# ---- block 1 ----
[src/rtl/mem_sum_game.sv]
// mem_sum_game: memory-sum game sequencer; define GAME_SCORE_EN to enable the saturating score counter.
module mem_sum_game #(
    parameter int                 NUM_W      = 5,
    parameter logic [NUM_W-1:0]   LFSR_SEED  = 5'b10101,
    parameter logic [NUM_W-1:0]   LFSR_TAPS  = 5'b10100,
    parameter int                 N_SHOW     = 4,
    parameter int                 SHOW_CYC   = 1,
    parameter int                 INPUT_CYC  = 6,
    parameter int                 RESULT_CYC = 4,
    parameter int                 AUTO_START = 1,
    parameter int                 LED_W      = 7,
    parameter int                 SW_W       = 7
) (
    input  logic             clk,
    input  logic             rst,
    input  logic             start,
    input  logic             submit,
    input  logic [SW_W-1:0]  switch,
    output logic [LED_W-1:0] led,
    output logic [7:0]       disp_value,
    output logic             busy,
    output logic             round_done,
    output logic             correct,
    output logic [3:0]       score
);
    localparam int SUM_W = NUM_W + 3;
    localparam logic [NUM_W-1:0] SEED = (LFSR_SEED == '0) ? '1 : LFSR_SEED;
    localparam logic [LED_W-1:0] ALT = LED_W'({LED_W{2'b10}} >> LED_W);
    localparam logic [7:0] SHOW_LAST = 8'(SHOW_CYC - 1);
    localparam logic [7:0] INPUT_LAST = 8'(INPUT_CYC - 1);
    localparam logic [7:0] RESULT_LAST = 8'(RESULT_CYC - 1);
    localparam logic [2:0] SLOT_LAST = 3'(N_SHOW - 1);

    typedef enum logic [2:0] {IDLE, SHOW, BLANK, INPUT, RESULT, GAP} state_t;

    state_t           state;
    logic [NUM_W-1:0] lfsr;
    logic [NUM_W-1:0] number;
    logic [SUM_W-1:0] sum;
    logic [7:0]       cnt;
    logic [2:0]       slot;
    logic [7:0]       answer;
    logic             go, draw, to_result, hit;

    assign answer    = 8'(32'(sum) % 32'd100);
    assign go        = AUTO_START != 0 || start;
    assign to_result = state == INPUT && (submit || cnt == INPUT_LAST);
    assign hit       = 8'(switch) == answer;
    // a draw happens on every slot entry, including the first slot of a looping round
    assign draw = (state == IDLE && go) || (state == GAP && AUTO_START != 0) ||
                  (state == SHOW && cnt == SHOW_LAST && slot != SLOT_LAST);

    always_ff @(posedge clk or posedge rst) begin
        if (rst) begin
            state      <= IDLE;
            lfsr       <= SEED;
            number     <= '0;
            sum        <= '0;
            cnt        <= '0;
            slot       <= '0;
            led        <= '0;
            disp_value <= '0;
            busy       <= 1'b0;
            round_done <= 1'b0;
            correct    <= 1'b0;
        end else begin
            busy       <= state != IDLE;
            round_done <= state == RESULT && cnt == RESULT_LAST;
            disp_value <= state == SHOW   ? 8'(number) :
                          state == INPUT  ? 8'(switch) :
                          state == RESULT ? answer : 8'd0;
            led <= state == IDLE   ? '0 :
                   state == SHOW   ? LED_W'(number) << (LED_W - NUM_W) :
                   state == RESULT ? (correct ? '1 : ALT) :
                   state == GAP    ? '1 : led;
            if (draw) begin
                number <= lfsr;
                lfsr   <= {lfsr[NUM_W-2:0], ^(lfsr & LFSR_TAPS)};
                sum    <= (state == SHOW ? sum : '0) + SUM_W'(lfsr);
            end else if (state == IDLE) begin
                sum <= '0;
            end
            if (to_result)
                correct <= hit;
            case (state)
                IDLE: if (go) begin
                    state <= SHOW;
                    slot  <= '0;
                    cnt   <= '0;
                end
                SHOW: if (cnt == SHOW_LAST) begin
                    cnt   <= '0;
                    slot  <= slot + 3'd1;
                    state <= slot == SLOT_LAST ? BLANK : SHOW;
                end else begin
                    cnt <= cnt + 8'd1;
                end
                BLANK: begin
                    state <= INPUT;
                    cnt   <= '0;
                end
                INPUT: begin
                    state <= to_result ? RESULT : INPUT;
                    cnt   <= to_result ? 8'd0 : cnt + 8'd1;
                end
                RESULT: begin
                    state <= cnt == RESULT_LAST ? GAP : RESULT;
                    cnt   <= cnt == RESULT_LAST ? 8'd0 : cnt + 8'd1;
                end
                GAP: begin
                    state <= AUTO_START != 0 ? SHOW : IDLE;
                    slot  <= '0;
                    cnt   <= '0;
                end
                default: state <= IDLE;
            endcase
        end
    end

`ifdef GAME_SCORE_EN
    always_ff @(posedge clk or posedge rst) begin
        if (rst)
            score <= '0;
        else if (to_result && hit && score != 4'hF)
            score <= score + 4'd1;
    end
`else
    assign score = '0;
`endif
endmodule

[config.mk]
export PLATFORM = sky130hd
export DESIGN_NAME = mem_sum_game
export DESIGN_NICKNAME = d
export VERILOG_FILES = /design/src/rtl/mem_sum_game.sv
export SDC_FILE = /design/constraint.sdc
export NUM_CORES = 1
export LEC_CHECK = 0
export ABC_AREA = 1
export CORE_MARGIN = 5
export CORE_UTILIZATION = 46
export CTS_BUF_LIST = sky130_fd_sc_hd__clkbuf_2
export DETAILED_ROUTE_END_ITERATION = 7
export DONT_BUFFER_PORTS = 1
export PLACE_DENSITY_LB_ADDON = 0.2
export SKIP_CTS_REPAIR_TIMING = 1
export SLEW_MARGIN = 30
export SYNTH_ARGS = -nofsm -noshare
export SYNTH_HDL_FRONTEND = slang
export SYNTH_SLANG_ARGS = --single-unit
[constraint.sdc]
create_clock -name clk -period 2.3 [get_ports clk]
set_input_delay 0.46 -clock clk [delete_from_list [all_inputs] [get_ports clk]]
set_output_delay 0.46 -clock clk [all_outputs]
set_load 0.01 [all_outputs]
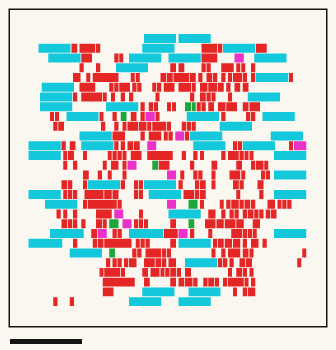
block_1/cell_classes.png
Scale bar: 20 um.
clock drivers and dummy loads: shown in green, cells 8. other buffers and delay cells: shown in magenta, cells 12. flip-flops: shown in cyan, cells 48. all other logic: shown in red, cells 312.

==> run summary <==
Notes on the flow run.

- The run finished with clean final reports.
- Per report_power, the Clock row totals 0.350 mW.
- The setup slack of the worst register-to-register path is 0.12 ns, for reference.
- The yosys synthesis chip area is 2810 um2, for reference.
- The end-of-flow timing check tallies setup violations at 0.
- The cell type that accounts for the most area after synthesis is sky130_fd_sc_hd__dfrtp_1.
- The worst VDD IR drop from the latest analysis is 0.000622 V.
- Once iteration 0 of detailed routing completed, the report listed 83 DRC markers.
- 255 cells are multi-input combinational gates.
- The total length of routed wires is 6090 um, for reference.
- The portion of total power attributed to the clock network is 0.131, for reference.
- The clock-pin slew reported for the worst setup and hold paths after clock tree synthesis is 0.25 ns, for reference.
- The H-tree generated during clock tree synthesis spans 2 levels.
- For this run, the number of Yosys warnings is 0.
- The share of post-route cells with drive strength above 1 is 0.134, for reference.
- Logic depth along the worst register-to-register path is recorded as 14.
- The most numerous logic cell after layout is sky130_fd_sc_hd__nand2_1, for reference.
- The commonest cells after synthesis are sky130_fd_sc_hd__nand2_1, sky130_fd_sc_hd__inv_1, sky130_fd_sc_hd__dfrtp_1, sky130_fd_sc_hd__nor2_1, sky130_fd_sc_hd__nand3_1.
- The sort of element at the start of the critical path is a flop, for reference.
- The overall routing resource usage is 0.169, for reference.
- Across the run, the number of max-cap violations was 0.
- STA lists the startpoint of the worst register-to-register path as state[0].
- In the hold timing report, the worst path depth is 2.
- The power dissipated by switching net loads is 1.22 mW, for reference.
- TritonRoute output was used to compute an average wire per cell of 13.4 um.
- 33 I/O pins were placed.
- The via count of the first global-routing pass is 2,170, for reference.
- After synthesis the cells add up to 2810 um2.
- The delay contributed by the slowest stage of the critical path is 0.45 ns, for reference.
- The post-route DRC violation count is 0, for reference.
- The transition time recorded at the tightest slew-check pin is 0.601 ns.
- Of all the cell area in the finished design, the clock network holds 0.0143.
- The die width is 88.2 um, for reference.
- Dividing total power by cell area gives a power density of 878 nW/um2.
- The end of the worst register-to-register path is sum[6], for reference.
- The via count is 2,328, for reference.
- The post-route worst hold slack is 0.165 ns, for reference.
- The remaining max-slew budget at the tightest pin is 0.599, for reference.
- The endpoint kind of the worst setup timing path is a flop, for reference.
- The clock sink count is 48, for reference.
- The buffer cell driving the clock tree root is sky130_fd_sc_hd__clkbuf_2, for reference.
- A synthesized cell averages 7.71 um2.
- The multi-input gate share of the layout cell area is 0.458, for reference.
- Per the STA report, the cell with the highest stage delay on the worst path is sky130_fd_sc_hd__dfrtp_1.
- The post-synthesis to final-layout area growth is 8.59%, for reference.
- The number of nets with antenna violations after routing is 0, for reference.
- The finished design was reported to have a net count of 402.
- In this run the vertical extent of the chip is 88.2 um.
- OpenROAD emitted warnings numbering 30.
- Counting along the longest clock path gives a buffer depth of 2.
- In this design, the largest share of critical-path delay is due to AND-OR/OR-AND gates.
- The top cell types in the final layout, fill and taps aside, are sky130_fd_sc_hd__nand2_1, sky130_fd_sc_hd__inv_1, sky130_fd_sc_hd__dfrtp_1.
- Routing resource usage on met1 recorded by global route was 0.228.
- The cell-internal power is 1.46 mW, for reference.
- The max-slew violation count is 0, for reference.
- The heaviest power group is combinational logic, for reference.
- In this run, synthesis inferred 0 flip-flops with an integrated enable.
- The number of search-and-repair iterations in the first detailed-routing pass is 4, for reference.
- Setup repair after global routing could not meet its margin everywhere.
- The final hold violation count recorded for this run is 0.
- In the Yosys stats the netlist draws on 39 distinct library cells.
- Looking at the cell usage after synthesis, the top flip-flop cell is sky130_fd_sc_hd__dfrtp_1.
- Counting both buffers and inverters, the worst setup path holds a total of 3.
- Summed over all nets, the half-perimeter wirelength after detailed placement is 4630 um.
- The number of standard-cell rows in the floorplan is 28, for reference.
- The clock period could shrink to 2.18 ns.
- The number of inserted diodes is 0, for reference.
- The met2 global-route usage is 0.264, for reference.
==> through the flow <==
step                setup TNS (ns)  power [mW]  utilization  cells
floorplan                        0        2.08            -    368
global placement                 0        2.33        0.495    444
detailed placement               0        2.34        0.495    444
CTS                              0        2.70        0.503    452
global route               -0.0200        2.93        0.516    455
finish                           0        2.68        0.516    455
==> registers in the layout, summed over array words and instances (netlist names) <==
| register | flops |
|---|---|
| correct | 1 |
| lfsr | 5 |
| disp_value | 8 |
| busy | 1 |
| sum | 8 |
| led | 7 |
| slot | 3 |
| round_done | 1 |
| number | 3 |
| state | 3 |
| cnt | 8 |
==> cells by family after synthesis <==
kind of cell	synth area share
AND-OR/OR-AND	0.109
XOR/XNOR	0.0156
adder cells (fa/ha/maj)	0.0560
buffers and inverters	0.0965
flip-flops	0.428
other	0.00133
AND/OR/NAND/NOR	0.294
==> worst max-delay path by stage <==
stage	start	end	cells past startpoint
floorplan	state[0]	sum[6]	15
global placement	state[0]	sum[6]	14
detailed placement	state[0]	sum[6]	14
CTS	state[2]	sum[7]	16
global route	state[0]	sum[6]	14
finish	state[0]	sum[6]	14

# ---- block 2 ----
`src/rtl/vc_credit_sender_pkg.sv`:
```
// Shared types for the credit-based ring link sender.
// Holds the drain FSM encoding and the credit-width helper.
package vc_credit_sender_pkg;

  typedef enum logic [1:0] {
    VC_CREDIT_RUN   = 2'd0,
    VC_CREDIT_DRAIN = 2'd1,
    VC_CREDIT_ACK   = 2'd2,
    VC_CREDIT_WAIT  = 2'd3
  } vc_state_e;

  function automatic int vc_cnt_nbits(input int n);
    return $clog2(n + 1);
  endfunction

endpackage

```
`src/rtl/vc_credit_counter.sv`:
```
// Up/down credit counter, saturating at both ends.
// Resets full; ovf flags an increment that would pass the maximum.
module vc_credit_counter #(
  parameter int p_max   = 2,
  parameter int p_nbits = 2
) (
  input  logic               clk,
  input  logic               reset,
  input  logic               inc,
  input  logic               dec,
  output logic [p_nbits-1:0] count,
  output logic               ovf
);

  localparam logic [p_nbits-1:0] c_max = p_nbits'(p_max);
  localparam logic [p_nbits-1:0] c_one = p_nbits'(1);

  logic up;
  logic dn;

  always_comb begin
    up  = inc && !dec;
    dn  = dec && !inc;
    ovf = up && (count == c_max);
  end

  always_ff @(posedge clk or negedge reset) begin
    if (!reset) begin
      count <= c_max;
    end else begin
      unique case (1'b1)
        (up && count != c_max): count <= count + c_one;
        (dn && count != '0):    count <= count - c_one;
        default:                count <= count;
      endcase
    end
  end

endmodule

```
`src/rtl/vc_credit_sender.sv`:
```
// Transmit end of a credit-flow-controlled ring link with domain drain.
// Optional sticky err output when VC_CREDIT_SENDER_ERR_EN is defined.
module vc_credit_sender
  import vc_credit_sender_pkg::*;
#(
  parameter int p_msg_nbits   = 1,
  parameter int p_num_credits = 2,
  localparam int c_cnt_nbits  = vc_cnt_nbits(p_num_credits)
) (
  input  logic                   clk,
  input  logic                   reset,
  input  logic                   domain,
  input  logic                   in_val,
  output logic                   in_rdy,
  input  logic [p_msg_nbits-1:0] in_msg,
  output logic                   out_val,
  output logic [p_msg_nbits-1:0] out_msg,
  input  logic                   cred_ret,
  input  logic                   sw_req,
  output logic                   sw_ack,
  output logic [c_cnt_nbits-1:0] num_credits
`ifdef VC_CREDIT_SENDER_ERR_EN
  ,
  output logic                   err
`endif
);

  localparam logic [c_cnt_nbits-1:0] c_full =
    c_cnt_nbits'(p_num_credits);

  vc_state_e state;
  logic      fire;
  logic      ovf;
  logic      unused_domain;

  // domain is a label only; the sender does not act on it
  assign unused_domain = domain;

  assign in_rdy = (state == VC_CREDIT_RUN)
               && (num_credits != '0)
               && !sw_req;
  assign fire   = in_val && in_rdy;

  vc_credit_counter #(
    .p_max   (p_num_credits),
    .p_nbits (c_cnt_nbits)
  ) u_cnt (
    .clk   (clk),
    .reset (reset),
    .inc   (cred_ret),
    .dec   (fire),
    .count (num_credits),
    .ovf   (ovf)
  );

  always_ff @(posedge clk or negedge reset) begin
    if (!reset) begin
      state   <= VC_CREDIT_RUN;
      out_val <= 1'b0;
      out_msg <= '0;
      sw_ack  <= 1'b0;
    end else begin
      out_val <= fire;
      if (fire) out_msg <= in_msg;
      sw_ack <= 1'b0;
      unique case (state)
        VC_CREDIT_RUN:
          if (sw_req) state <= VC_CREDIT_DRAIN;
        VC_CREDIT_DRAIN:
          if (num_credits == c_full) begin
            state  <= VC_CREDIT_ACK;
            sw_ack <= 1'b1;
          end
        VC_CREDIT_ACK:
          state <= VC_CREDIT_WAIT;
        VC_CREDIT_WAIT:
          if (!sw_req) state <= VC_CREDIT_RUN;
        default:
          state <= VC_CREDIT_RUN;
      endcase
    end
  end

`ifdef VC_CREDIT_SENDER_ERR_EN
  // a return while idle-and-full means the receiver lost count
  always_ff @(posedge clk or negedge reset) begin
    if (!reset) begin
      err <= 1'b0;
    end else if (ovf
              || (cred_ret && state == VC_CREDIT_WAIT
                  && num_credits == c_full)) begin
      err <= 1'b1;
    end
  end
`else
  logic unused_ovf;
  assign unused_ovf = ovf;
`endif

  a_no_x : assert property (@(posedge clk) disable iff (!reset)
    !$isunknown({in_val, cred_ret, sw_req}));

endmodule

```
`config.mk`:
```
export PLATFORM = sky130hd
export DESIGN_NAME = vc_credit_sender
export DESIGN_NICKNAME = d
export VERILOG_FILES = /design/src/rtl/vc_credit_sender_pkg.sv /design/src/rtl/vc_credit_counter.sv /design/src/rtl/vc_credit_sender.sv
export SDC_FILE = /design/constraint.sdc
export NUM_CORES = 1
export LEC_CHECK = 0
export ABC_AREA = 1
export CAP_MARGIN = 5
export CORE_AREA = 2 2 39 41
export CTS_CLUSTER_DIAMETER = 80
export DETAILED_ROUTE_END_ITERATION = 10
export DIE_AREA = 0 0 41 43
export PLACE_DENSITY = 0.64
export SLEW_MARGIN = 5
export SYNTH_ARGS = -nofsm -noshare
export SYNTH_HDL_FRONTEND = slang
export SYNTH_SLANG_ARGS = --single-unit
```
`constraint.sdc`:
```
create_clock -name clk -period 1.35 [get_ports clk]
set_input_delay 0.27 -clock clk [delete_from_list [all_inputs] [get_ports clk]]
set_output_delay 0.27 -clock clk [all_outputs]
set_load 0.02 [all_outputs]
```
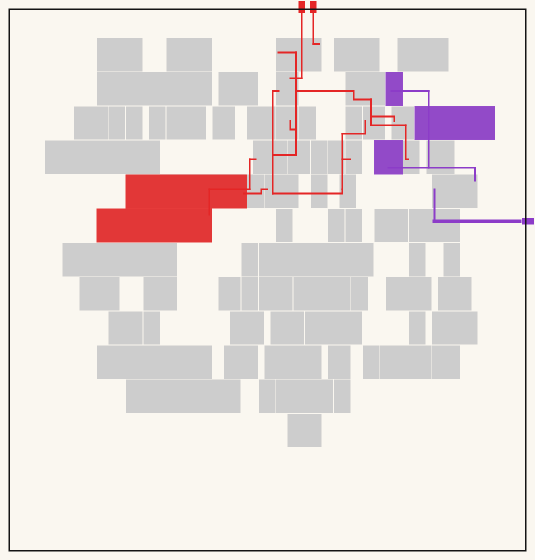
block_2/port_nets.png
num_credits: shown in red, bits 2, direction output, edge top, end cells 2, buffers 4, wire 71.1 um. in_val: shown in purple, bits 1, direction input, edge right, end cells 3, buffers 1, wire 26.3 um.

==> run summary <==
Notes on the flow run.

- The utilization after layout is 0.492, for reference.
- The number of antenna violations at the first check in global routing is 0, for reference.
- The complex-gate fraction of the synthesized area is 0.0430, for reference.
- The multi-input gate area in the final layout is 245 um2, for reference.
- The share of total power dissipated in the clock network is 0.129.
- The HPWL after detailed placement is 671 um, for reference.
- The area of the placeable core is 1380 um2, for reference.
- Sequential power for this build is 0.348 mW.
- The layout report lists the clock-cell share of area as 0.0386.
- Per the finish-stage timing summary, setup violations number 1.
- Of all nets on the critical path, the largest fanout is 2.
- The number of nets with antenna violations after routing is 0, for reference.
- The final cell count without fillers is 93, for reference.
- The post-cts gate resize count is 22, for reference.
- The post-synthesis adder-cell area fraction is 0.143, for reference.
- The final reports fail on negative setup slack.
- For reference, the top cells by count after synthesis are sky130_fd_sc_hd__nand2_1, sky130_fd_sc_hd__inv_1, sky130_fd_sc_hd__dfrtp_1, sky130_fd_sc_hd__ha_1, sky130_fd_sc_hd__nor2_1.
- The worst setup path is launched from a flop.
- The share of the synthesized area in the top cell type is 0.344, for reference.
- The first-pass GRT wire length is 1330 um, for reference.
- Of the synthesized area, sequential elements account for 0.404.
- The non-clock buffer instance count of the final layout is 20, for reference.
- The timing report lists the critical path depth as 5 cells.
- According to the cell report, flip-flops and latches in the layout number 7.
- Yosys mapped the design onto 16 distinct sky130hd cell types.
- The report counts max-capacitance violations totalling 0.
- The share of post-route cells with drive strength above 1 is 0.338, for reference.
- The areal power density over the cells is 2050 nW/um2, for reference.
- As reported, the later end of the worst-skew pair has a clock insertion delay of 0.24 ns.
- The number of hold buffers added after CTS was 0.
- The standard cell area after detailed placement is 627 um2, for reference.
- On the final layout, the worst hold slack is 0.273 ns.
- The setup path with the least slack is of type reg -> out.
- Dividing the detail-routed wire length by the instance count gives 9.31 um.
- The layout report lists the combined flip-flop and latch area as 176 um2.
- Summing every instance area after synthesis gives 437 um2.
- The number of top-level pins is 13, for reference.
- The number of multi-input combinational cells in the layout is 35.
- The count of cells along the worst register-to-register path is 6, for reference.
- Per the gpl log, the routability congestion estimate is 0.736.
- After layout, the worst setup slack is -0.0497 ns.
- The number of fillers in the final layout is 142, for reference.
- The power consumed by combinational cells is 0.866 mW, for reference.
- The power dissipated by switching net loads is 0.583 mW, for reference.
- Per the placement report, the placed cell count is 88.
- Together, buffers and inverters on the worst path number 2.
- For this design, the sink count on the clock tree is 7.
- The final timing summary puts the cycle share of the worst path at 1.04.
- The run finished, with violations left.
- Per STA, the highest per-stage delay on the worst path measures 0.38 ns.
- Per the CTS log, the buffer count on the longest clock path is 2.
- The via-per-instance ratio is 4.26, for reference.
- The cell-mix breakdown from Yosys lists the XOR/XNOR area share as 0.
- Per the CTS log, the maximum H-tree level is 1.
- Clock network power for this build is 0.180 mW.
- Among all stages on the critical path, the largest delay is contributed by sky130_fd_sc_hd__dfrtp_1.
- The cell-internal power is 0.811 mW, for reference.
- 0 antenna diodes ended up in the layout.
- The register share of the cell area is 0.259, for reference.
- The sequential share of power is 0.249, for reference.
- The most common flop cell mapped by yosys is sky130_fd_sc_hd__dfrtp_1, for reference.
- The number of search-and-repair iterations in the first detailed-routing pass is 4, for reference.
- The critical path goes through inv_2 -> ha_4 -> nand2_4 -> nor2_4 -> buf_6.
- TritonCTS built the clock tree.
- The total length of routed wires is 866 um, for reference.
- In this run the tool buffered the top-level ports with 11 buffer cells.
- The overall routing resource usage is 0.119, for reference.
- Per the repair_timing log after CTS, setup buffers inserted total 0.
- In this run, the synthesized area fraction spent on and/or/nand/nor cells is recorded as 0.312.
layout by cell type (no fill, tap or decap), types with 2 or more instances in the layout:
master,count
sky130_fd_sc_hd__nand2_1,11
sky130_fd_sc_hd__buf_4,9
sky130_fd_sc_hd__inv_1,8
sky130_fd_sc_hd__dfrtp_1,6
sky130_fd_sc_hd__clkdlybuf4s50_1,5
sky130_fd_sc_hd__nor2_1,4
sky130_fd_sc_hd__nand3_1,4
sky130_fd_sc_hd__ha_1,4
sky130_fd_sc_hd__clkbuf_4,3
sky130_fd_sc_hd__dlygate4sd2_1,3
sky130_fd_sc_hd__inv_2,2
sky130_fd_sc_hd__nand2_2,2
state kept, by name (all words and copies together) (netlist names):
signal / cells
state: 2
sw_ack: 1
out_val: 1
out_msg: 1
u_cnt.count: 2
routing by layer:
layer | global-route usage | wire length [um] | up-vias
met5 | 0 | 0 | -
met3 | 0.0314 | 37 | 2
met4 | 0.100 | 17 | 0
met1 | 0.154 | 404 | 176
li1 | - | - | 211
met2 | 0.156 | 406 | 7

# ---- block 3 ----
## src/rtl/seq_matrix_multiplier.sv

```systemverilog
// -----------------------------------------------------------------------------
// seq_matrix_multiplier
//
// Sequential N x N unsigned matrix multiplier, C = A x B. Each job uses one
// multiply-accumulate per clock cycle, so a job takes N^3 cycles. When a
// result element is written it is either truncated to W bits (wrap) or clamped
// to 2^W-1 (saturate). The saturate/wrap choice is captured when the job is
// accepted.
//
// Ports
//   clk        rising-edge clock
//   reset      asynchronous, active-high reset
//   in_valid   operands (a_flat, b_flat, sat_en) offered
//   in_ready   block is idle and will accept operands on this edge
//   a_flat     matrix A, row-major, element (r,c) at [(r*N+c)*W +: W]
//   b_flat     matrix B, same packing as A
//   sat_en     1 = saturating result, 0 = wrapping result
//   out_valid  c_flat holds a completed product
//   out_ready  consumer takes the result on this edge
//   c_flat     result matrix C, same packing as A
//   busy       high while computing or holding a result
// -----------------------------------------------------------------------------
module seq_matrix_multiplier #(
    parameter int N    = 4,
    parameter int W    = 4,
    parameter int ACCW = 2 * W + $clog2(N)
) (
    input  logic             clk,
    input  logic             reset,
    input  logic             in_valid,
    output logic             in_ready,
    input  logic [N*N*W-1:0] a_flat,
    input  logic [N*N*W-1:0] b_flat,
    input  logic             sat_en,
    output logic             out_valid,
    input  logic             out_ready,
    output logic [N*N*W-1:0] c_flat,
    output logic             busy
);

    localparam int NE   = N * N;
    localparam int IW   = $clog2(N);
    localparam int IDXW = $clog2(NE);

    typedef enum logic [1:0] {
        IDLE = 2'd0,
        CALC = 2'd1,
        DONE = 2'd2
    } state_t;

    state_t state_reg, state_next;

    // Captured operands and result mode for the job in progress.
    logic [N*N*W-1:0] a_reg;
    logic [N*N*W-1:0] b_reg;
    logic             sat_reg;

    // Loop indices: i = result row, j = result column, k = inner-product term.
    logic [IW-1:0]   i_reg, i_next;
    logic [IW-1:0]   j_reg, j_next;
    logic [IW-1:0]   k_reg, k_next;
    logic [ACCW-1:0] acc_reg, acc_next;

    // Element views of the captured operands.
    logic [W-1:0] a_elem [NE];
    logic [W-1:0] b_elem [NE];
    logic [W-1:0] c_elem_reg [NE];

    logic [IDXW-1:0] a_idx;
    logic [IDXW-1:0] b_idx;
    logic [IDXW-1:0] c_idx;

    logic [2*W-1:0]  prod;
    logic [ACCW-1:0] sum;
    logic [W-1:0]    result;

    logic k_last;
    logic last_mac;
    logic accept;
    logic write_elem;

    genvar gi;

    // -------------------------------------------------------------------------
    // Operand unpacking and result packing
    // -------------------------------------------------------------------------
    generate
        for (gi = 0; gi < NE; gi++) begin : g_elem
            assign a_elem[gi]            = a_reg[gi*W +: W];
            assign b_elem[gi]            = b_reg[gi*W +: W];
            assign c_flat[gi*W +: W]     = c_elem_reg[gi];
        end
    endgenerate

    // -------------------------------------------------------------------------
    // MAC datapath
    // -------------------------------------------------------------------------
    // A[i][k] sits at row-major index i*N+k, B[k][j] at k*N+j, C[i][j] at i*N+j.
    assign a_idx = IDXW'(i_reg) * IDXW'(N) + IDXW'(k_reg);
    assign b_idx = IDXW'(k_reg) * IDXW'(N) + IDXW'(j_reg);
    assign c_idx = IDXW'(i_reg) * IDXW'(N) + IDXW'(j_reg);

    assign prod = a_elem[a_idx] * b_elem[b_idx];
    assign sum  = acc_reg + ACCW'(prod);

    // ACCW always exceeds W, so any set bit above W-1 means the sum is beyond
    // the largest W-bit value.
    always_comb begin
        result = sum[W-1:0];
        if (sat_reg && (|sum[ACCW-1:W])) begin
            result = '1;
        end
    end

    assign k_last     = (k_reg == IW'(N - 1));
    assign last_mac   = k_last && (i_reg == IW'(N - 1)) && (j_reg == IW'(N - 1));
    assign accept     = (state_reg == IDLE) && in_valid;
    assign write_elem = (state_reg == CALC) && k_last;

    // -------------------------------------------------------------------------
    // FSM: state register
    // -------------------------------------------------------------------------
    always_ff @(posedge clk or posedge reset) begin
        if (reset) begin
            state_reg <= IDLE;
        end else begin
            state_reg <= state_next;
        end
    end

    // -------------------------------------------------------------------------
    // FSM: next state
    // -------------------------------------------------------------------------
    always_comb begin
        state_next = state_reg;
        unique case (state_reg)
            IDLE: if (in_valid)  state_next = CALC;
            CALC: if (last_mac)  state_next = DONE;
            DONE: if (out_ready) state_next = IDLE;
            default:             state_next = IDLE;
        endcase
    end

    // -------------------------------------------------------------------------
    // Index and accumulator sequencing
    // -------------------------------------------------------------------------
    always_comb begin
        i_next   = i_reg;
        j_next   = j_reg;
        k_next   = k_reg;
        acc_next = acc_reg;
        if (accept) begin
            i_next   = '0;
            j_next   = '0;
            k_next   = '0;
            acc_next = '0;
        end else if (state_reg == CALC) begin
            if (k_last) begin
                // Element finished: restart the inner product for the next one.
                k_next   = '0;
                acc_next = '0;
                if (j_reg == IW'(N - 1)) begin
                    j_next = '0;
                    i_next = (i_reg == IW'(N - 1)) ? '0 : i_reg + IW'(1);
                end else begin
                    j_next = j_reg + IW'(1);
                end
            end else begin
                k_next   = k_reg + IW'(1);
                acc_next = sum;
            end
        end
    end

    always_ff @(posedge clk or posedge reset) begin
        if (reset) begin
            i_reg   <= '0;
            j_reg   <= '0;
            k_reg   <= '0;
            acc_reg <= '0;
        end else begin
            i_reg   <= i_next;
            j_reg   <= j_next;
            k_reg   <= k_next;
            acc_reg <= acc_next;
        end
    end

    // -------------------------------------------------------------------------
    // Operand capture; a_flat, b_flat and sat_en are ignored outside acceptance
    // -------------------------------------------------------------------------
    always_ff @(posedge clk or posedge reset) begin
        if (reset) begin
            a_reg   <= '0;
            b_reg   <= '0;
            sat_reg <= 1'b0;
        end else if (accept) begin
            a_reg   <= a_flat;
            b_reg   <= b_flat;
            sat_reg <= sat_en;
        end
    end

    // -------------------------------------------------------------------------
    // Result elements: each element register loads only when its (i,j) inner
    // product completes, and otherwise keeps the previous job's value.
    // -------------------------------------------------------------------------
    generate
        for (gi = 0; gi < NE; gi++) begin : g_c_reg
            always_ff @(posedge clk or posedge reset) begin
                if (reset) begin
                    c_elem_reg[gi] <= '0;
                end else if (write_elem && (c_idx == IDXW'(gi))) begin
                    c_elem_reg[gi] <= result;
                end
            end
        end
    endgenerate

    // -------------------------------------------------------------------------
    // Handshake and status outputs
    // -------------------------------------------------------------------------
    assign in_ready  = (state_reg == IDLE);
    assign out_valid = (state_reg == DONE);
    assign busy      = (state_reg != IDLE);

endmodule

```

## config.mk

```make
export PLATFORM = sky130hd
export DESIGN_NAME = seq_matrix_multiplier
export DESIGN_NICKNAME = d
export VERILOG_FILES = /design/src/rtl/seq_matrix_multiplier.sv
export SDC_FILE = /design/constraint.sdc
export NUM_CORES = 1
export LEC_CHECK = 0
export ABC_CLOCK_PERIOD_IN_PS = 7700
export CORE_MARGIN = 1.5
export CORE_UTILIZATION = 40
export DETAILED_ROUTE_END_ITERATION = 10
export PLACE_DENSITY = 0.78
export RECOVER_POWER = 100
export SETUP_SLACK_MARGIN = 0.3
export SLEW_MARGIN = 20
export SYNTH_ARGS = -nofsm -noshare
export SYNTH_HDL_FRONTEND = slang
export SYNTH_SLANG_ARGS = --single-unit
```

## constraint.sdc

```tcl
create_clock -name clk -period 7.7 [get_ports clk]
set_input_delay 2.31 -clock clk [delete_from_list [all_inputs] [get_ports clk]]
set_output_delay 2.31 -clock clk [all_outputs]
set_load 0.005 [all_outputs]
```

==> run summary <==
Notes on the flow run.

- The run finished, with violations left.
- The checks that failed: max-capacitance violations, max-slew violations.
- After floorplanning, the die was sized to cover 27,400 um2.
- The share of the synthesized area in the top cell type is 0.500, for reference.
- The final sequential cell count is 211, for reference.
- Hold-check failures listed in the final report amount to 0.
- The most numerous logic cell after layout is sky130_fd_sc_hd__dfrtp_1, for reference.
- The number of nets with antenna violations after routing is 0, for reference.
- For this run, the top clock speed supported by timing is 158 MHz.
- The detailed placer reported the number of placed instances as 1,330.
- Of the total synthesized cell area, the portion taken by XOR and XNOR cells is 0.00415.
- Per the final layout report, the fraction of cells sized above drive strength 1 comes to 0.206.
- The area of the placeable core is 26,000 um2, for reference.
- The multi-input gate area in the final layout is 4800 um2, for reference.
- According to the finish report, the design has a final net count of 1,190.
- The die width is 166 um, for reference.
- The synthesis run shows the most used standard cells to be sky130_fd_sc_hd__dfrtp_1, sky130_fd_sc_hd__mux2_2, sky130_fd_sc_hd__nor2_1, sky130_fd_sc_hd__nand2_1, sky130_fd_sc_hd__o21ai_0.
- The number of standard-cell rows in the floorplan is 59, for reference.
- The sort of element at the start of the critical path is a primary input, for reference.
- The total length of routed wires is 27,000 um, for reference.
- In this run, the synthesized area fraction spent on and/or/nand/nor cells is recorded as 0.0673.
- As reported, the later end of the worst-skew pair has a clock insertion delay of 0.51 ns.
- The async set or reset register ratio after synthesis is 1.00, for reference.
- The height of the chip is 166 um, for reference.
- The setup TNS after final layout is 0 ns, for reference.
- The remaining max-slew budget at the tightest pin is -0.675, for reference.
- The biggest cell category by area in the final layout is flip-flops and latches, for reference.
- For this design, the CTS-stage hold fixing added 0 buffers.
- The first global-routing pass estimated 43,400 um of wire.
- The number of DRC violations after detailed-routing iteration 0 is 581, for reference.
- The synthesized netlist was found by Yosys to have 854 cells.
- The shortest clock period the worst path allows after layout is 6.33 ns, for reference.
- The count of cell types in the netlist is 47, for reference.
- A synthesized cell averages 12.4 um2.
- Per the synthesis report, the AND-OR/OR-AND share of the synthesized area is 0.102.
- On the reported timing paths, the clock transition at the registers reads 0.06 ns.
- In the routed layout, each cell is associated on average with a via count of 5.46.
- The number of search-and-repair iterations in the first detailed-routing pass is 5, for reference.
- The length of routed met2 wiring is 13,200 um, for reference.
- The yosys synthesis chip area is 10,600 um2, for reference.
- The post-cts gate resize count is 0, for reference.
- The max-cap check violation count is 4, for reference.
- The met3 usage is 0.0440, for reference.
- The longest clock path from root to sink contains 3 buffers.
- Warnings reported by Yosys during synthesis add up to 0.
- The max-slew violation count is 174, for reference.
- The overall routing resource usage is 0.204, for reference.
- 541 cells are multi-input combinational gates.
- The count of library flops with an enable pin is 0, for reference.
- RePlAce ended its routability-driven mode at a weighted congestion of 0.816.
- The net count of the mapped netlist is 1,023, for reference.
- The largest net degree at the start of global routing is 165, for reference.
- The path type of the worst min-delay path is reg -> reg, for reference.
- The count of cells in the finished layout, fillers not included, comes to 1,373.
- The count of mapped cells out of synthesis is 854, for reference.
- After synthesis the cells add up to 10,600 um2.
## worst max-delay path, stage by stage
cell                            delay (ns)
sky130_fd_sc_hd__dlygate4sd3_1        0.56
sky130_fd_sc_hd__and2_0               1.83
sky130_fd_sc_hd__clkbuf_1             1.52
sky130_fd_sc_hd__mux2_2               0.45
## path summary, 6_finish.rpt
check	startpoint	to	slack (ns)	cells past startpoint
setup / recovery	in_valid	b_reg[52]	1.37	4
hold / removal	acc_reg[8]	acc_reg[8]	0.50	2
setup reg to reg	k_reg[0]	c_flat[27]	1.44	16
hold reg to reg	acc_reg[8]	acc_reg[8]	0.50	2
max in group asynchronous	reset	b_reg[8]	3.28	3
min in group asynchronous	reset	a_reg[48]	2.31	2
## stage by stage
stage	area [um2]	util	setup WS, ns	hold slack (ns)
after global routing	13400	0.518	0.952	0.519
after CTS	13500	0.518	1.48	0.503
after floorplan	10600	-	2.65	0.450
final	13400	0.518	1.37	0.500
after global placement	12700	0.489	1.60	0.480
after detailed placement	12700	0.489	1.50	0.490
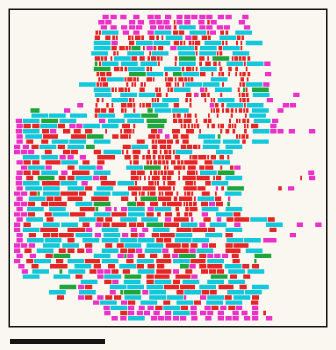
block_3/cell_classes.png
Scale bar: 50 um.
all other logic: shown in red, cells 574. other buffers and delay cells: shown in magenta, cells 211. clock drivers and dummy loads: shown in green, cells 41. flip-flops: shown in cyan, cells 211.

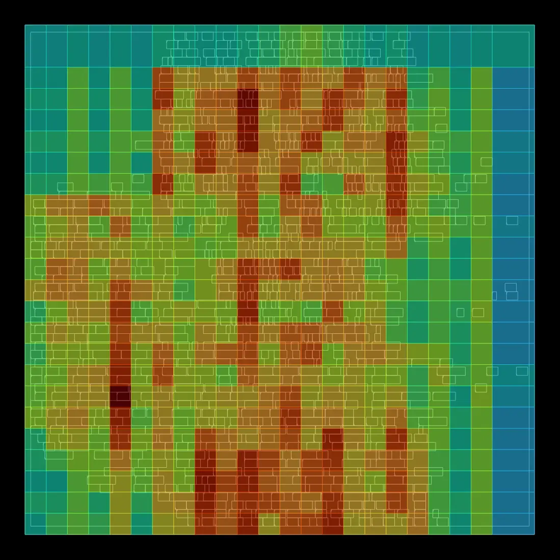
block_3/final_congestion.png
met2 demand-to-capacity share in global routing: 0.337
met1 capacity usage during global routing: 0.272
WL/cell: 19.7 um
peak-usage layer in the global routing report: met2
end-of-flow core utilization: 0.518


# ---- block 4 ----
--- src/rtl/iob_dma_mc_pkg.sv ---
// iob_dma_mc_pkg: shared FSM encoding and AXI constants for the multi-channel DMA
package iob_dma_mc_pkg;
    typedef enum logic [2:0] {ST_IDLE, ST_ARB, ST_AW, ST_W, ST_B} state_t;
    localparam logic [1:0] AXI_BURST_INCR = 2'b01;
    localparam logic [1:0] AXI_RESP_OKAY = 2'b00;
    localparam int BOUNDARY_4K = 4096;
endpackage

--- src/rtl/iob_dma_mc_rr_arb.sv ---
// iob_dma_mc_rr_arb: round-robin arbiter, searches from the channel after the last grant
module iob_dma_mc_rr_arb
    import iob_dma_mc_pkg::*;
#(
    parameter int N = 2,
    parameter int SEL_W = 1
) (
    input  logic             clk,
    input  logic             cke,
    input  logic             rst,
    input  logic [N-1:0]     req,
    input  logic             upd,
    output logic [SEL_W-1:0] grant
);
    logic [SEL_W-1:0] ptr;
    logic found;
    always_comb begin
        grant = '0;
        found = 1'b0;
        for (int i = 1; i <= N; i++) begin
            if (!found && req[(int'(ptr) + i) % N]) begin
                found = 1'b1;
                grant = SEL_W'((int'(ptr) + i) % N);
            end
        end
    end
    // pointer starts at the last channel so channel 0 wins first
    always_ff @(posedge clk) begin
        if (rst) ptr <= SEL_W'(N - 1);
        else if (cke && upd && found) ptr <= grant;
    end
endmodule

--- src/rtl/iob_dma_mc.sv ---
// iob_dma_mc: multi-channel AXI-Stream to AXI-write DMA with round-robin burst arbitration
module iob_dma_mc
    import iob_dma_mc_pkg::*;
#(
    parameter int N_CH = 2,
    parameter int ADDR_W = 32,
    parameter int DATA_W = 32,
    parameter int LEN_W = 16,
    parameter int BURST_MAX = 16,
    parameter logic [ADDR_W-1:0] MEM_ADDR_OFFSET = '0,
    localparam int SEL_W = (N_CH > 1) ? $clog2(N_CH) : 1
) (
    input  logic                     clk_i,
    input  logic                     cke_i,
    input  logic                     rst_i,
    input  logic [SEL_W-1:0]         cfg_ch_i,
    input  logic [ADDR_W-1:0]        cfg_addr_i,
    input  logic [LEN_W-1:0]         cfg_len_i,
    input  logic                     cfg_valid_i,
    output logic                     cfg_ready_o,
    output logic [N_CH-1:0]          busy_o,
    output logic [N_CH-1:0]          done_o,
    output logic [N_CH-1:0]          err_o,
    input  logic [N_CH*DATA_W-1:0]   tdata_i,
    input  logic [N_CH-1:0]          tvalid_i,
    output logic [N_CH-1:0]          tready_o,
    output logic [ADDR_W-1:0]        awaddr_o,
    output logic [7:0]               awlen_o,
    output logic [2:0]               awsize_o,
    output logic [1:0]               awburst_o,
    output logic                     awvalid_o,
    input  logic                     awready_i,
    output logic [DATA_W-1:0]        wdata_o,
    output logic [DATA_W/8-1:0]      wstrb_o,
    output logic                     wlast_o,
    output logic                     wvalid_o,
    input  logic                     wready_i,
    input  logic [1:0]               bresp_i,
    input  logic                     bvalid_i,
    output logic                     bready_o
);
    localparam int BYTES = DATA_W / 8;
    localparam int SZ = $clog2(BYTES);

    state_t state, state_nx;
    logic [ADDR_W-1:0] addr [N_CH];
    logic [LEN_W-1:0] rem [N_CH];
    logic [N_CH-1:0] busy, done, err, busy_nx, done_nx, err_nx;
    logic [SEL_W-1:0] g, arb_idx;
    logic [8:0] blen, blen_c;
    logic [7:0] cnt;
    logic [12:0] to_4k;
    logic [31:0] words, lim;
    logic cfg_fire, w_fire, b_fire, last_beat;

    iob_dma_mc_rr_arb #(.N(N_CH), .SEL_W(SEL_W)) u_arb (
        .clk(clk_i),
        .cke(cke_i),
        .rst(rst_i),
        .req(busy),
        .upd(state == ST_ARB),
        .grant(arb_idx)
    );

    assign cfg_ready_o = (32'(cfg_ch_i) < N_CH) && !busy[cfg_ch_i];
    assign cfg_fire = cfg_valid_i && cfg_ready_o;
    assign w_fire = (state == ST_W) && tvalid_i[g] && wready_i;
    assign b_fire = (state == ST_B) && bvalid_i;
    assign last_beat = {1'b0, cnt} == blen - 9'd1;

    // burst length: smallest of remaining words, BURST_MAX and words left in the 4 KB page
    assign to_4k = 13'(BOUNDARY_4K) - {1'b0, addr[arb_idx][11:0]};
    assign words = 32'(to_4k >> SZ);
    assign lim = (32'(rem[arb_idx]) < 32'(BURST_MAX)) ? 32'(rem[arb_idx]) : 32'(BURST_MAX);
    assign blen_c = 9'((lim < words) ? lim : words);

    always_comb begin
        busy_nx = busy;
        done_nx = done;
        err_nx = err;
        if (b_fire) begin
            err_nx[g] = err[g] | (bresp_i != AXI_RESP_OKAY);
            if (rem[g] == LEN_W'(blen)) begin
                busy_nx[g] = 1'b0;
                done_nx[g] = 1'b1;
            end
        end
        if (cfg_fire) begin
            busy_nx[cfg_ch_i] = cfg_len_i != '0;
            done_nx[cfg_ch_i] = cfg_len_i == '0;
            err_nx[cfg_ch_i] = 1'b0;
        end
    end

    always_comb begin
        state_nx = state;
        case (state)
            ST_IDLE: state_nx = |busy_nx ? ST_ARB : ST_IDLE;
            ST_ARB:  state_nx = ST_AW;
            ST_AW:   state_nx = awready_i ? ST_W : ST_AW;
            ST_W:    state_nx = (w_fire && last_beat) ? ST_B : ST_W;
            ST_B:    state_nx = !bvalid_i ? ST_B : |busy_nx ? ST_ARB : ST_IDLE;
            default: state_nx = ST_IDLE;
        endcase
    end

    always_ff @(posedge clk_i) begin
        if (rst_i) begin
            state <= ST_IDLE;
            g <= '0;
            blen <= '0;
            cnt <= '0;
            busy <= '0;
            done <= '0;
            err <= '0;
            for (int c = 0; c < N_CH; c++) begin
                addr[c] <= '0;
                rem[c] <= '0;
            end
        end else if (cke_i) begin
            state <= state_nx;
            busy <= busy_nx;
            done <= done_nx;
            err <= err_nx;
            if (state == ST_ARB) begin
                g <= arb_idx;
                blen <= blen_c;
                cnt <= '0;
            end else if (w_fire) begin
                cnt <= cnt + 8'd1;
            end
            for (int c = 0; c < N_CH; c++) begin
                if (cfg_fire && 32'(cfg_ch_i) == c) begin
                    addr[c] <= cfg_addr_i & ~ADDR_W'(BYTES - 1);
                    rem[c] <= cfg_len_i;
                end else if (b_fire && 32'(g) == c) begin
                    addr[c] <= addr[c] + (ADDR_W'(blen) << SZ);
                    rem[c] <= rem[c] - LEN_W'(blen);
                end
            end
        end
    end

    assign busy_o = busy;
    assign done_o = done;
    assign err_o = err;
    assign awvalid_o = state == ST_AW;
    assign awaddr_o = awvalid_o ? addr[g] + MEM_ADDR_OFFSET : '0;
    assign awlen_o = awvalid_o ? 8'(blen - 9'd1) : '0;
    assign awsize_o = awvalid_o ? 3'(SZ) : '0;
    assign awburst_o = awvalid_o ? AXI_BURST_INCR : '0;
    assign wvalid_o = (state == ST_W) && tvalid_i[g];
    assign wdata_o = (state == ST_W) ? tdata_i[int'(g) * DATA_W +: DATA_W] : '0;
    assign wstrb_o = (state == ST_W) ? '1 : '0;
    assign wlast_o = (state == ST_W) && last_beat;
    assign bready_o = state == ST_B;
    assign tready_o = (state == ST_W && wready_i) ? (N_CH'(1) << g) : '0;
endmodule

--- config.mk ---
export PLATFORM = sky130hd
export DESIGN_NAME = iob_dma_mc
export DESIGN_NICKNAME = d
export VERILOG_FILES = /design/src/rtl/iob_dma_mc_pkg.sv /design/src/rtl/iob_dma_mc_rr_arb.sv /design/src/rtl/iob_dma_mc.sv
export SDC_FILE = /design/constraint.sdc
export NUM_CORES = 1
export LEC_CHECK = 0
export ABC_CLOCK_PERIOD_IN_PS = 5600
export CORE_AREA = 8 8 142 144
export DETAILED_ROUTE_END_ITERATION = 8
export DIE_AREA = 0 0 150 152
export GPL_TIMING_DRIVEN = 0
export PLACE_DENSITY = 0.93
export SLEW_MARGIN = 20
export SYNTH_ARGS = -nofsm -noshare
export SYNTH_HDL_FRONTEND = slang
export SYNTH_SLANG_ARGS = --single-unit
--- constraint.sdc ---
create_clock -name clk_i -period 5.6 [get_ports clk_i]
set_input_delay 0.56 -clock clk_i [delete_from_list [all_inputs] [get_ports clk_i]]
set_output_delay 0.56 -clock clk_i [all_outputs]
set_load 0.01 [all_outputs]
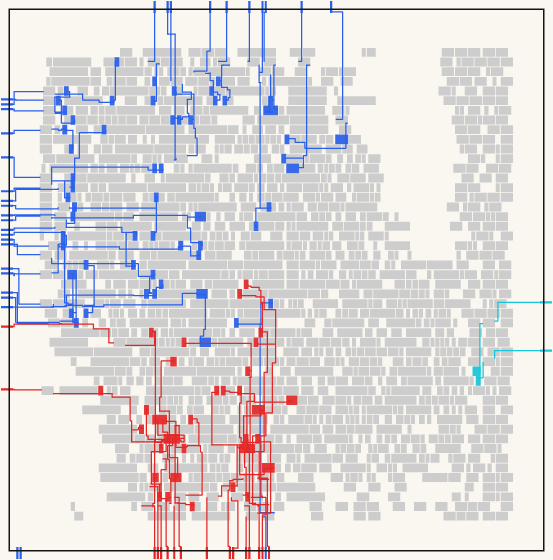
block_4/port_nets.png
tready_o: shown in cyan, bits 2, direction output, edge right, end cells 2, buffers 2, wire 54.8 um. cfg_addr_i: shown in blue, bits 32, direction input, edge 19 left, 10 top, 3 bottom, end cells 60, buffers 30, wire 1,340 um. cfg_len_i: shown in red, bits 16, direction input, edge 14 bottom, 2 left, end cells 36, buffers 16, wire 1,050 um.

==> run summary <==
Notes on the flow run.

- The starting utilization of the core area is 0.564, for reference.
- The clock network consumes a total of 1.18 mW.
- The most numerous logic cell after layout is sky130_fd_sc_hd__clkdlybuf4s50_1, for reference.
- Walking the worst path, the cells encountered are a21boi_4 -> buf_2 -> buf_1 -> nor2_1 -> a21oi_1 -> ha_1 -> nand2_1 -> nor2_1 -> xnor2_1 -> ha_1 -> nand4_1 -> a21oi_1 -> a2111oi_1 -> nand2_1 -> o21ai_4 -> mux2i_1 -> o22ai_1.
- Internal power comes to 2.00 mW.
- In the final routed layout, each cell accounts on average for 21.1 um.
- The routed metal-1 wirelength is 12,600 um, for reference.
- The worst-path cell with the longest stage delay is sky130_fd_sc_hd__a2111oi_1, for reference.
- The count of mapped cells out of synthesis is 1,172, for reference.
- The number of standard-cell rows in the floorplan is 49, for reference.
- The die width is 150 um, for reference.
- The number of setup buffers added after CTS is 0, for reference.
- The count of cell types in the netlist is 73, for reference.
- The cell family contributing the most delay on the critical path is AND-OR/OR-AND gates, for reference.
- The clock latency reported for the late side of the worst-skew pair is 0.44 ns, for reference.
- The worst supply voltage drop on vdd is 0.000227 V, for reference.
- According to the Yosys statistics, the synthesized design has a chip area of 10,000 um2.
- The clock-pin slew reported for the worst setup and hold paths after clock tree synthesis is 0.06 ns, for reference.
- In the final layout, the share of cells above drive strength 1 is 0.0512.
- Setup repair after global routing left no endpoint under its margin.
- The remaining global-route overflow is 0, for reference.
- The flow ran to the end, and the final reports show no timing, DRC or antenna violations.
- After the last flow step, the layout net total stands at 1,589.
- The sequential fraction of the synthesis area is 0.333, for reference.
- The count of library flops with an enable pin is 92, for reference.
- The critical path class is reg -> reg, for reference.
- The highest clock frequency the design can meet is 208 MHz, for reference.
- The via count is 10,500, for reference.
- The largest single stage delay on the critical path is 0.69 ns.
- The critical path required time is 5.91 ns, for reference.
- The top fanout value on the critical path is 10, for reference.
- The register with the most flip-flops in the layout has 60 of them.
- The synthesized design spends more area on one cell type than any other, namely sky130_fd_sc_hd__edfxtp_1.
- The number of warnings reported in the yosys synthesis log is 0, for reference.
- The share of total power dissipated in the clock network is 0.416.
- Yosys reported a register bit count of 121.
- For this design the ratio of total power to cell area is 216 nW/um2.
- met3 track demand over resource after global routing is 0.0769.
- The number of search-and-repair iterations in the first detailed-routing pass is 6, for reference.
- The path type of the worst min-delay path is reg -> reg, for reference.
- According to the floorplan report, the total die area is 22,800 um2.
- In the final layout, the fill cell count is 1,246.
- The number of top-level pins is 218, for reference.
- Signal nets in the final route climb as high as met4.
- The global routing report lists met2 layer usage as 0.484.
- The post-synthesis area per instance is 8.56 um2, for reference.
worst paths after layout:
check | startpoint | end | slack (ns) | cells after the start
max | busy_o[1] | blen[1] | 0.79 | 17
min | err_o[1] | err_o[1] | 0.53 | 2
max reg2reg | busy_o[1] | blen[1] | 0.79 | 17
min reg2reg | err_o[1] | err_o[1] | 0.53 | 2
area by class of cell:
cell class | count | area, um2 | share of cell area
flip-flops and latches | 121 | 3340 | 0.255
inverters | 39 | 146 | 0.0112
clock buffers | 17 | 425 | 0.0325
plain buffers | 68 | 300 | 0.0229
clock inverters | 15 | 189 | 0.0144
repair buffers | 211 | 2110 | 0.161
multi-input cells | 954 | 6300 | 0.481
well taps | 229 | 287 | 0.0219
cell families after synthesis:
family / count (synthesis) / share of synthesized area
fa+ha+maj: 53 / 0.0691
other cells: 1 / 0.000374
simple gates: 445 / 0.215
compound gates: 250 / 0.154
buf+inv: 107 / 0.0445
flops: 121 / 0.333
xor+xnor: 113 / 0.103
mux: 82 / 0.0819
metrics by stage:
step                area [um2]  utilization
floorplan                10100            -
global route             13100        0.737
CTS                      13100        0.737
finish                   13100        0.737
detailed placement       12500        0.703
global placement         12500        0.701

# ---- block 5 ----
block_5/final_congestion.png
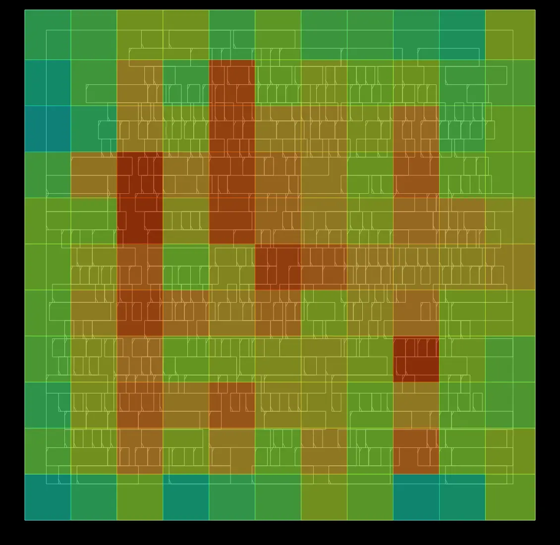
block_5/cell_classes.png
Scale bar: 20 um.
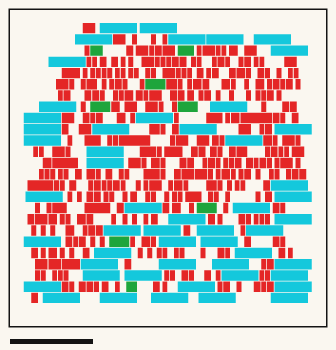
**src/rtl/jpeg_dqt_parse_if.sv**
```systemverilog
// Byte-stream input and table-RAM write port of the DQT segment parser.
// The master modport belongs to the header stream side, the slave modport to the parser.
interface jpeg_dqt_parse_if;
  logic       Start;
  logic       DataInEnable;
  logic [7:0] DataIn;
  logic       DataInRead;
  logic       DqtEnable;
  logic       DqtColor;
  logic [5:0] DqtCount;
  logic [7:0] DqtData;
  logic       DqtDone;
  logic       DqtError;

  modport master (
    output Start, DataInEnable, DataIn,
    input  DataInRead, DqtEnable, DqtColor, DqtCount, DqtData, DqtDone, DqtError
  );

  modport slave (
    input  Start, DataInEnable, DataIn,
    output DataInRead, DqtEnable, DqtColor, DqtCount, DqtData, DqtDone, DqtError
  );
endinterface

```
**src/rtl/jpeg_dqt_parse.sv**
```systemverilog
// DQT (FFDB) segment payload parser: validates Lq/Pq/Tq and emits one
// registered write strobe per quantizer byte toward the Y/C table RAMs.
module jpeg_dqt_parse #(
  parameter int unsigned TQ_MAX = 32'd1
) (
  input logic              clk,
  input logic              rst,
  jpeg_dqt_parse_if.slave  bus
);

  typedef enum logic [2:0] {
    IDLE  = 3'd0,
    LEN_H = 3'd1,
    LEN_L = 3'd2,
    PQTQ  = 3'd3,
    TABLE = 3'd4,
    DONE  = 3'd5,
    ERROR = 3'd6
  } state_t;

  state_t      state_r;
  state_t      stateNext_s;
  logic        dataInRead_s;
  logic        xfer_s;
  logic [15:0] lq_s;
  logic        pqtqBad_s;

  logic [7:0]  lenHi_r;
  logic [15:0] remain_r;
  logic        color_r;
  logic [5:0]  count_r;
  logic        dqtEnable_r;
  logic        dqtColor_r;
  logic [5:0]  dqtCount_r;
  logic [7:0]  dqtData_r;
  logic        dqtDone_r;
  logic        dqtError_r;

  // State register.
  always_ff @(posedge clk or posedge rst) begin
    if (rst) begin
      state_r <= IDLE;
    end else begin
      state_r <= stateNext_s;
    end
  end

  // Next-state decode, byte acceptance and segment field checks.
  always_comb begin
    stateNext_s  = state_r;
    dataInRead_s = 1'b0;
    lq_s         = {lenHi_r, bus.DataIn};
    // The remaining-length test must happen before the subtract so Remain never wraps.
    pqtqBad_s    = (bus.DataIn[7:4] != 4'd0) ||
                   (32'(bus.DataIn[3:0]) > TQ_MAX) ||
                   (remain_r < 16'd65);

    case (state_r)
      LEN_H, LEN_L, PQTQ, TABLE: dataInRead_s = ~bus.Start;
      IDLE, DONE, ERROR:         dataInRead_s = 1'b0;
      default:                   dataInRead_s = 1'b0;
    endcase

    xfer_s = bus.DataInEnable & dataInRead_s;

    if (bus.Start) begin
      stateNext_s = LEN_H;
    end else begin
      case (state_r)
        IDLE: stateNext_s = IDLE;
        LEN_H: begin
          if (xfer_s) stateNext_s = LEN_L;
          else        stateNext_s = LEN_H;
        end
        LEN_L: begin
          if (!xfer_s)              stateNext_s = LEN_L;
          else if (lq_s < 16'd2)    stateNext_s = ERROR;
          else if (lq_s == 16'd2)   stateNext_s = DONE;
          else                      stateNext_s = PQTQ;
        end
        PQTQ: begin
          if (!xfer_s)      stateNext_s = PQTQ;
          else if (pqtqBad_s) stateNext_s = ERROR;
          else              stateNext_s = TABLE;
        end
        TABLE: begin
          if (!xfer_s || (count_r != 6'd63)) stateNext_s = TABLE;
          else if (remain_r == 16'd0)        stateNext_s = DONE;
          else                               stateNext_s = PQTQ;
        end
        DONE:    stateNext_s = IDLE;
        ERROR:   stateNext_s = ERROR;
        default: stateNext_s = IDLE;
      endcase
    end
  end

  // Segment bookkeeping plus registered table-write and status outputs.
  always_ff @(posedge clk or posedge rst) begin
    if (rst) begin
      lenHi_r     <= 8'd0;
      remain_r    <= 16'd0;
      color_r     <= 1'b0;
      count_r     <= 6'd0;
      dqtEnable_r <= 1'b0;
      dqtColor_r  <= 1'b0;
      dqtCount_r  <= 6'd0;
      dqtData_r   <= 8'd0;
      dqtDone_r   <= 1'b0;
      dqtError_r  <= 1'b0;
    end else begin
      dqtEnable_r <= 1'b0;
      dqtDone_r   <= (state_r == DONE) && !bus.Start;

      if (bus.Start) begin
        dqtError_r <= 1'b0;
      end else if (stateNext_s == ERROR) begin
        dqtError_r <= 1'b1;
      end

      if (xfer_s) begin
        case (state_r)
          LEN_H: lenHi_r <= bus.DataIn;
          LEN_L: begin
            if (lq_s > 16'd2) remain_r <= lq_s - 16'd2;
          end
          PQTQ: begin
            if (!pqtqBad_s) begin
              remain_r <= remain_r - 16'd65;
              color_r  <= bus.DataIn[0];
              count_r  <= 6'd0;
            end
          end
          TABLE: begin
            dqtEnable_r <= 1'b1;
            dqtData_r   <= bus.DataIn;
            dqtCount_r  <= count_r;
            dqtColor_r  <= color_r;
            count_r     <= count_r + 6'd1;
          end
          default: lenHi_r <= lenHi_r;
        endcase
      end
    end
  end

  assign bus.DataInRead = dataInRead_s;
  assign bus.DqtEnable  = dqtEnable_r;
  assign bus.DqtColor   = dqtColor_r;
  assign bus.DqtCount   = dqtCount_r;
  assign bus.DqtData    = dqtData_r;
  assign bus.DqtDone    = dqtDone_r;
  assign bus.DqtError   = dqtError_r;

endmodule

```
**src/flat_wrapper.sv**
```systemverilog
// flat-port wrapper written by rule: the top's interface ports become plain ports
module jpeg_dqt_parse_flat 
#(
  parameter int unsigned TQ_MAX = 32'd1
)
  (clk, rst, bus_Start, bus_DataInEnable, bus_DataIn, bus_DataInRead, bus_DqtEnable, bus_DqtColor, bus_DqtCount, bus_DqtData, bus_DqtDone, bus_DqtError);
  jpeg_dqt_parse_if bus_i ();
  input logic clk;
  input logic rst;
  input wire logic [$bits(bus_i.Start)-1:0] bus_Start;
  input wire logic [$bits(bus_i.DataInEnable)-1:0] bus_DataInEnable;
  input wire logic [$bits(bus_i.DataIn)-1:0] bus_DataIn;
  output wire logic [$bits(bus_i.DataInRead)-1:0] bus_DataInRead;
  output wire logic [$bits(bus_i.DqtEnable)-1:0] bus_DqtEnable;
  output wire logic [$bits(bus_i.DqtColor)-1:0] bus_DqtColor;
  output wire logic [$bits(bus_i.DqtCount)-1:0] bus_DqtCount;
  output wire logic [$bits(bus_i.DqtData)-1:0] bus_DqtData;
  output wire logic [$bits(bus_i.DqtDone)-1:0] bus_DqtDone;
  output wire logic [$bits(bus_i.DqtError)-1:0] bus_DqtError;
  assign bus_i.Start = bus_Start;
  assign bus_i.DataInEnable = bus_DataInEnable;
  assign bus_i.DataIn = bus_DataIn;
  assign bus_DataInRead = bus_i.DataInRead;
  assign bus_DqtEnable = bus_i.DqtEnable;
  assign bus_DqtColor = bus_i.DqtColor;
  assign bus_DqtCount = bus_i.DqtCount;
  assign bus_DqtData = bus_i.DqtData;
  assign bus_DqtDone = bus_i.DqtDone;
  assign bus_DqtError = bus_i.DqtError;
  jpeg_dqt_parse #(.TQ_MAX(TQ_MAX)) u_core (.clk(clk), .rst(rst), .bus(bus_i));
endmodule
```
**config.mk**
```make
export PLATFORM = sky130hd
export DESIGN_NAME = jpeg_dqt_parse_flat
export DESIGN_NICKNAME = d
export VERILOG_FILES = /design/src/rtl/jpeg_dqt_parse_if.sv /design/src/rtl/jpeg_dqt_parse.sv /design/src/flat_wrapper.sv
export SDC_FILE = /design/constraint.sdc
export NUM_CORES = 1
export LEC_CHECK = 0
export ABC_AREA = 1
export CAP_MARGIN = 20
export CORE_MARGIN = 3
export CORE_UTILIZATION = 65
export DETAILED_ROUTE_END_ITERATION = 8
export DONT_BUFFER_PORTS = 1
export PLACE_DENSITY = 0.8
export SLEW_MARGIN = 20
export SYNTH_ARGS = -nofsm -noshare
export SYNTH_HDL_FRONTEND = slang
export SYNTH_SLANG_ARGS = --single-unit
```
**constraint.sdc**
```tcl
create_clock -name clk -period 4.6 [get_ports clk]
set_input_delay 0.69 -clock clk [delete_from_list [all_inputs] [get_ports clk]]
set_output_delay 0.69 -clock clk [all_outputs]
set_load 0.02 [all_outputs]
```
==> run summary <==
Notes on the flow run.

- The run finished with clean final reports.
- Looking at the clock tree report, the maximum root-to-sink buffer count equals 2.
- Setup slack on the worst path after placement came out at 2.09 ns.
- The areal power density over the cells is 532 nW/um2, for reference.
- VDD sags by at most 0.000385 V.
- The shortest clock period the worst path allows after layout is 2.45 ns, for reference.
- The endpoint kind of the worst setup timing path is a flop, for reference.
- The flip-flop and latch area is 1300 um2, for reference.
- Before any placement, the netlist area is recorded as 3230 um2.
- Registers represent a cell area share of 0.390.
- The HPWL after detailed placement is 5120 um, for reference.
- Per Yosys stat, the portion of area used by sequential elements is 0.403.
- The number of logged tool warnings is 26, for reference.
- The leakage power is 1.56 nW, for reference.
- The biggest cell category by area in the final layout is combinational gates, for reference.
- The combinational family with the most area after synthesis is simple AND/OR/NAND/NOR gates, for reference.
- The non-clock buffer instance count of the final layout is 0, for reference.
- Setup repair after global routing left no endpoint under its margin.
- The number of buffers inserted by port buffering is 0, for reference.
- The max-slew violation count is 0, for reference.
- The clock H-tree reported by CTS has 2 levels.
- The remaining global-route overflow is 0, for reference.
- The fraction of final cell area spent on clock buffers and inverters in this run is 0.0289.
- Between clock sinks in the finished design, the worst skew comes to 0.00602 ns.
- The number of top-level pins is 31, for reference.
- The tree is rooted in a sky130_fd_sc_hd__clkbuf_8.
- The number of buffers created by CTS is 5, for reference.
- The number of inserted diodes is 0, for reference.
- The cell count after placement is 486, for reference.
- The share of total power dissipated in combinational logic is 0.410.
- The destination of the critical timing path is u_core.bus.DqtError, for reference.
- The synthesis report names the predominant flop master as sky130_fd_sc_hd__dfrtp_1.
- Per the OpenROAD timing report, the critical path contains 11 cells.
- The share of post-route cells with drive strength above 1 is 0.119, for reference.
- The portion of total power attributed to the clock network is 0.157, for reference.
- For this run, the number of standard cells in the final layout without fillers is 494.
- Fill cells in the final layout number 425.
- For this design, the CTS-stage hold fixing added 0 buffers.
- The power dissipated by switching net loads is 0.818 mW, for reference.
- Yosys printed 0 warnings.
- Of the total synthesized cell area, the portion taken by AND, OR, NAND and NOR gates is 0.321.
- The total length of routed wires is 6850 um, for reference.
- The total power consumption of the routed design is 1.78 mW, for reference.
- Yosys reports that the most numerous cell types are sky130_fd_sc_hd__nand2_1, sky130_fd_sc_hd__dfrtp_1, sky130_fd_sc_hd__nor2_1, sky130_fd_sc_hd__inv_1, sky130_fd_sc_hd__o21ai_0.
- In the post-synthesis netlist, the cell with the most instances is sky130_fd_sc_hd__nand2_1.
## Picture notes: block_5/final_congestion.png
routing usage on met3: 0.0508
WL/cell: 13.9 um
end-of-flow core utilization: 0.702
peak-usage layer in the global routing report: met2

## Picture notes: block_5/cell_classes.png
all other logic: shown in red, cells 367. clock drivers and dummy loads: shown in green, cells 8. flip-flops: shown in cyan, cells 52.

## state kept, by name, summed over array words and instances, names as in the netlist
signal / count
u_core.bus.DqtColor: 1
u_core.bus.DqtCount: 6
u_core.bus.DqtData: 8
u_core.bus.DqtDone: 1
u_core.bus.DqtEnable: 1
u_core.bus.DqtError: 1
u_core.color_r: 1
u_core.count_r: 6
u_core.lenHi_r: 8
u_core.remain_r: 16
u_core.state_r: 3
## power by group through the flow
stage	sequential, mW	clock (mW)	combinational (mW)
2_1_floorplan	0.726	0	0.630
3_3_place_gp	0.772	0	0.698
3_5_place_dp	0.775	0	0.721
4_1_cts	0.767	0.283	0.725
5_1_grt	0.790	0.305	0.838
6_report	0.769	0.279	0.728
## per-layer routing
layer / global-route usage / up-vias / wire, um
met1: 0.350 / 1296 / 3160
met5: 0 / - / 0
met4: 0.0543 / 0 / 77
met3: 0.0508 / 12 / 400
met2: 0.410 / 82 / 3210
li1: - / 1384 / -
## cell usage in the layout (no fill, tap or decap), drive strengths merged, types with 3 or more instances in the layout
cell type / n
nor3: 5
a21oi: 10
xor2: 8
nor2: 51
nand3: 38
nand2: 119
clkbuf: 5
inv: 49
ha: 3
xnor2: 4
dfrtp: 52
o21ai: 59
nand4: 9

# ---- block 6 ----
[src/rtl/ascon_pack.sv]
// Shared types for the Ascon subsystem: block-sized words and the host
// sequencer state encoding.
package ascon_pack;
  localparam int BLOCK_WIDTH = 64;

  typedef logic [BLOCK_WIDTH-1:0] u64_t;
  typedef logic [127:0]           u128_t;

  typedef enum logic [2:0] {
    SEQ_IDLE     = 3'd0,
    SEQ_START    = 3'd1,
    SEQ_XFER     = 3'd2,
    SEQ_WAIT_TAG = 3'd3,
    SEQ_DONE     = 3'd4
  } seq_state_t;
endpackage

[src/rtl/ascon_stream_seq_if.sv]
// Scratch-memory port plus the wrapper's AD/PT/CT FIFO and status signals,
// seen from the sequencer (master) and from the memory/wrapper side (slave).
interface ascon_stream_seq_if #(
  parameter int MEM_AW = 8
);
  logic [MEM_AW-1:0]  mem_addr_o;
  logic               mem_rd_o;
  logic               mem_wr_o;
  ascon_pack::u64_t   mem_wdata_o;
  ascon_pack::u64_t   mem_rdata_i;
  logic               core_ready_i;
  logic               tag_valid_i;
  ascon_pack::u128_t  tag_i;
  logic               core_start_o;
  logic               ad_push_o;
  logic               pt_push_o;
  ascon_pack::u64_t   ad_o;
  ascon_pack::u64_t   pt_o;
  logic               ad_full_i;
  logic               pt_full_i;
  logic               ct_pop_o;
  ascon_pack::u64_t   ct_i;
  logic               ct_empty_i;

  modport master (
    output mem_addr_o, mem_rd_o, mem_wr_o, mem_wdata_o, core_start_o,
           ad_push_o, pt_push_o, ad_o, pt_o, ct_pop_o,
    input  mem_rdata_i, core_ready_i, tag_valid_i, tag_i,
           ad_full_i, pt_full_i, ct_i, ct_empty_i
  );

  modport slave (
    input  mem_addr_o, mem_rd_o, mem_wr_o, mem_wdata_o, core_start_o,
           ad_push_o, pt_push_o, ad_o, pt_o, ct_pop_o,
    output mem_rdata_i, core_ready_i, tag_valid_i, tag_i,
           ad_full_i, pt_full_i, ct_i, ct_empty_i
  );
endinterface

[src/rtl/ascon_stream_seq.sv]
// Host sequencer: streams AD/PT blocks from scratch memory into the Ascon
// wrapper FIFOs, drains CT back to memory and latches the final tag.
module ascon_stream_seq
  import ascon_pack::*;
#(
  parameter int DATA_AW = 7,
  parameter int MEM_AW  = 8
) (
  input  logic               clk,
  input  logic               rst,
  input  logic               go_i,
  input  logic [MEM_AW-1:0]  ad_base_i,
  input  logic [MEM_AW-1:0]  pt_base_i,
  input  logic [MEM_AW-1:0]  ct_base_i,
  input  logic [DATA_AW-1:0] ad_words_i,
  input  logic [DATA_AW-1:0] pt_words_i,
  output logic               busy_o,
  output logic               done_o,
  output u128_t              tag_o,
  ascon_stream_seq_if.master bus
);
  localparam logic [2:0] S_IDLE  = SEQ_IDLE;
  localparam logic [2:0] S_START = SEQ_START;
  localparam logic [2:0] S_XFER  = SEQ_XFER;
  localparam logic [2:0] S_WAIT  = SEQ_WAIT_TAG;
  localparam logic [2:0] S_DONE  = SEQ_DONE;

  logic [2:0]         state, state_nxt;
  logic [MEM_AW-1:0]  ad_base, pt_base, ct_base;
  logic [DATA_AW-1:0] ad_words, pt_words, ad_cnt, pt_cnt, ct_cnt;
  logic               rd_pend, rd_pt, tag_seen;
  logic               accept, in_xfer, ct_go, ad_go, pt_go, xfer_fin;
  logic               ad_push, pt_push, tag_window;

  // ---------------- control ----------------
  assign accept     = (state == S_IDLE) & go_i & bus.core_ready_i;
  assign in_xfer    = (state == S_XFER);
  assign tag_window = (state == S_START) | in_xfer | (state == S_WAIT);

  always_comb begin
    state_nxt = state;
    case (state)
      S_IDLE:  if (accept) state_nxt = S_START;
      S_START: state_nxt = S_XFER;
      S_XFER:  if (xfer_fin) state_nxt = S_WAIT;
      S_WAIT:  if (tag_seen | bus.tag_valid_i) state_nxt = S_DONE;
      S_DONE:  state_nxt = S_IDLE;
      default: state_nxt = S_IDLE;
    endcase
  end

  always_ff @(posedge clk or posedge rst) begin
    if (rst) state <= S_IDLE;
    else     state <= state_nxt;
  end

  assign busy_o           = (state != S_IDLE);
  assign done_o           = (state == S_DONE);
  assign bus.core_start_o = (state == S_START);

  // ---------------- datapath ----------------
  // CT drain outranks reads so the wrapper's CT FIFO never stalls the core;
  // reads are single-outstanding, which is what keeps pushes off full FIFOs.
  assign ct_go    = in_xfer & ~bus.ct_empty_i & (ct_cnt < pt_words);
  assign ad_go    = in_xfer & ~ct_go & ~rd_pend & (ad_cnt < ad_words) & ~bus.ad_full_i;
  assign pt_go    = in_xfer & ~ct_go & ~rd_pend & (ad_cnt == ad_words)
                  & (pt_cnt < pt_words) & ~bus.pt_full_i;
  assign xfer_fin = in_xfer & ~rd_pend & (ad_cnt == ad_words)
                  & (pt_cnt == pt_words) & (ct_cnt == pt_words);

  assign ad_push = rd_pend & ~rd_pt;
  assign pt_push = rd_pend & rd_pt;

  always_comb begin
    bus.mem_addr_o = '0;
    if (ct_go)      bus.mem_addr_o = ct_base + MEM_AW'(ct_cnt);
    else if (ad_go) bus.mem_addr_o = ad_base + MEM_AW'(ad_cnt);
    else if (pt_go) bus.mem_addr_o = pt_base + MEM_AW'(pt_cnt);
  end

  assign bus.mem_rd_o    = ad_go | pt_go;
  assign bus.mem_wr_o    = ct_go;
  assign bus.ct_pop_o    = ct_go;
  assign bus.mem_wdata_o = ct_go ? bus.ct_i : '0;
  assign bus.ad_push_o   = ad_push;
  assign bus.pt_push_o   = pt_push;
  assign bus.ad_o        = ad_push ? bus.mem_rdata_i : '0;
  assign bus.pt_o        = pt_push ? bus.mem_rdata_i : '0;

  always_ff @(posedge clk or posedge rst) begin
    if (rst) begin
      ad_base  <= '0;
      pt_base  <= '0;
      ct_base  <= '0;
      ad_words <= '0;
      pt_words <= '0;
      ad_cnt   <= '0;
      pt_cnt   <= '0;
      ct_cnt   <= '0;
      rd_pend  <= 1'b0;
      rd_pt    <= 1'b0;
      tag_seen <= 1'b0;
      tag_o    <= '0;
    end else begin
      if (accept) begin
        ad_base  <= ad_base_i;
        pt_base  <= pt_base_i;
        ct_base  <= ct_base_i;
        ad_words <= ad_words_i;
        pt_words <= pt_words_i;
        ad_cnt   <= '0;
        pt_cnt   <= '0;
        ct_cnt   <= '0;
        tag_seen <= 1'b0;
      end
      rd_pend <= ad_go | pt_go;
      rd_pt   <= pt_go;
      if (ad_push) ad_cnt <= ad_cnt + DATA_AW'(1);
      if (pt_push) pt_cnt <= pt_cnt + DATA_AW'(1);
      if (ct_go)   ct_cnt <= ct_cnt + DATA_AW'(1);
      if (bus.tag_valid_i & tag_window) begin
        tag_o    <= bus.tag_i;
        tag_seen <= 1'b1;
      end
    end
  end
endmodule

[src/flat_wrapper.sv]
// flat-port wrapper written by rule: the top's interface ports become plain ports
module ascon_stream_seq_flat import ascon_pack::*;
#(
  parameter int DATA_AW = 7,
  parameter int MEM_AW  = 8
)
  (clk, rst, go_i, ad_base_i, pt_base_i, ct_base_i, ad_words_i, pt_words_i, busy_o, done_o, tag_o, bus_mem_addr_o, bus_mem_rd_o, bus_mem_wr_o, bus_mem_wdata_o, bus_core_start_o, bus_ad_push_o, bus_pt_push_o, bus_ad_o, bus_pt_o, bus_ct_pop_o, bus_mem_rdata_i, bus_core_ready_i, bus_tag_valid_i, bus_tag_i, bus_ad_full_i, bus_pt_full_i, bus_ct_i, bus_ct_empty_i);
  ascon_stream_seq_if #(.MEM_AW(MEM_AW)) bus_i ();
  input  logic clk;
  input  logic rst;
  input  logic go_i;
  input  logic [MEM_AW-1:0] ad_base_i;
  input  logic [MEM_AW-1:0] pt_base_i;
  input  logic [MEM_AW-1:0] ct_base_i;
  input  logic [DATA_AW-1:0] ad_words_i;
  input  logic [DATA_AW-1:0] pt_words_i;
  output logic busy_o;
  output logic done_o;
  output u128_t tag_o;
  output wire logic [$bits(bus_i.mem_addr_o)-1:0] bus_mem_addr_o;
  output wire logic [$bits(bus_i.mem_rd_o)-1:0] bus_mem_rd_o;
  output wire logic [$bits(bus_i.mem_wr_o)-1:0] bus_mem_wr_o;
  output wire logic [$bits(bus_i.mem_wdata_o)-1:0] bus_mem_wdata_o;
  output wire logic [$bits(bus_i.core_start_o)-1:0] bus_core_start_o;
  output wire logic [$bits(bus_i.ad_push_o)-1:0] bus_ad_push_o;
  output wire logic [$bits(bus_i.pt_push_o)-1:0] bus_pt_push_o;
  output wire logic [$bits(bus_i.ad_o)-1:0] bus_ad_o;
  output wire logic [$bits(bus_i.pt_o)-1:0] bus_pt_o;
  output wire logic [$bits(bus_i.ct_pop_o)-1:0] bus_ct_pop_o;
  input wire logic [$bits(bus_i.mem_rdata_i)-1:0] bus_mem_rdata_i;
  input wire logic [$bits(bus_i.core_ready_i)-1:0] bus_core_ready_i;
  input wire logic [$bits(bus_i.tag_valid_i)-1:0] bus_tag_valid_i;
  input wire logic [$bits(bus_i.tag_i)-1:0] bus_tag_i;
  input wire logic [$bits(bus_i.ad_full_i)-1:0] bus_ad_full_i;
  input wire logic [$bits(bus_i.pt_full_i)-1:0] bus_pt_full_i;
  input wire logic [$bits(bus_i.ct_i)-1:0] bus_ct_i;
  input wire logic [$bits(bus_i.ct_empty_i)-1:0] bus_ct_empty_i;
  assign bus_mem_addr_o = bus_i.mem_addr_o;
  assign bus_mem_rd_o = bus_i.mem_rd_o;
  assign bus_mem_wr_o = bus_i.mem_wr_o;
  assign bus_mem_wdata_o = bus_i.mem_wdata_o;
  assign bus_core_start_o = bus_i.core_start_o;
  assign bus_ad_push_o = bus_i.ad_push_o;
  assign bus_pt_push_o = bus_i.pt_push_o;
  assign bus_ad_o = bus_i.ad_o;
  assign bus_pt_o = bus_i.pt_o;
  assign bus_ct_pop_o = bus_i.ct_pop_o;
  assign bus_i.mem_rdata_i = bus_mem_rdata_i;
  assign bus_i.core_ready_i = bus_core_ready_i;
  assign bus_i.tag_valid_i = bus_tag_valid_i;
  assign bus_i.tag_i = bus_tag_i;
  assign bus_i.ad_full_i = bus_ad_full_i;
  assign bus_i.pt_full_i = bus_pt_full_i;
  assign bus_i.ct_i = bus_ct_i;
  assign bus_i.ct_empty_i = bus_ct_empty_i;
  ascon_stream_seq #(.DATA_AW(DATA_AW), .MEM_AW(MEM_AW)) u_core (.clk(clk), .rst(rst), .go_i(go_i), .ad_base_i(ad_base_i), .pt_base_i(pt_base_i), .ct_base_i(ct_base_i), .ad_words_i(ad_words_i), .pt_words_i(pt_words_i), .busy_o(busy_o), .done_o(done_o), .tag_o(tag_o), .bus(bus_i));
endmodule
[config.mk]
export PLATFORM = sky130hd
export DESIGN_NAME = ascon_stream_seq_flat
export DESIGN_NICKNAME = d
export VERILOG_FILES = /design/src/rtl/ascon_pack.sv /design/src/rtl/ascon_stream_seq_if.sv /design/src/rtl/ascon_stream_seq.sv /design/src/flat_wrapper.sv
export SDC_FILE = /design/constraint.sdc
export NUM_CORES = 1
export LEC_CHECK = 0
export CORE_AREA = 4 4 246 248
export CTS_BUF_LIST = sky130_fd_sc_hd__clkbuf_4 sky130_fd_sc_hd__clkbuf_8
export DETAILED_ROUTE_END_ITERATION = 10
export DIE_AREA = 0 0 250 252
export PLACE_DENSITY = 0.44
export SYNTH_ARGS = -nofsm -noshare
export SYNTH_HDL_FRONTEND = slang
export SYNTH_SLANG_ARGS = --single-unit
[constraint.sdc]
create_clock -name clk -period 19.45 [get_ports clk]
set_input_delay 5.835 -clock clk [delete_from_list [all_inputs] [get_ports clk]]
set_output_delay 5.835 -clock clk [all_outputs]
set_load 0.01 [all_outputs]
==> run summary <==
Notes on the flow run.

- The area of the placeable core is 58,500 um2, for reference.
- The post-detailed-route wirelength per cell is 19.6 um, for reference.
- The overall routing resource usage is 0.142, for reference.
- The H-tree was split into 4 levels.
- The worst path arrival time is 8.91 ns, for reference.
- The via count of the first global-routing pass is 9,737, for reference.
- The combinational group share of total power is 0.548, for reference.
- The height of the chip is 252 um, for reference.
- The heaviest power group is combinational logic, for reference.
- Looking at the post-CTS report, the setup buffer insertion count equals 0.
- Sorting the synthesized cells by area gives the leading types as sky130_fd_sc_hd__dfrtp_1, sky130_fd_sc_hd__mux2_2, sky130_fd_sc_hd__and2_1, sky130_fd_sc_hd__ha_1, sky130_fd_sc_hd__and3_1.
- The post-route worst hold slack is 0.500 ns, for reference.
- The number of flip-flops under the largest register name is 128, for reference.
- Summed over all cells, the static leakage comes to 7.51 nW.
- Per the run report, area growth between synthesis and finish was 74.5%.
- The setup slack of the worst register-to-register path is 16.38 ns, for reference.
- The clock passes through at most 2 buffers.
- Among all flip-flop cells after synthesis, the most frequent one is sky130_fd_sc_hd__dfrtp_1.
- In the synthesized netlist, the cells that appear most often are sky130_fd_sc_hd__dfrtp_1, sky130_fd_sc_hd__and2_1, sky130_fd_sc_hd__mux2_2, sky130_fd_sc_hd__nand2_1, sky130_fd_sc_hd__and3_1.
- The first detailed-routing pass took 4 iterations.
- The clock arrives with 0.0224 ns of skew.
- Signal nets in the final route climb as high as met5.
- The HPWL after detailed placement is 37,300 um, for reference.
- The post-synthesis area per instance is 10.3 um2, for reference.
- The clock-pin slew reported for the worst setup and hold paths after clock tree synthesis is 0.09 ns, for reference.
- The critical path class is in -> out, for reference.
- The share of the synthesized area in the top cell type is 0.473, for reference.
- The largest net degree at the start of global routing is 126, for reference.
- Counting tap cells, the placed design contains a total of 2,350 instances.
- The top fanout value on the critical path is 59, for reference.
- The portion of total power attributed to the clock network is 0.129, for reference.
- The number of standard cells reported by yosys is 989, for reference.
- The global-route met1 utilization is 0.175, for reference.
- At the end of the flow the core is filled with cells to 0.305.
- The number of nets in the synthesized netlist is 1,339.
- For this run, the detailed router reports a per-instance via density of 3.98.
- For this design, the CTS-stage hold fixing added 0 buffers.
- The worst supply voltage drop on vdd is 0.0000665 V, for reference.
- The longest incremental delay of any stage on the critical path is reported as 0.59 ns.
- Counting flops with a built-in enable in the synthesized netlist gives 0.
- The register bank with the most flops is u_core.tag_o, for reference.
- The sort of element at the start of the critical path is a primary input, for reference.
- The synthesis-stage register bit count is 193, for reference.
- The share of total power dissipated in sequential elements is 0.323.
- The flow ran to the end, and the final reports show no timing, DRC or antenna violations.
- met3 track demand over resource after global routing is 0.0522.
- The power dissipated by switching net loads is 0.811 mW, for reference.
- In this run the critical register-to-register path is launched from u_core.state[0].
- The destination of the critical timing path is bus_mem_addr_o[5], for reference.
- The final timing summary puts the cycle share of the worst path at 0.758.
- The number of nets with antenna violations after routing is 0, for reference.
- The shortest clock period the worst path allows after layout is 14.74 ns, for reference.
- The flow reports an fmax of 67.8 MHz.
- The final cell count without fillers is 2,386, for reference.
## area by class of cell
cell class	count	area [um2]	area share
Inverter	34	135	0.00758
Timing Repair Buffer	645	6440	0.361
Tap cell	773	967	0.0543
Clock buffer	18	248	0.0139
Multi-Input combinational cell	705	5050	0.283
Clock inverter	13	149	0.00835
Sequential cell	193	4830	0.271
Antenna cell	5	12.5	0.000702
## through the flow
stage | worst slack [ns] | instance area [um2]
after floorplan | 6.45 | 10200
after global placement | 4.73 | 17400
after detailed placement | 4.60 | 17400
after CTS | 4.60 | 17800
after global routing | 4.41 | 17800
final | 4.71 | 17800
## worst min-delay path: cells and delay by family (launching register included)
kind / cells / cell delay, ns
simple gates: 2 / 0.11
flops: 1 / 0.36
## cell families after synthesis
kind of cell,count (synthesis),synth area share
AND-OR/OR-AND,99,0.0594
XOR/XNOR,18,0.0154
adder cells (fa/ha/maj),48,0.0610
buffers and inverters,91,0.0343
flip-flops,193,0.473
multiplexers,131,0.144
AND/OR/NAND/NOR,409,0.213
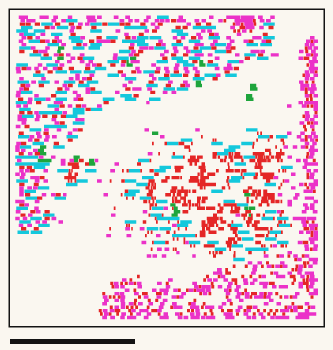
block_6/cell_classes.png
Scale bar: 100 um.
clock drivers and dummy loads: shown in green, cells 31. flip-flops: shown in cyan, cells 193. other buffers and delay cells: shown in magenta, cells 645. all other logic: shown in red, cells 739.

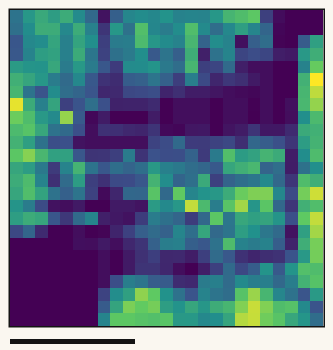
block_6/wire_density.png
Scale bar: 100 um. The die is cut into 25 by 25 equal tiles; dark purple is low, yellow is high, scaled to the fullest tile. Values are wire area over tile area, all layers added.
14% of the tiles are nearly empty. The mean over all tiles is 0.12. The densest ninth of the die: bottom right. The emptiest ninth of the die: bottom left. 28% of the tiles are over half the peak. The fullest tile reaches 0.36.


# ---- block 7 ----
block_7/drive_strength.png
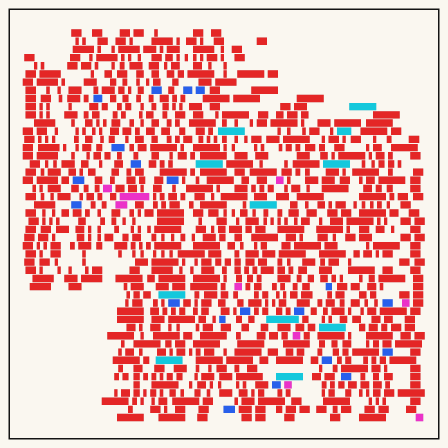
block_7/final_congestion.png
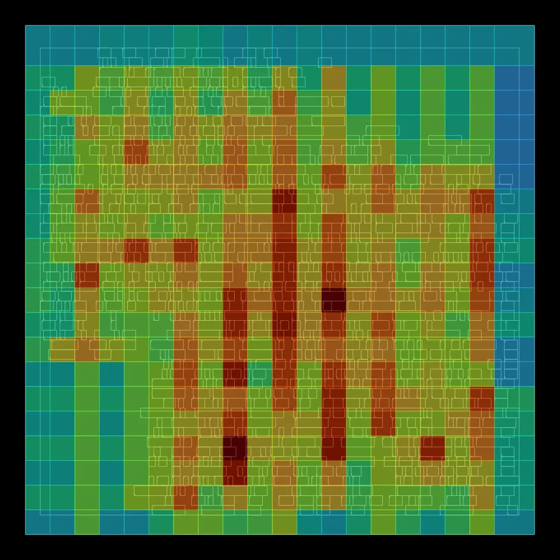
## config.mk

```make
export PLATFORM = sky130hd
export DESIGN_NAME = approx_err_monitor
export DESIGN_NICKNAME = d
export VERILOG_FILES = /design/src/rtl/approx_mon_pkg.sv /design/src/rtl/approx_err_monitor_err_distance.sv /design/src/rtl/approx_err_monitor.sv
export SDC_FILE = /design/constraint.sdc
export NUM_CORES = 1
export LEC_CHECK = 0
export CELL_PAD_IN_SITES_DETAIL_PLACEMENT = 1
export CELL_PAD_IN_SITES_GLOBAL_PLACEMENT = 1
export CORE_MARGIN = 4
export CORE_UTILIZATION = 40
export DETAILED_ROUTE_END_ITERATION = 16
export MAX_ROUTING_LAYER = met4
export PLACE_DENSITY = 0.92
export SYNTH_ARGS = -nofsm -noshare
export SYNTH_HDL_FRONTEND = slang
export SYNTH_SLANG_ARGS = --single-unit
```

## constraint.sdc

```tcl
create_clock -name clk -period 5.3 [get_ports clk]
set_input_delay 0.53 -clock clk [delete_from_list [all_inputs] [get_ports clk]]
set_output_delay 0.53 -clock clk [all_outputs]
set_load 0.05 [all_outputs]
```

## src/rtl/approx_mon_pkg.sv

```systemverilog
// Shared types and default widths for the approximate-adder error monitor.
package approx_mon_pkg;

  localparam int DEF_WIDTH        = 16;
  localparam int DEF_SAMPLES_LOG2 = 10;
  localparam int RES_W            = DEF_WIDTH + 1;
  localparam int SUM_W            = RES_W + DEF_SAMPLES_LOG2;

  typedef enum logic [1:0] {
    ST_IDLE  = 2'd0,
    ST_RUN   = 2'd1,
    ST_DRAIN = 2'd2,
    ST_DONE  = 2'd3
  } state_t;

endpackage

```

## src/rtl/approx_err_monitor_err_distance.sv

```systemverilog
// Combinational error distance |(IN1 + IN2) - APPROX| for one approximate-adder sample.
module err_distance
  import approx_mon_pkg::*;
#(
  parameter int WIDTH = DEF_WIDTH
) (
  input  logic [WIDTH-1:0] IN1,
  input  logic [WIDTH-1:0] IN2,
  input  logic [WIDTH:0]   APPROX,
  output logic [WIDTH:0]   ed
);

  logic [WIDTH:0]          exact;
  logic signed [WIDTH+1:0] diff;

  assign exact = {1'b0, IN1} + {1'b0, IN2};
  assign diff  = $signed({1'b0, exact}) - $signed({1'b0, APPROX});

  // |diff| never exceeds 2^(WIDTH+1)-1, so negating the low bits alone is exact.
  assign ed = diff[WIDTH+1] ? (~diff[WIDTH:0] + 1'b1) : diff[WIDTH:0];

endmodule

```

## src/rtl/approx_err_monitor.sv

```systemverilog
// Streaming error statistics (sum/mean/max ED, error count) over 2^SAMPLES_LOG2 samples.
module approx_err_monitor
  import approx_mon_pkg::*;
#(
  parameter int WIDTH        = DEF_WIDTH,
  parameter int SAMPLES_LOG2 = DEF_SAMPLES_LOG2
) (
  input  logic                           clk,
  input  logic                           rst_n,
  input  logic                           start,
  input  logic                           in_valid,
  output logic                           in_ready,
  input  logic [WIDTH-1:0]               IN1,
  input  logic [WIDTH-1:0]               IN2,
  input  logic [WIDTH:0]                 APPROX,
  output logic                           busy,
  output logic                           done,
  output logic [WIDTH:0]                 mae,
  output logic [WIDTH:0]                 max_ed,
  output logic [SAMPLES_LOG2:0]          err_cnt,
  output logic [WIDTH+SAMPLES_LOG2:0]    sum_ed,
  output state_t                         dbg_state
);

  localparam int RW = WIDTH + 1;
  localparam int SW = RW + SAMPLES_LOG2;
  localparam int CW = SAMPLES_LOG2 + 1;
  localparam logic [CW-1:0] N_SAMPLES = {1'b1, {SAMPLES_LOG2{1'b0}}};

  // Handshake: a sample transfers on a rising edge where in_valid && in_ready;
  // in_ready depends only on registered state, never on in_valid.

  state_t          state, state_nxt;
  logic [CW-1:0]   cnt;
  logic            s1_valid;
  logic [RW-1:0]   s1_ed;
  logic [RW-1:0]   ed;
  logic            done_q;
  logic            start_ok;
  logic            xfer;

  err_distance #(.WIDTH(WIDTH)) u_ed (
    .IN1    (IN1),
    .IN2    (IN2),
    .APPROX (APPROX),
    .ed     (ed)
  );

  // The first DONE cycle (done high) refuses start so results are seen at least once.
  assign start_ok = start && ((state == ST_IDLE) || ((state == ST_DONE) && !done_q));
  assign in_ready = (state == ST_RUN) && (cnt != N_SAMPLES);
  assign xfer     = in_valid && in_ready;

  always_comb begin
    state_nxt = state;
    case (state)
      ST_IDLE:  if (start_ok) state_nxt = ST_RUN;
      ST_RUN:   if (cnt == N_SAMPLES) state_nxt = ST_DRAIN;
      ST_DRAIN: if (!s1_valid) state_nxt = ST_DONE;
      ST_DONE:  if (start_ok) state_nxt = ST_RUN;
      default:  state_nxt = ST_IDLE;
    endcase
  end

  always_ff @(posedge clk or negedge rst_n) begin
    if (!rst_n) begin
      state  <= ST_IDLE;
      done_q <= 1'b0;
    end else begin
      state  <= state_nxt;
      done_q <= (state == ST_DRAIN) && !s1_valid;
    end
  end

  always_ff @(posedge clk or negedge rst_n) begin
    if (!rst_n) begin
      cnt      <= '0;
      s1_valid <= 1'b0;
      s1_ed    <= '0;
    end else begin
      if (start_ok) begin
        cnt      <= '0;
        s1_valid <= 1'b0;
      end else begin
        if (xfer) cnt <= cnt + 1'b1;
        s1_valid <= xfer;
      end
      if (xfer) s1_ed <= ed;
    end
  end

  always_ff @(posedge clk or negedge rst_n) begin
    if (!rst_n) begin
      sum_ed  <= '0;
      max_ed  <= '0;
      err_cnt <= '0;
    end else if (start_ok) begin
      sum_ed  <= '0;
      max_ed  <= '0;
      err_cnt <= '0;
    end else if (s1_valid) begin
      sum_ed  <= sum_ed + SW'(s1_ed);
      if (s1_ed > max_ed) max_ed <= s1_ed;
      err_cnt <= err_cnt + CW'(s1_ed != '0);
    end
  end

  assign mae       = sum_ed[SW-1:SAMPLES_LOG2];
  assign busy      = (state == ST_RUN) || (state == ST_DRAIN);
  assign done      = done_q;
  assign dbg_state = state;

endmodule

```

==> run summary <==
Notes on the flow run.

- The count of nets left with antenna violations once routing finished came out at 0.
- Post-route period utilization is reported as 0.818.
- For the pin with the worst max-slew slack, the measured transition is 1.13 ns.
- Detailed placement finished with a half-perimeter wire length of 15,400 um.
- The most common flop cell mapped by yosys is sky130_fd_sc_hd__dfrtp_1, for reference.
- Per STA, the highest per-stage delay on the worst path measures 0.56 ns.
- The area taken by sequential standard cells is reported as 2180 um2.
- The sum of buffers and inverters on the critical path is 3, for reference.
- The number of DRC violations after detailed-routing iteration 0 is 206, for reference.
- Power comes to 4.73 mW.
- The met2 global-route usage is 0.363, for reference.
- Yosys stat counts 839 cells in the synthesized netlist.
- The largest clock skew in the final design is 0.00650 ns, for reference.
- The chip footprint is 20,200 um2, for reference.
- In the setup report, the worst path falls into the class in -> reg.
- The run finished with clean final reports.
- According to the I/O placement log, the pin count is 130.
- The share of final layout cell area taken by non-clock buffers is 0.150, for reference.
- On the final layout, the worst hold slack is 0.0630 ns.
- The layout report gives the register share of total cell area as 0.247.
- The highest clock frequency the design can meet is 231 MHz, for reference.
- Across every metal layer, demand over resource in global routing totals 0.205.
- The netlist area before placement is 7210 um2, for reference.
- The standard cell area after detailed placement is 8550 um2, for reference.
- By area the synthesized netlist is led by sky130_fd_sc_hd__dfrtp_1, sky130_fd_sc_hd__ha_1, sky130_fd_sc_hd__inv_1, sky130_fd_sc_hd__fa_1, sky130_fd_sc_hd__nor2_1.
- The top fanout value on the critical path is 9, for reference.
- Sorting the Yosys area breakdown by cell type puts at the top sky130_fd_sc_hd__dfrtp_1.
- The chip area line in the Yosys stat output reads 7210 um2.
- The final layout contains routed wiring with a total length of 20,000 um.
- Detailed routing inserted a total of 6,362 vias.
- In the global route stage, met3 resource usage came out at 0.0296.
- The setup TNS after final layout is 0 ns, for reference.
- At floorplan, the net count of the design was reported as 971.
- The most frequently used library cell after synthesis is sky130_fd_sc_hd__inv_1.
- The worst-case clock buffer depth is 2, for reference.
- STA puts the critical path data required time at 5.54 ns.
- The die width is 142 um, for reference.
- The first-pass GRT wire length is 32,900 um, for reference.
- The number of antenna diodes in the final layout is 0.
- The share of post-route cells with drive strength above 1 is 0.0426, for reference.
- The max-slew violation count is 0, for reference.
- The height of the chip is 142 um, for reference.
- During placement, the flow inserted port buffers numbering 129.
- At the end of routability-driven placement, the weighted congestion stood at 0.832.
- The buffer cell driving the clock tree root is sky130_fd_sc_hd__clkbuf_16, for reference.
About block_7/drive_strength.png:
drive 1 or less: shown in red, cells 900, most used clkdlybuf4s50_1. drive 3 to 4: shown in magenta, cells 9, most used buf_4. drive 6 and up: shown in cyan, cells 11, most used clkbuf_16. drive 2: shown in blue, cells 20, most used or4b_2.

About block_7/final_congestion.png:
met1 capacity usage during global routing: 0.242
peak-usage layer in the global routing report: met2

==> cell families after synthesis <==
logic type      synth area share
simple gates               0.203
compound gates             0.144
buf+inv                   0.0909
flops                      0.302
fa+ha+maj                  0.155
xor+xnor                  0.0607
mux                       0.0449
==> worst paths after layout <==
path,startpoint,to,slack [ns],depth (start not counted)
setup / recovery,IN1[4],s1_ed[13],0.96,14
hold / removal,rst_n,sum_ed[25],0.06,1
setup reg to reg,s1_ed[1],sum_ed[19],1.64,10
hold reg to reg,max_ed[10],max_ed[10],0.57,2
max in group asynchronous,rst_n,sum_ed[5],4.07,2
min in group clk,max_ed[10],max_ed[10],0.57,2
==> flip-flops by register name (all words and copies together), names as in the netlist <==
register and count:
s1_valid 1, max_ed 17, done 1, sum_ed 27, cnt 11, dbg_state 2, err_cnt 11, s1_ed 17
==> power breakdown <==
part	total, mW	internal (mW)	switching (mW)
Clock	0.633	0.374	0.259
Sequential	1.18	0.867	0.311
Combinational	2.92	1.12	1.80
Total	4.73	2.36	2.37
==> layer usage <==
layer / share of wire / up-vias
li1: - / 3070
met1: 0.43 / 3123
met2: 0.52 / 142
met3: 0.042 / 27
met4: 0.016 / 0
met5: 0 / -

# ---- block 8 ----
$ cat config.mk
export PLATFORM = sky130hd
export DESIGN_NAME = fetch_arb
export DESIGN_NICKNAME = d
export VERILOG_FILES = /design/src/rtl/fetch_arb_pkg.sv /design/src/rtl/fetch_arb_fifo.sv /design/src/rtl/fetch_arb.sv
export SDC_FILE = /design/constraint.sdc
export NUM_CORES = 1
export LEC_CHECK = 0
export CAP_MARGIN = 0
export CORE_MARGIN = 2
export CORE_UTILIZATION = 56
export CTS_BUF_LIST = sky130_fd_sc_hd__clkbuf_16
export CTS_CLUSTER_DIAMETER = 30
export DETAILED_ROUTE_END_ITERATION = 6
export PLACE_DENSITY = 0.76
export SLEW_MARGIN = 20
export SYNTH_ARGS = -nofsm -noshare
export SYNTH_HDL_FRONTEND = slang
export SYNTH_SLANG_ARGS = --single-unit
$ cat constraint.sdc
create_clock -name clk_sys -period 6.95 [get_ports clk_sys]
set_input_delay 1.0425 -clock clk_sys [delete_from_list [all_inputs] [get_ports clk_sys]]
set_output_delay 1.0425 -clock clk_sys [all_outputs]
set_load 0.1 [all_outputs]
$ cat src/rtl/fetch_arb_pkg.sv
// fetch_arb shared types: FSM state encoding, 17-bit FIFO entry
// layout (bit 16 = frm, bits 15:0 = data) and the frame-length helper.
package fetch_arb_pkg;

    localparam int DATA_W  = 16;
    localparam int ENTRY_W = 17;

    typedef enum logic [1:0] {
        ST_IDLE  = 2'd0,
        ST_GNT_A = 2'd1,
        ST_GNT_B = 2'd2
    } state_t;

    typedef struct packed {
        logic              frm;
        logic [DATA_W-1:0] data;
    } entry_t;

    // A zero length still means one word: the frame start itself.
    function automatic logic [DATA_W-1:0] eff_len(
        input logic [DATA_W-1:0] len
    );
        return (len == '0) ? 16'd1 : len;
    endfunction

endpackage

$ cat src/rtl/fetch_arb_fifo.sv
// fetch_arb_fifo: per-channel word FIFO, depth 2**FIFO_AW, with flush.
// Ports: clk_sys, rst_n, flush, push/din, pop/dout, empty, drop.
module fetch_arb_fifo
    import fetch_arb_pkg::*;
#(
    parameter int FIFO_AW = 3
) (
    input  logic   clk_sys,
    input  logic   rst_n,
    input  logic   flush,
    input  logic   push,
    input  entry_t din,
    input  logic   pop,
    output entry_t dout,
    output logic   empty,
    output logic   drop
);

    localparam logic [FIFO_AW:0] ONE = 1;

    logic [FIFO_AW:0] wptr;
    logic [FIFO_AW:0] rptr;
    logic             full;
    logic             wr_en;
    logic             rd_en;
    entry_t           mem [2**FIFO_AW];

    assign empty = (wptr == rptr);
    assign full  = (wptr[FIFO_AW] != rptr[FIFO_AW]) &&
                   (wptr[FIFO_AW-1:0] == rptr[FIFO_AW-1:0]);

    // Fullness is judged before any same-cycle pop; flush wins over both.
    assign wr_en = push && !full && !flush;
    assign rd_en = pop && !empty && !flush;
    assign drop  = push && full && !flush;
    assign dout  = mem[rptr[FIFO_AW-1:0]];

    always_ff @(posedge clk_sys or negedge rst_n) begin
        if (!rst_n) begin
            wptr <= '0;
            rptr <= '0;
        end else if (flush) begin
            wptr <= '0;
            rptr <= '0;
        end else begin
            if (wr_en) wptr <= wptr + ONE;
            if (rd_en) rptr <= rptr + ONE;
        end
    end

    always_ff @(posedge clk_sys) begin
        if (wr_en) mem[wptr[FIFO_AW-1:0]] <= din;
    end

endmodule

$ cat src/rtl/fetch_arb.sv
// fetch_arb: merges two framed package streams (A/B) into one, frame by frame.
// Ports: fire_sync, pkga_*/pkgb_* in, len_pkg, tout_cyc; pkg_* out, ovf_*, err_*, busy.
module fetch_arb
    import fetch_arb_pkg::*;
#(
    parameter int FIFO_AW = 3,
    parameter int TOUT_W  = 20
) (
    input  logic              clk_sys,
    input  logic              rst_n,
    input  logic              fire_sync,
    input  logic [15:0]       pkga_data,
    input  logic              pkga_vld,
    input  logic              pkga_frm,
    input  logic [15:0]       pkgb_data,
    input  logic              pkgb_vld,
    input  logic              pkgb_frm,
    input  logic [15:0]       len_pkg,
    input  logic [TOUT_W-1:0] tout_cyc,
    output logic [15:0]       pkg_data,
    output logic              pkg_vld,
    output logic              pkg_frm,
    output logic              pkg_src,
    output logic              ovf_a,
    output logic              ovf_b,
    output logic              err_trunc,
    output logic              err_tout,
    output logic              busy
);

    localparam logic [TOUT_W-1:0] T_ONE = 1;

    state_t            state;
    logic              last_b;
    logic [15:0]       len_q;
    logic [15:0]       cnt;
    logic [TOUT_W-1:0] tcnt;

    entry_t head_a, head_b, sel_head;
    logic   empty_a, empty_b, sel_empty;
    logic   drop_a, drop_b, pop_a, pop_b;
    logic   idle, granted, sel_b;
    logic   elig_a, elig_b, gnt_a, gnt_b;
    logic   g_pop, g_trunc, g_tout, fin;
    logic [15:0] len_eff;

    fetch_arb_fifo #(.FIFO_AW(FIFO_AW)) u_fifo_a (
        .clk_sys (clk_sys),
        .rst_n   (rst_n),
        .flush   (fire_sync),
        .push    (pkga_vld),
        .din     ({pkga_frm, pkga_data}),
        .pop     (pop_a),
        .dout    (head_a),
        .empty   (empty_a),
        .drop    (drop_a)
    );

    fetch_arb_fifo #(.FIFO_AW(FIFO_AW)) u_fifo_b (
        .clk_sys (clk_sys),
        .rst_n   (rst_n),
        .flush   (fire_sync),
        .push    (pkgb_vld),
        .din     ({pkgb_frm, pkgb_data}),
        .pop     (pop_b),
        .dout    (head_b),
        .empty   (empty_b),
        .drop    (drop_b)
    );

    assign idle    = (state == ST_IDLE);
    assign sel_b   = (state == ST_GNT_B);
    assign granted = (state == ST_GNT_A) || sel_b;
    assign busy    = !idle;
    assign len_eff = eff_len(len_pkg);

    assign elig_a = !empty_a && head_a.frm;
    assign elig_b = !empty_b && head_b.frm;
    // last_b set means B was served last (or fresh start): A has priority.
    assign gnt_a  = idle && elig_a && (!elig_b || last_b);
    assign gnt_b  = idle && elig_b && !gnt_a;

    assign sel_head  = sel_b ? head_b : head_a;
    assign sel_empty = sel_b ? empty_b : empty_a;

    // A frame start at the head of the granted FIFO ends the current frame.
    assign g_pop   = granted && !sel_empty && !sel_head.frm;
    assign g_trunc = granted && !sel_empty && sel_head.frm;
    assign g_tout  = granted && !g_pop && !g_trunc &&
                     (tout_cyc != '0) && ((tcnt + T_ONE) == tout_cyc);
    assign fin     = g_pop && (cnt == len_q - 16'd1);

    // The grant cycle also pops the frame start; idle heads without frm resync.
    assign pop_a = gnt_a || (idle && !empty_a && !head_a.frm) ||
                   (g_pop && !sel_b);
    assign pop_b = gnt_b || (idle && !empty_b && !head_b.frm) ||
                   (g_pop && sel_b);

    always_ff @(posedge clk_sys or negedge rst_n) begin
        if (!rst_n) begin
            state     <= ST_IDLE;
            last_b    <= 1'b1;
            len_q     <= 16'd1;
            cnt       <= '0;
            tcnt      <= '0;
            pkg_data  <= '0;
            pkg_vld   <= 1'b0;
            pkg_frm   <= 1'b0;
            pkg_src   <= 1'b0;
            ovf_a     <= 1'b0;
            ovf_b     <= 1'b0;
            err_trunc <= 1'b0;
            err_tout  <= 1'b0;
        end else if (fire_sync) begin
            state     <= ST_IDLE;
            last_b    <= 1'b1;
            cnt       <= '0;
            tcnt      <= '0;
            pkg_vld   <= 1'b0;
            ovf_a     <= 1'b0;
            ovf_b     <= 1'b0;
            err_trunc <= 1'b0;
            err_tout  <= 1'b0;
        end else begin
            pkg_vld   <= 1'b0;
            err_trunc <= 1'b0;
            err_tout  <= 1'b0;
            ovf_a     <= ovf_a | drop_a;
            ovf_b     <= ovf_b | drop_b;
            unique case (state)
                ST_IDLE: begin
                    if (gnt_a || gnt_b) begin
                        pkg_vld  <= 1'b1;
                        pkg_frm  <= 1'b1;
                        pkg_src  <= gnt_b;
                        pkg_data <= gnt_b ? head_b.data : head_a.data;
                        len_q    <= len_eff;
                        cnt      <= 16'd1;
                        tcnt     <= '0;
                        if (len_eff == 16'd1) last_b <= gnt_b;
                        else state <= gnt_b ? ST_GNT_B : ST_GNT_A;
                    end
                end
                ST_GNT_A, ST_GNT_B: begin
                    unique case (1'b1)
                        g_trunc: begin
                            err_trunc <= 1'b1;
                            state     <= ST_IDLE;
                            last_b    <= sel_b;
                        end
                        g_pop: begin
                            pkg_vld  <= 1'b1;
                            pkg_frm  <= 1'b0;
                            pkg_src  <= sel_b;
                            pkg_data <= sel_head.data;
                            cnt      <= cnt + 16'd1;
                            tcnt     <= '0;
                            if (fin) begin
                                state  <= ST_IDLE;
                                last_b <= sel_b;
                            end
                        end
                        g_tout: begin
                            err_tout <= 1'b1;
                            state    <= ST_IDLE;
                            last_b   <= sel_b;
                        end
                        default: tcnt <= tcnt + T_ONE;
                    endcase
                end
                default: state <= ST_IDLE;
            endcase
        end
    end

endmodule

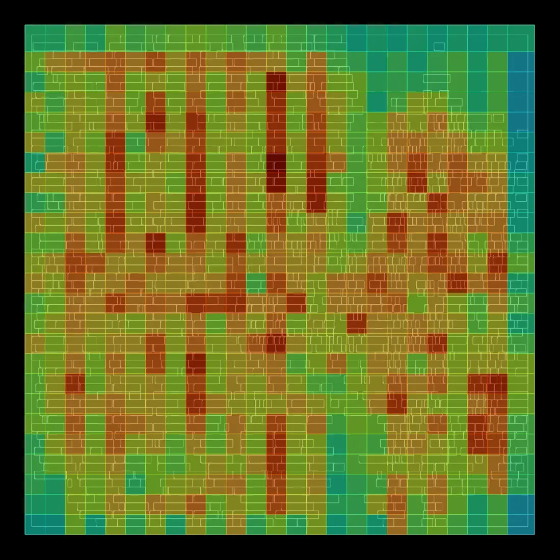
block_8/final_congestion.png
peak-usage layer in the global routing report: met2
end-of-flow core utilization: 0.704
WL/cell: 21.8 um

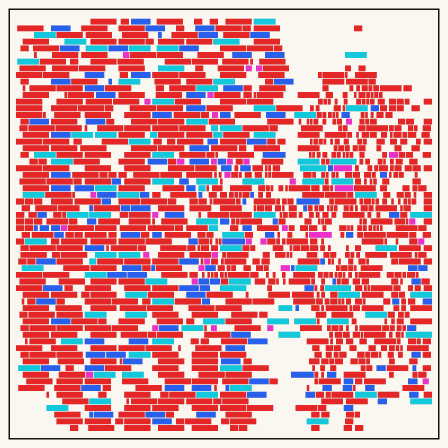
block_8/drive_strength.png
drive 3 to 4: shown in magenta, cells 36, most used buf_4. drive 1 or less: shown in red, cells 992, most used edfxtp_1. drive 6 and up: shown in cyan, cells 91, most used clkbuf_16. drive 2: shown in blue, cells 140, most used mux4_2.

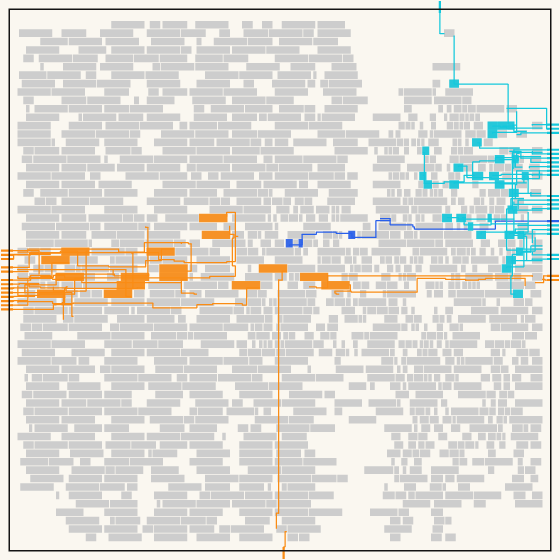
block_8/port_nets.png
pkg_data: shown in orange, bits 16, direction output, edge 13 left, 2 right, 1 bottom, end cells 16, buffers 16, wire 1,120 um. pkga_vld: shown in blue, bits 1, direction input, edge right, end cells 3, buffers 1, wire 105 um. tout_cyc: shown in cyan, bits 20, direction input, edge 19 right, 1 top, end cells 30, buffers 20, wire 701 um.

[layout make-up]
| class | count | area, um2 |
|---|---|---|
| clock buffer | 77 | 1930 |
| sequential | 366 | 10500 |
| inverter | 12 | 45.0 |
| multi-input combinational | 625 | 5570 |
| tap | 384 | 480 |
| timing repair buffer | 120 | 1150 |
| fill | 1842 | 8510 |
| clock inverter | 59 | 497 |
[cells in the mapped netlist (all sizes together) (3+ instances only)]
cell	count	area (um2)
and3	9	56.3
or3	9	56.3
xor2	32	280
a21oi	20	100
o21ai	34	170
dfrtp	92	2300
nand3b	3	22.5
nor3	16	90.1
nand4	16	121
ha	10	125
nand2	40	150
and2	6	37.5
nor4	21	131
nor2b	8	50.1
nand2b	5	31.3
inv	12	45.0
mux4	68	1530
o31ai	10	88.8
edfxtp	272	8170
and4b	3	30.0
clkbuf	39	148
mux2	34	383
a31oi	9	56.3
nor3b	9	67.6
and3b	4	35.0
nor2	70	265
buf	20	104
o41ai	5	43.8
and4	12	105
or4	8	63.8
nand3	26	130
xnor2	46	403
or2	3	18.8
mux2i	59	591
a21boi	3	22.5
==> run summary <==
Notes on the flow run.

- The first-pass GRT wire length is 56,600 um, for reference.
- The number of cells on the worst hold path is listed as 2.
- Per the slew report, the remaining headroom to the max-slew limit stands at 0.270.
- The shortest clock period the worst path allows after layout is 3.95 ns, for reference.
- Per the hold report, the tightest min-delay path originates at ovf_a.
- The number of setup buffers added after CTS is 0.
- The clock sink count is 366, for reference.
- The worst flop-to-flop path startpoint is tcnt[0], for reference.
- For met3 alone, demand over resource in global routing was 0.0503.
- Of the total synthesized cell area, the portion taken by XOR and XNOR cells is 0.0418.
- In the detailed route, the total length drawn on met2 is 17,900 um.
- The via count is 9,807, for reference.
- In this run the vertical extent of the chip is 175 um.
- After detailed routing, the met3 layer carries 2160 um of wire.
- For the worst-skew pair, the clock arrives at the later sink with an insertion delay of 0.58 ns.
- The largest net degree at the start of global routing is 50, for reference.
- The registers of the reported paths see a clock transition of 0.04 ns.
- The post-route worst hold slack is 0.500 ns, for reference.
- STA classifies the critical path endpoint as a flop.
- OpenSTA, run right after detailed placement, puts the worst setup slack at 2.87 ns.
- The flow ran to the end, and the final reports show no timing, DRC or antenna violations.
- The critical path required time is 7.42 ns, for reference.
- The detailed placer reported the number of placed instances as 1,505.
- The synthesis report lists the Yosys warning total as 0.
- The sort of element at the start of the critical path is a flop, for reference.
- The script extracted a net switching power of 2.55 mW.
- The count of cell types in the netlist is 70, for reference.
- No sink is reached through more buffers than the 3 on the longest clock path.
- The chip occupies 30,500 um2.
- Along the worst path, the maximum fanout reaches 19.
- The synthesis-stage register bit count is 366, for reference.
- The sum of buffers and inverters on the critical path is 0, for reference.
- The largest clock skew in the final design is 0.0262 ns, for reference.
- The via count of the first global-routing pass was 10,000.
- The die width is 175 um, for reference.
- The number of failing setup endpoints in the final timing report is 0, for reference.

# ---- block 9 ----
## src/rtl/byte_fifo_pkg.sv

```systemverilog
// Shared constants and types for the byte FIFO used between the
// key-edge/switch capture stage and the hex-to-segment display stage.
//   FIFO_DW     data width in bits
//   FIFO_DEPTH  number of entries (power of two, >= 2)
//   FIFO_AW     pointer width, $clog2(FIFO_DEPTH)
package byte_fifo_pkg;

  localparam int FIFO_DW    = 8;
  localparam int FIFO_DEPTH = 16;
  localparam int FIFO_AW    = 4;

  typedef logic [FIFO_DW-1:0] fifo_byte_t;
  typedef logic [FIFO_AW:0]   fifo_cnt_t;

endpackage

```

## src/rtl/byte_fifo_ram.sv

```systemverilog
// DEPTH x DW register array backing the byte FIFO.
// Ports:
//   clk    in   system clock, write on rising edge
//   rst_n  in   asynchronous active-low reset, clears every entry to 0
//   we     in   write enable
//   waddr  in   write address
//   wdata  in   write data
//   raddr  in   read address
//   rdata  out  combinational read of mem[raddr]
module byte_fifo_ram
  import byte_fifo_pkg::*;
#(
  parameter int DW    = FIFO_DW,
  parameter int DEPTH = FIFO_DEPTH,
  parameter int AW    = $clog2(DEPTH)
) (
  input  logic          clk,
  input  logic          rst_n,
  input  logic          we,
  input  logic [AW-1:0] waddr,
  input  logic [DW-1:0] wdata,
  input  logic [AW-1:0] raddr,
  output logic [DW-1:0] rdata
);

  logic [DW-1:0] mem [DEPTH];

  always_ff @(posedge clk or negedge rst_n) begin
    if (!rst_n) begin
      for (int i = 0; i < DEPTH; i++) mem[i] <= '0;
    end else if (we) begin
      mem[waddr] <= wdata;
    end
  end

  assign rdata = mem[raddr];

endmodule

```

## src/rtl/byte_fifo_mem.sv

```systemverilog
// Byte FIFO: write pulses push the sampled switch byte, read pulses pop the
// oldest byte. Head byte (show-ahead), fill count and status flags feed the
// display stage.
// Configuration macro: FIFO_OVERWRITE_EN
//   undefined - a push while full is dropped
//   defined   - a push while full overwrites the oldest entry
// Ports:
//   clk        in   system clock
//   rst_n      in   asynchronous active-low reset
//   wr_pulse   in   one-cycle push strobe
//   wr_data    in   byte to push, sampled with wr_pulse
//   rd_pulse   in   one-cycle pop strobe
//   clr_pulse  in   one-cycle flush strobe (wins over push/pop)
//   rd_data    out  oldest entry, 0 when empty
//   count      out  number of stored entries, 0..DEPTH
//   full       out  count == DEPTH
//   empty      out  count == 0
//   ovf        out  sticky: push attempted while full (without a pop)
//   udf        out  sticky: pop attempted while empty
module byte_fifo_mem
  import byte_fifo_pkg::*;
#(
  parameter int DW    = FIFO_DW,
  parameter int DEPTH = FIFO_DEPTH,
  parameter int AW    = $clog2(DEPTH)
) (
  input  logic          clk,
  input  logic          rst_n,
  input  logic          wr_pulse,
  input  logic [DW-1:0] wr_data,
  input  logic          rd_pulse,
  input  logic          clr_pulse,
  output logic [DW-1:0] rd_data,
  output logic [AW:0]   count,
  output logic          full,
  output logic          empty,
  output logic          ovf,
  output logic          udf
);

  logic [AW-1:0] wr_ptr;
  logic [AW-1:0] rd_ptr;
  logic [DW-1:0] ram_rdata;

  logic do_wr, adv_rd, cnt_inc, cnt_dec, set_ovf, set_udf;

  assign full  = (count == (AW+1)'(DEPTH));
  assign empty = (count == '0);

  // Decode the per-cycle action; clr_pulse suppresses everything.
  always_comb begin
    do_wr   = 1'b0;
    adv_rd  = 1'b0;
    cnt_inc = 1'b0;
    cnt_dec = 1'b0;
    set_ovf = 1'b0;
    set_udf = 1'b0;
    if (!clr_pulse) begin
      if (wr_pulse && rd_pulse) begin
        if (empty) begin
          // Nothing to pop yet: the write lands, the pop is flagged.
          do_wr   = 1'b1;
          cnt_inc = 1'b1;
          set_udf = 1'b1;
        end else begin
          // Includes the full case: the pop frees the slot being written.
          do_wr  = 1'b1;
          adv_rd = 1'b1;
        end
      end else if (wr_pulse) begin
        if (!full) begin
          do_wr   = 1'b1;
          cnt_inc = 1'b1;
        end else begin
          set_ovf = 1'b1;
`ifdef FIFO_OVERWRITE_EN
          // wr_ptr == rd_ptr when full, so this replaces the oldest entry.
          do_wr  = 1'b1;
          adv_rd = 1'b1;
`endif
        end
      end else if (rd_pulse) begin
        if (!empty) begin
          adv_rd  = 1'b1;
          cnt_dec = 1'b1;
        end else begin
          set_udf = 1'b1;
        end
      end
    end
  end

  always_ff @(posedge clk or negedge rst_n) begin
    if (!rst_n) begin
      wr_ptr <= '0;
      rd_ptr <= '0;
      count  <= '0;
      ovf    <= 1'b0;
      udf    <= 1'b0;
    end else if (clr_pulse) begin
      wr_ptr <= '0;
      rd_ptr <= '0;
      count  <= '0;
      ovf    <= 1'b0;
      udf    <= 1'b0;
    end else begin
      if (do_wr)   wr_ptr <= wr_ptr + AW'(1);
      if (adv_rd)  rd_ptr <= rd_ptr + AW'(1);
      if (cnt_inc) count  <= count + (AW+1)'(1);
      if (cnt_dec) count  <= count - (AW+1)'(1);
      if (set_ovf) ovf    <= 1'b1;
      if (set_udf) udf    <= 1'b1;
    end
  end

  byte_fifo_ram #(
    .DW    (DW),
    .DEPTH (DEPTH),
    .AW    (AW)
  ) u_ram (
    .clk   (clk),
    .rst_n (rst_n),
    .we    (do_wr),
    .waddr (wr_ptr),
    .wdata (wr_data),
    .raddr (rd_ptr),
    .rdata (ram_rdata)
  );

  assign rd_data = empty ? '0 : ram_rdata;

endmodule

```

## config.mk

```make
export PLATFORM = sky130hd
export DESIGN_NAME = byte_fifo_mem
export DESIGN_NICKNAME = d
export VERILOG_FILES = /design/src/rtl/byte_fifo_pkg.sv /design/src/rtl/byte_fifo_ram.sv /design/src/rtl/byte_fifo_mem.sv
export SDC_FILE = /design/constraint.sdc
export NUM_CORES = 1
export LEC_CHECK = 0
export CORE_MARGIN = 3
export CORE_UTILIZATION = 50
export DETAILED_ROUTE_END_ITERATION = 16
export PLACE_DENSITY = 0.68
export SLEW_MARGIN = 10
export SYNTH_ARGS = -nofsm -noshare
export SYNTH_HDL_FRONTEND = slang
export SYNTH_HIERARCHICAL = 1
export SYNTH_SLANG_ARGS = --single-unit
```

## constraint.sdc

```tcl
create_clock -name clk -period 3.4 [get_ports clk]
set_clock_uncertainty 0.15 [all_clocks]
set_input_delay 0.85 -clock clk [delete_from_list [all_inputs] [get_ports clk]]
set_output_delay 0.85 -clock clk [all_outputs]
set_load 0.02 [all_outputs]
```

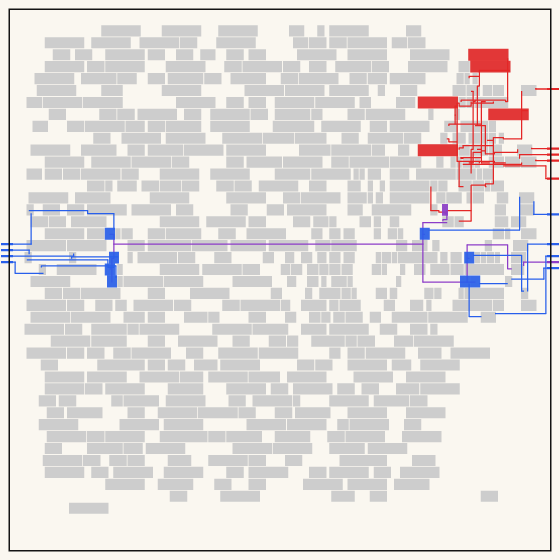
block_9/port_nets.png
empty: shown in purple, bits 1, direction output, edge right, end cells 1, buffers 2, wire 149 um. count: shown in red, bits 5, direction output, edge right, end cells 5, buffers 5, wire 285 um. rd_data: shown in blue, bits 8, direction output, edge 4 right, 4 left, end cells 8, buffers 8, wire 239 um.

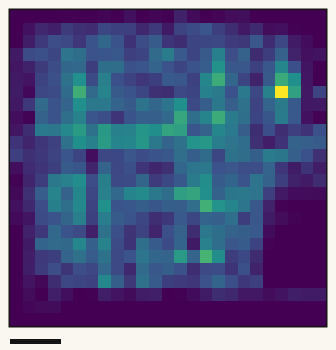
block_9/wire_density.png
Scale bar: 20 um. The die is cut into 25 by 25 equal tiles; dark purple is low, yellow is high, scaled to the fullest tile. Values are wire area over tile area, all layers added.
The densest ninth of the die: middle. The fullest tile reaches 0.75. The mean over all tiles is 0.16. The emptiest ninth of the die: bottom right. 19% of the tiles are nearly empty.

==> run summary <==
Notes on the flow run.

- The most common flop cell mapped by yosys is sky130_fd_sc_hd__dfrtp_1, for reference.
- The most common cell in the synthesized netlist is sky130_fd_sc_hd__dfrtp_1, for reference.
- The layout report lists the non-clock buffer share of cell area as 0.0756.
- The synthesized instance count is 470.
- The power consumed by combinational cells is 1.68 mW, for reference.
- Dividing total power by cell area gives a power density of 695 nW/um2.
- For this run, the top clock speed supported by timing is 303 MHz.
- CTS reports a maximum clock tree buffer depth of 2.
- The number of warnings reported in the yosys synthesis log is 6, for reference.
- For reference, the post-synthesis area per instance comes to 14.6 um2.
- The number of antenna violations at the first check in global routing is 0.
- The post-detailed-route wirelength per cell is 20.9 um, for reference.
- According to the timing report, the data required time at the worst endpoint equals 2.40 ns.
- The number of top-level pins is 30, for reference.
- The number of standard cells reported by yosys is 470, for reference.
- The remaining global-route overflow is 0, for reference.
- The post-synthesis adder-cell area fraction is 0.00730, for reference.
- The number of nets with antenna violations after routing is 0, for reference.
- Setup repair after global routing left no endpoint under its margin.
- The top cell types in the final layout, fill and taps aside, are sky130_fd_sc_hd__dfrtp_1, sky130_fd_sc_hd__mux2_2, sky130_fd_sc_hd__mux4_2.
- In this run the tightest slew margin relative to its limit is 0.506.
- The synthesized netlist occupies a cell area of 6850 um2.
- The overall routing resource usage is 0.214, for reference.
- The count of cell types in the netlist is 43, for reference.
- The leakage power is 3.76 nW, for reference.
- The starting utilization of the core area is 0.513, for reference.
- Per the post-synthesis report, the nets total 487.
- By area the synthesized netlist is led by sky130_fd_sc_hd__dfrtp_1, sky130_fd_sc_hd__mux2_2, sky130_fd_sc_hd__mux4_2, sky130_fd_sc_hd__a22oi_1, sky130_fd_sc_hd__mux2_4.
- The biggest cell category by area in the final layout is flip-flops and latches, for reference.
- The number of search-and-repair iterations in the first detailed-routing pass is 4, for reference.
- The cell-mix breakdown from Yosys lists the simple-gate area share as 0.0754.
- Per the timing report, the biggest fanout along the worst path comes to 12.
- The share of the cycle needed by the critical path after routing is 0.970, for reference.
- The register share of the cell area is 0.436, for reference.
- The worst path arrival time is 2.30 ns, for reference.
- The sequential fraction of the synthesis area is 0.522, for reference.
- Of all cell types, the one taking the most synthesized area is sky130_fd_sc_hd__dfrtp_1.
- The transition time of the tightest slew-check pin is 0.741 ns, for reference.
- The number of standard-cell rows in the floorplan is 42, for reference.
- The met3 usage is 0.0563, for reference.
- The flow ran to the end, and the final reports show no timing, DRC or antenna violations.
- According to the floorplan report, the die height is 123 um.
- The most critical min-delay path falls under in -> async.
- Per the final report, the share of cell area in clock cells is 0.0738.
- The worst-path cell with the longest stage delay is sky130_fd_sc_hd__mux4_2, for reference.
- The yosys synthesis chip area is 6850 um2, for reference.
- The most utilized layer in the global route result is met2, for reference.
- The TritonCTS clock tree is done, for reference.
- The clock network consumes a total of 1.89 mW.
- 295 cells are multi-input combinational gates.
- The total length of routed wires is 14,900 um, for reference.
- The library cell used most frequently in the layout, excluding fill and tap cells, is sky130_fd_sc_hd__dfrtp_1.
- After synthesis, the share of cell area in mux cells is 0.324.
- Leaving out buffers and inverters, the combinational logic in the layout accounts for 3170 um2.
- The CTS log lists the clock sinks for this run as 143.
- The worst path in the final design needs a cycle of 3.30 ns, including I/O delays and setup.
- The max-slew violation count is 0, for reference.
- The share of total power dissipated in the clock network is 0.331.
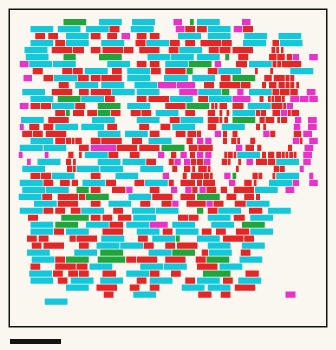
block_9/cell_classes.png
Scale bar: 20 um.
flip-flops: shown in cyan, cells 143. other buffers and delay cells: shown in magenta, cells 66. clock drivers and dummy loads: shown in green, cells 31. all other logic: shown in red, cells 299.

metrics by stage:
| step | hold slack (ns) | cells | setup TNS [ns] |
|---|---|---|---|
| after global routing | 0.246 | 715 | 0 |
| after floorplan | 0.324 | 470 | 0 |
| after CTS | 0.225 | 713 | 0 |
| final | 0.226 | 715 | 0 |
| after global placement | 0.329 | 680 | 0 |
| after detailed placement | 0.339 | 680 | -0.0239 |
what timing repair did:
item                       in CTS  in global routing
buffers inserted                1                  2
gates cloned                    1                  0
setup endpoints to repair       9                  8
resized                        19                 14
metal layers:
layer	wire length [um]	up-vias
met4	293	0
met3	820	31
met1	6430	2215
met5	0	-
met2	7390	102
li1	-	1855
state kept, by name (all words and copies together), names as in the netlist:
name,count
count,5
u_ram/mem,128
udf,1
ovf,1
wr_ptr,4
rd_ptr,4
worst paths after layout:
| kind | cells past startpoint | slack [ns] | end |
|---|---|---|---|
| max in group asynchronous | 2 | 2.16 | u_ram/mem[29] |
| min in group clk | 1 | 0.35 | u_ram/mem[79] |
| min | 1 | 0.23 | u_ram/mem[120] |
| max | 6 | 0.10 | rd_data[0] |
| min reg2reg | 1 | 0.35 | u_ram/mem[79] |
| max reg2reg | 8 | 0.77 | u_ram/mem[94] |


## Gallery

Cells coloured by class.
panel A
Scale bar: 50 um.
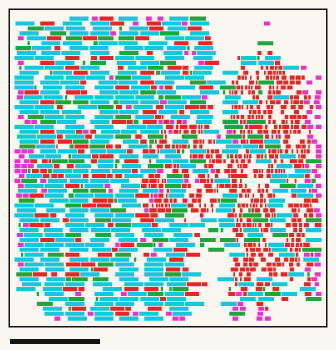
panel B
Scale bar: 50 um.
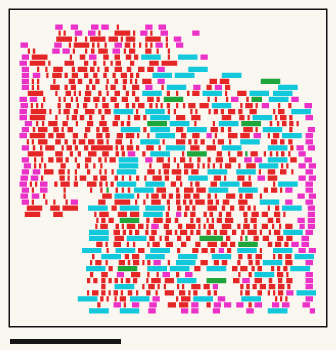
panel C
Scale bar: 10 um.
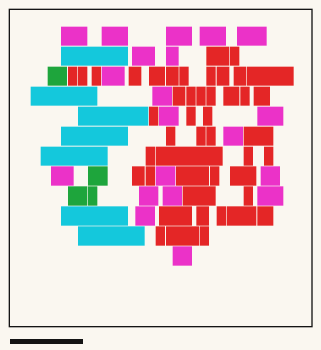
panel D
Scale bar: 50 um.
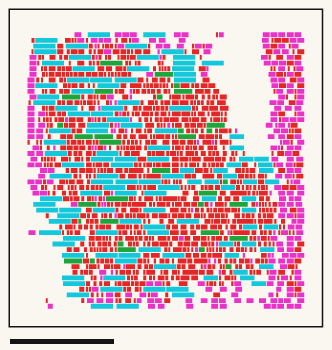
- smallest die: panel C
- panel B = block 7
- panel C = block 2
- panel A = block 8
- panel D = block 4


## Gallery

Sizing map.
Plate I
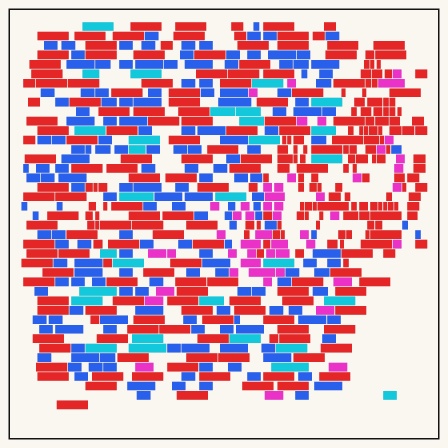
Plate II
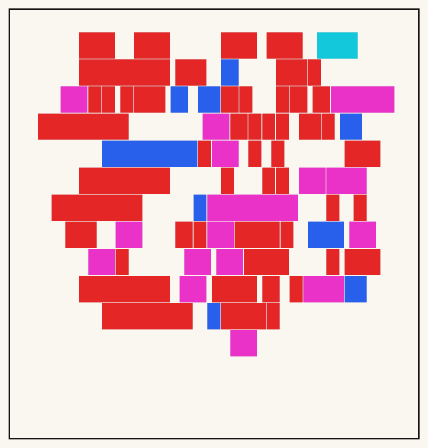
Plate III
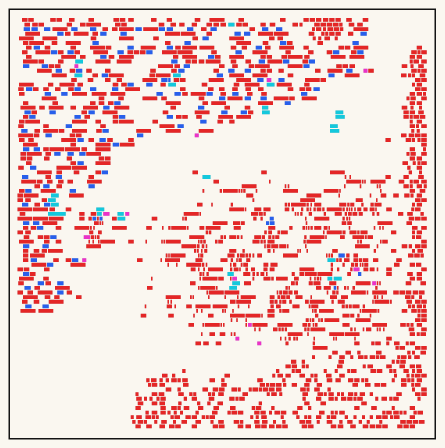
Plate IV
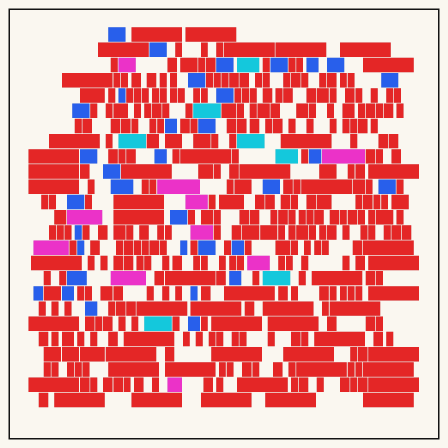
Plate V
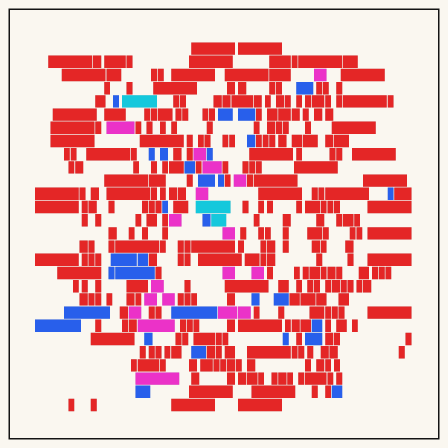
Plate VI
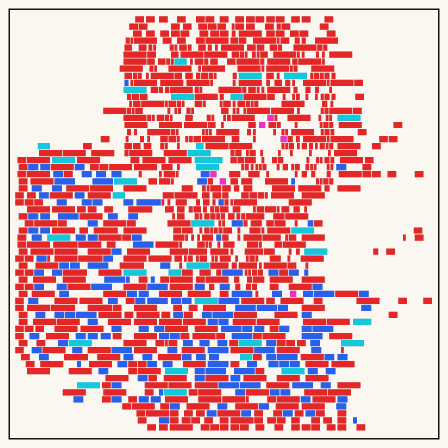
For block 6, see Plate III.
For block 9, see Plate I.
For block 5, see Plate IV.
For block 1, see Plate V.
For block 3, see Plate VI.
For block 2, see Plate II.

Power is estimated from default activity; no workload was simulated.
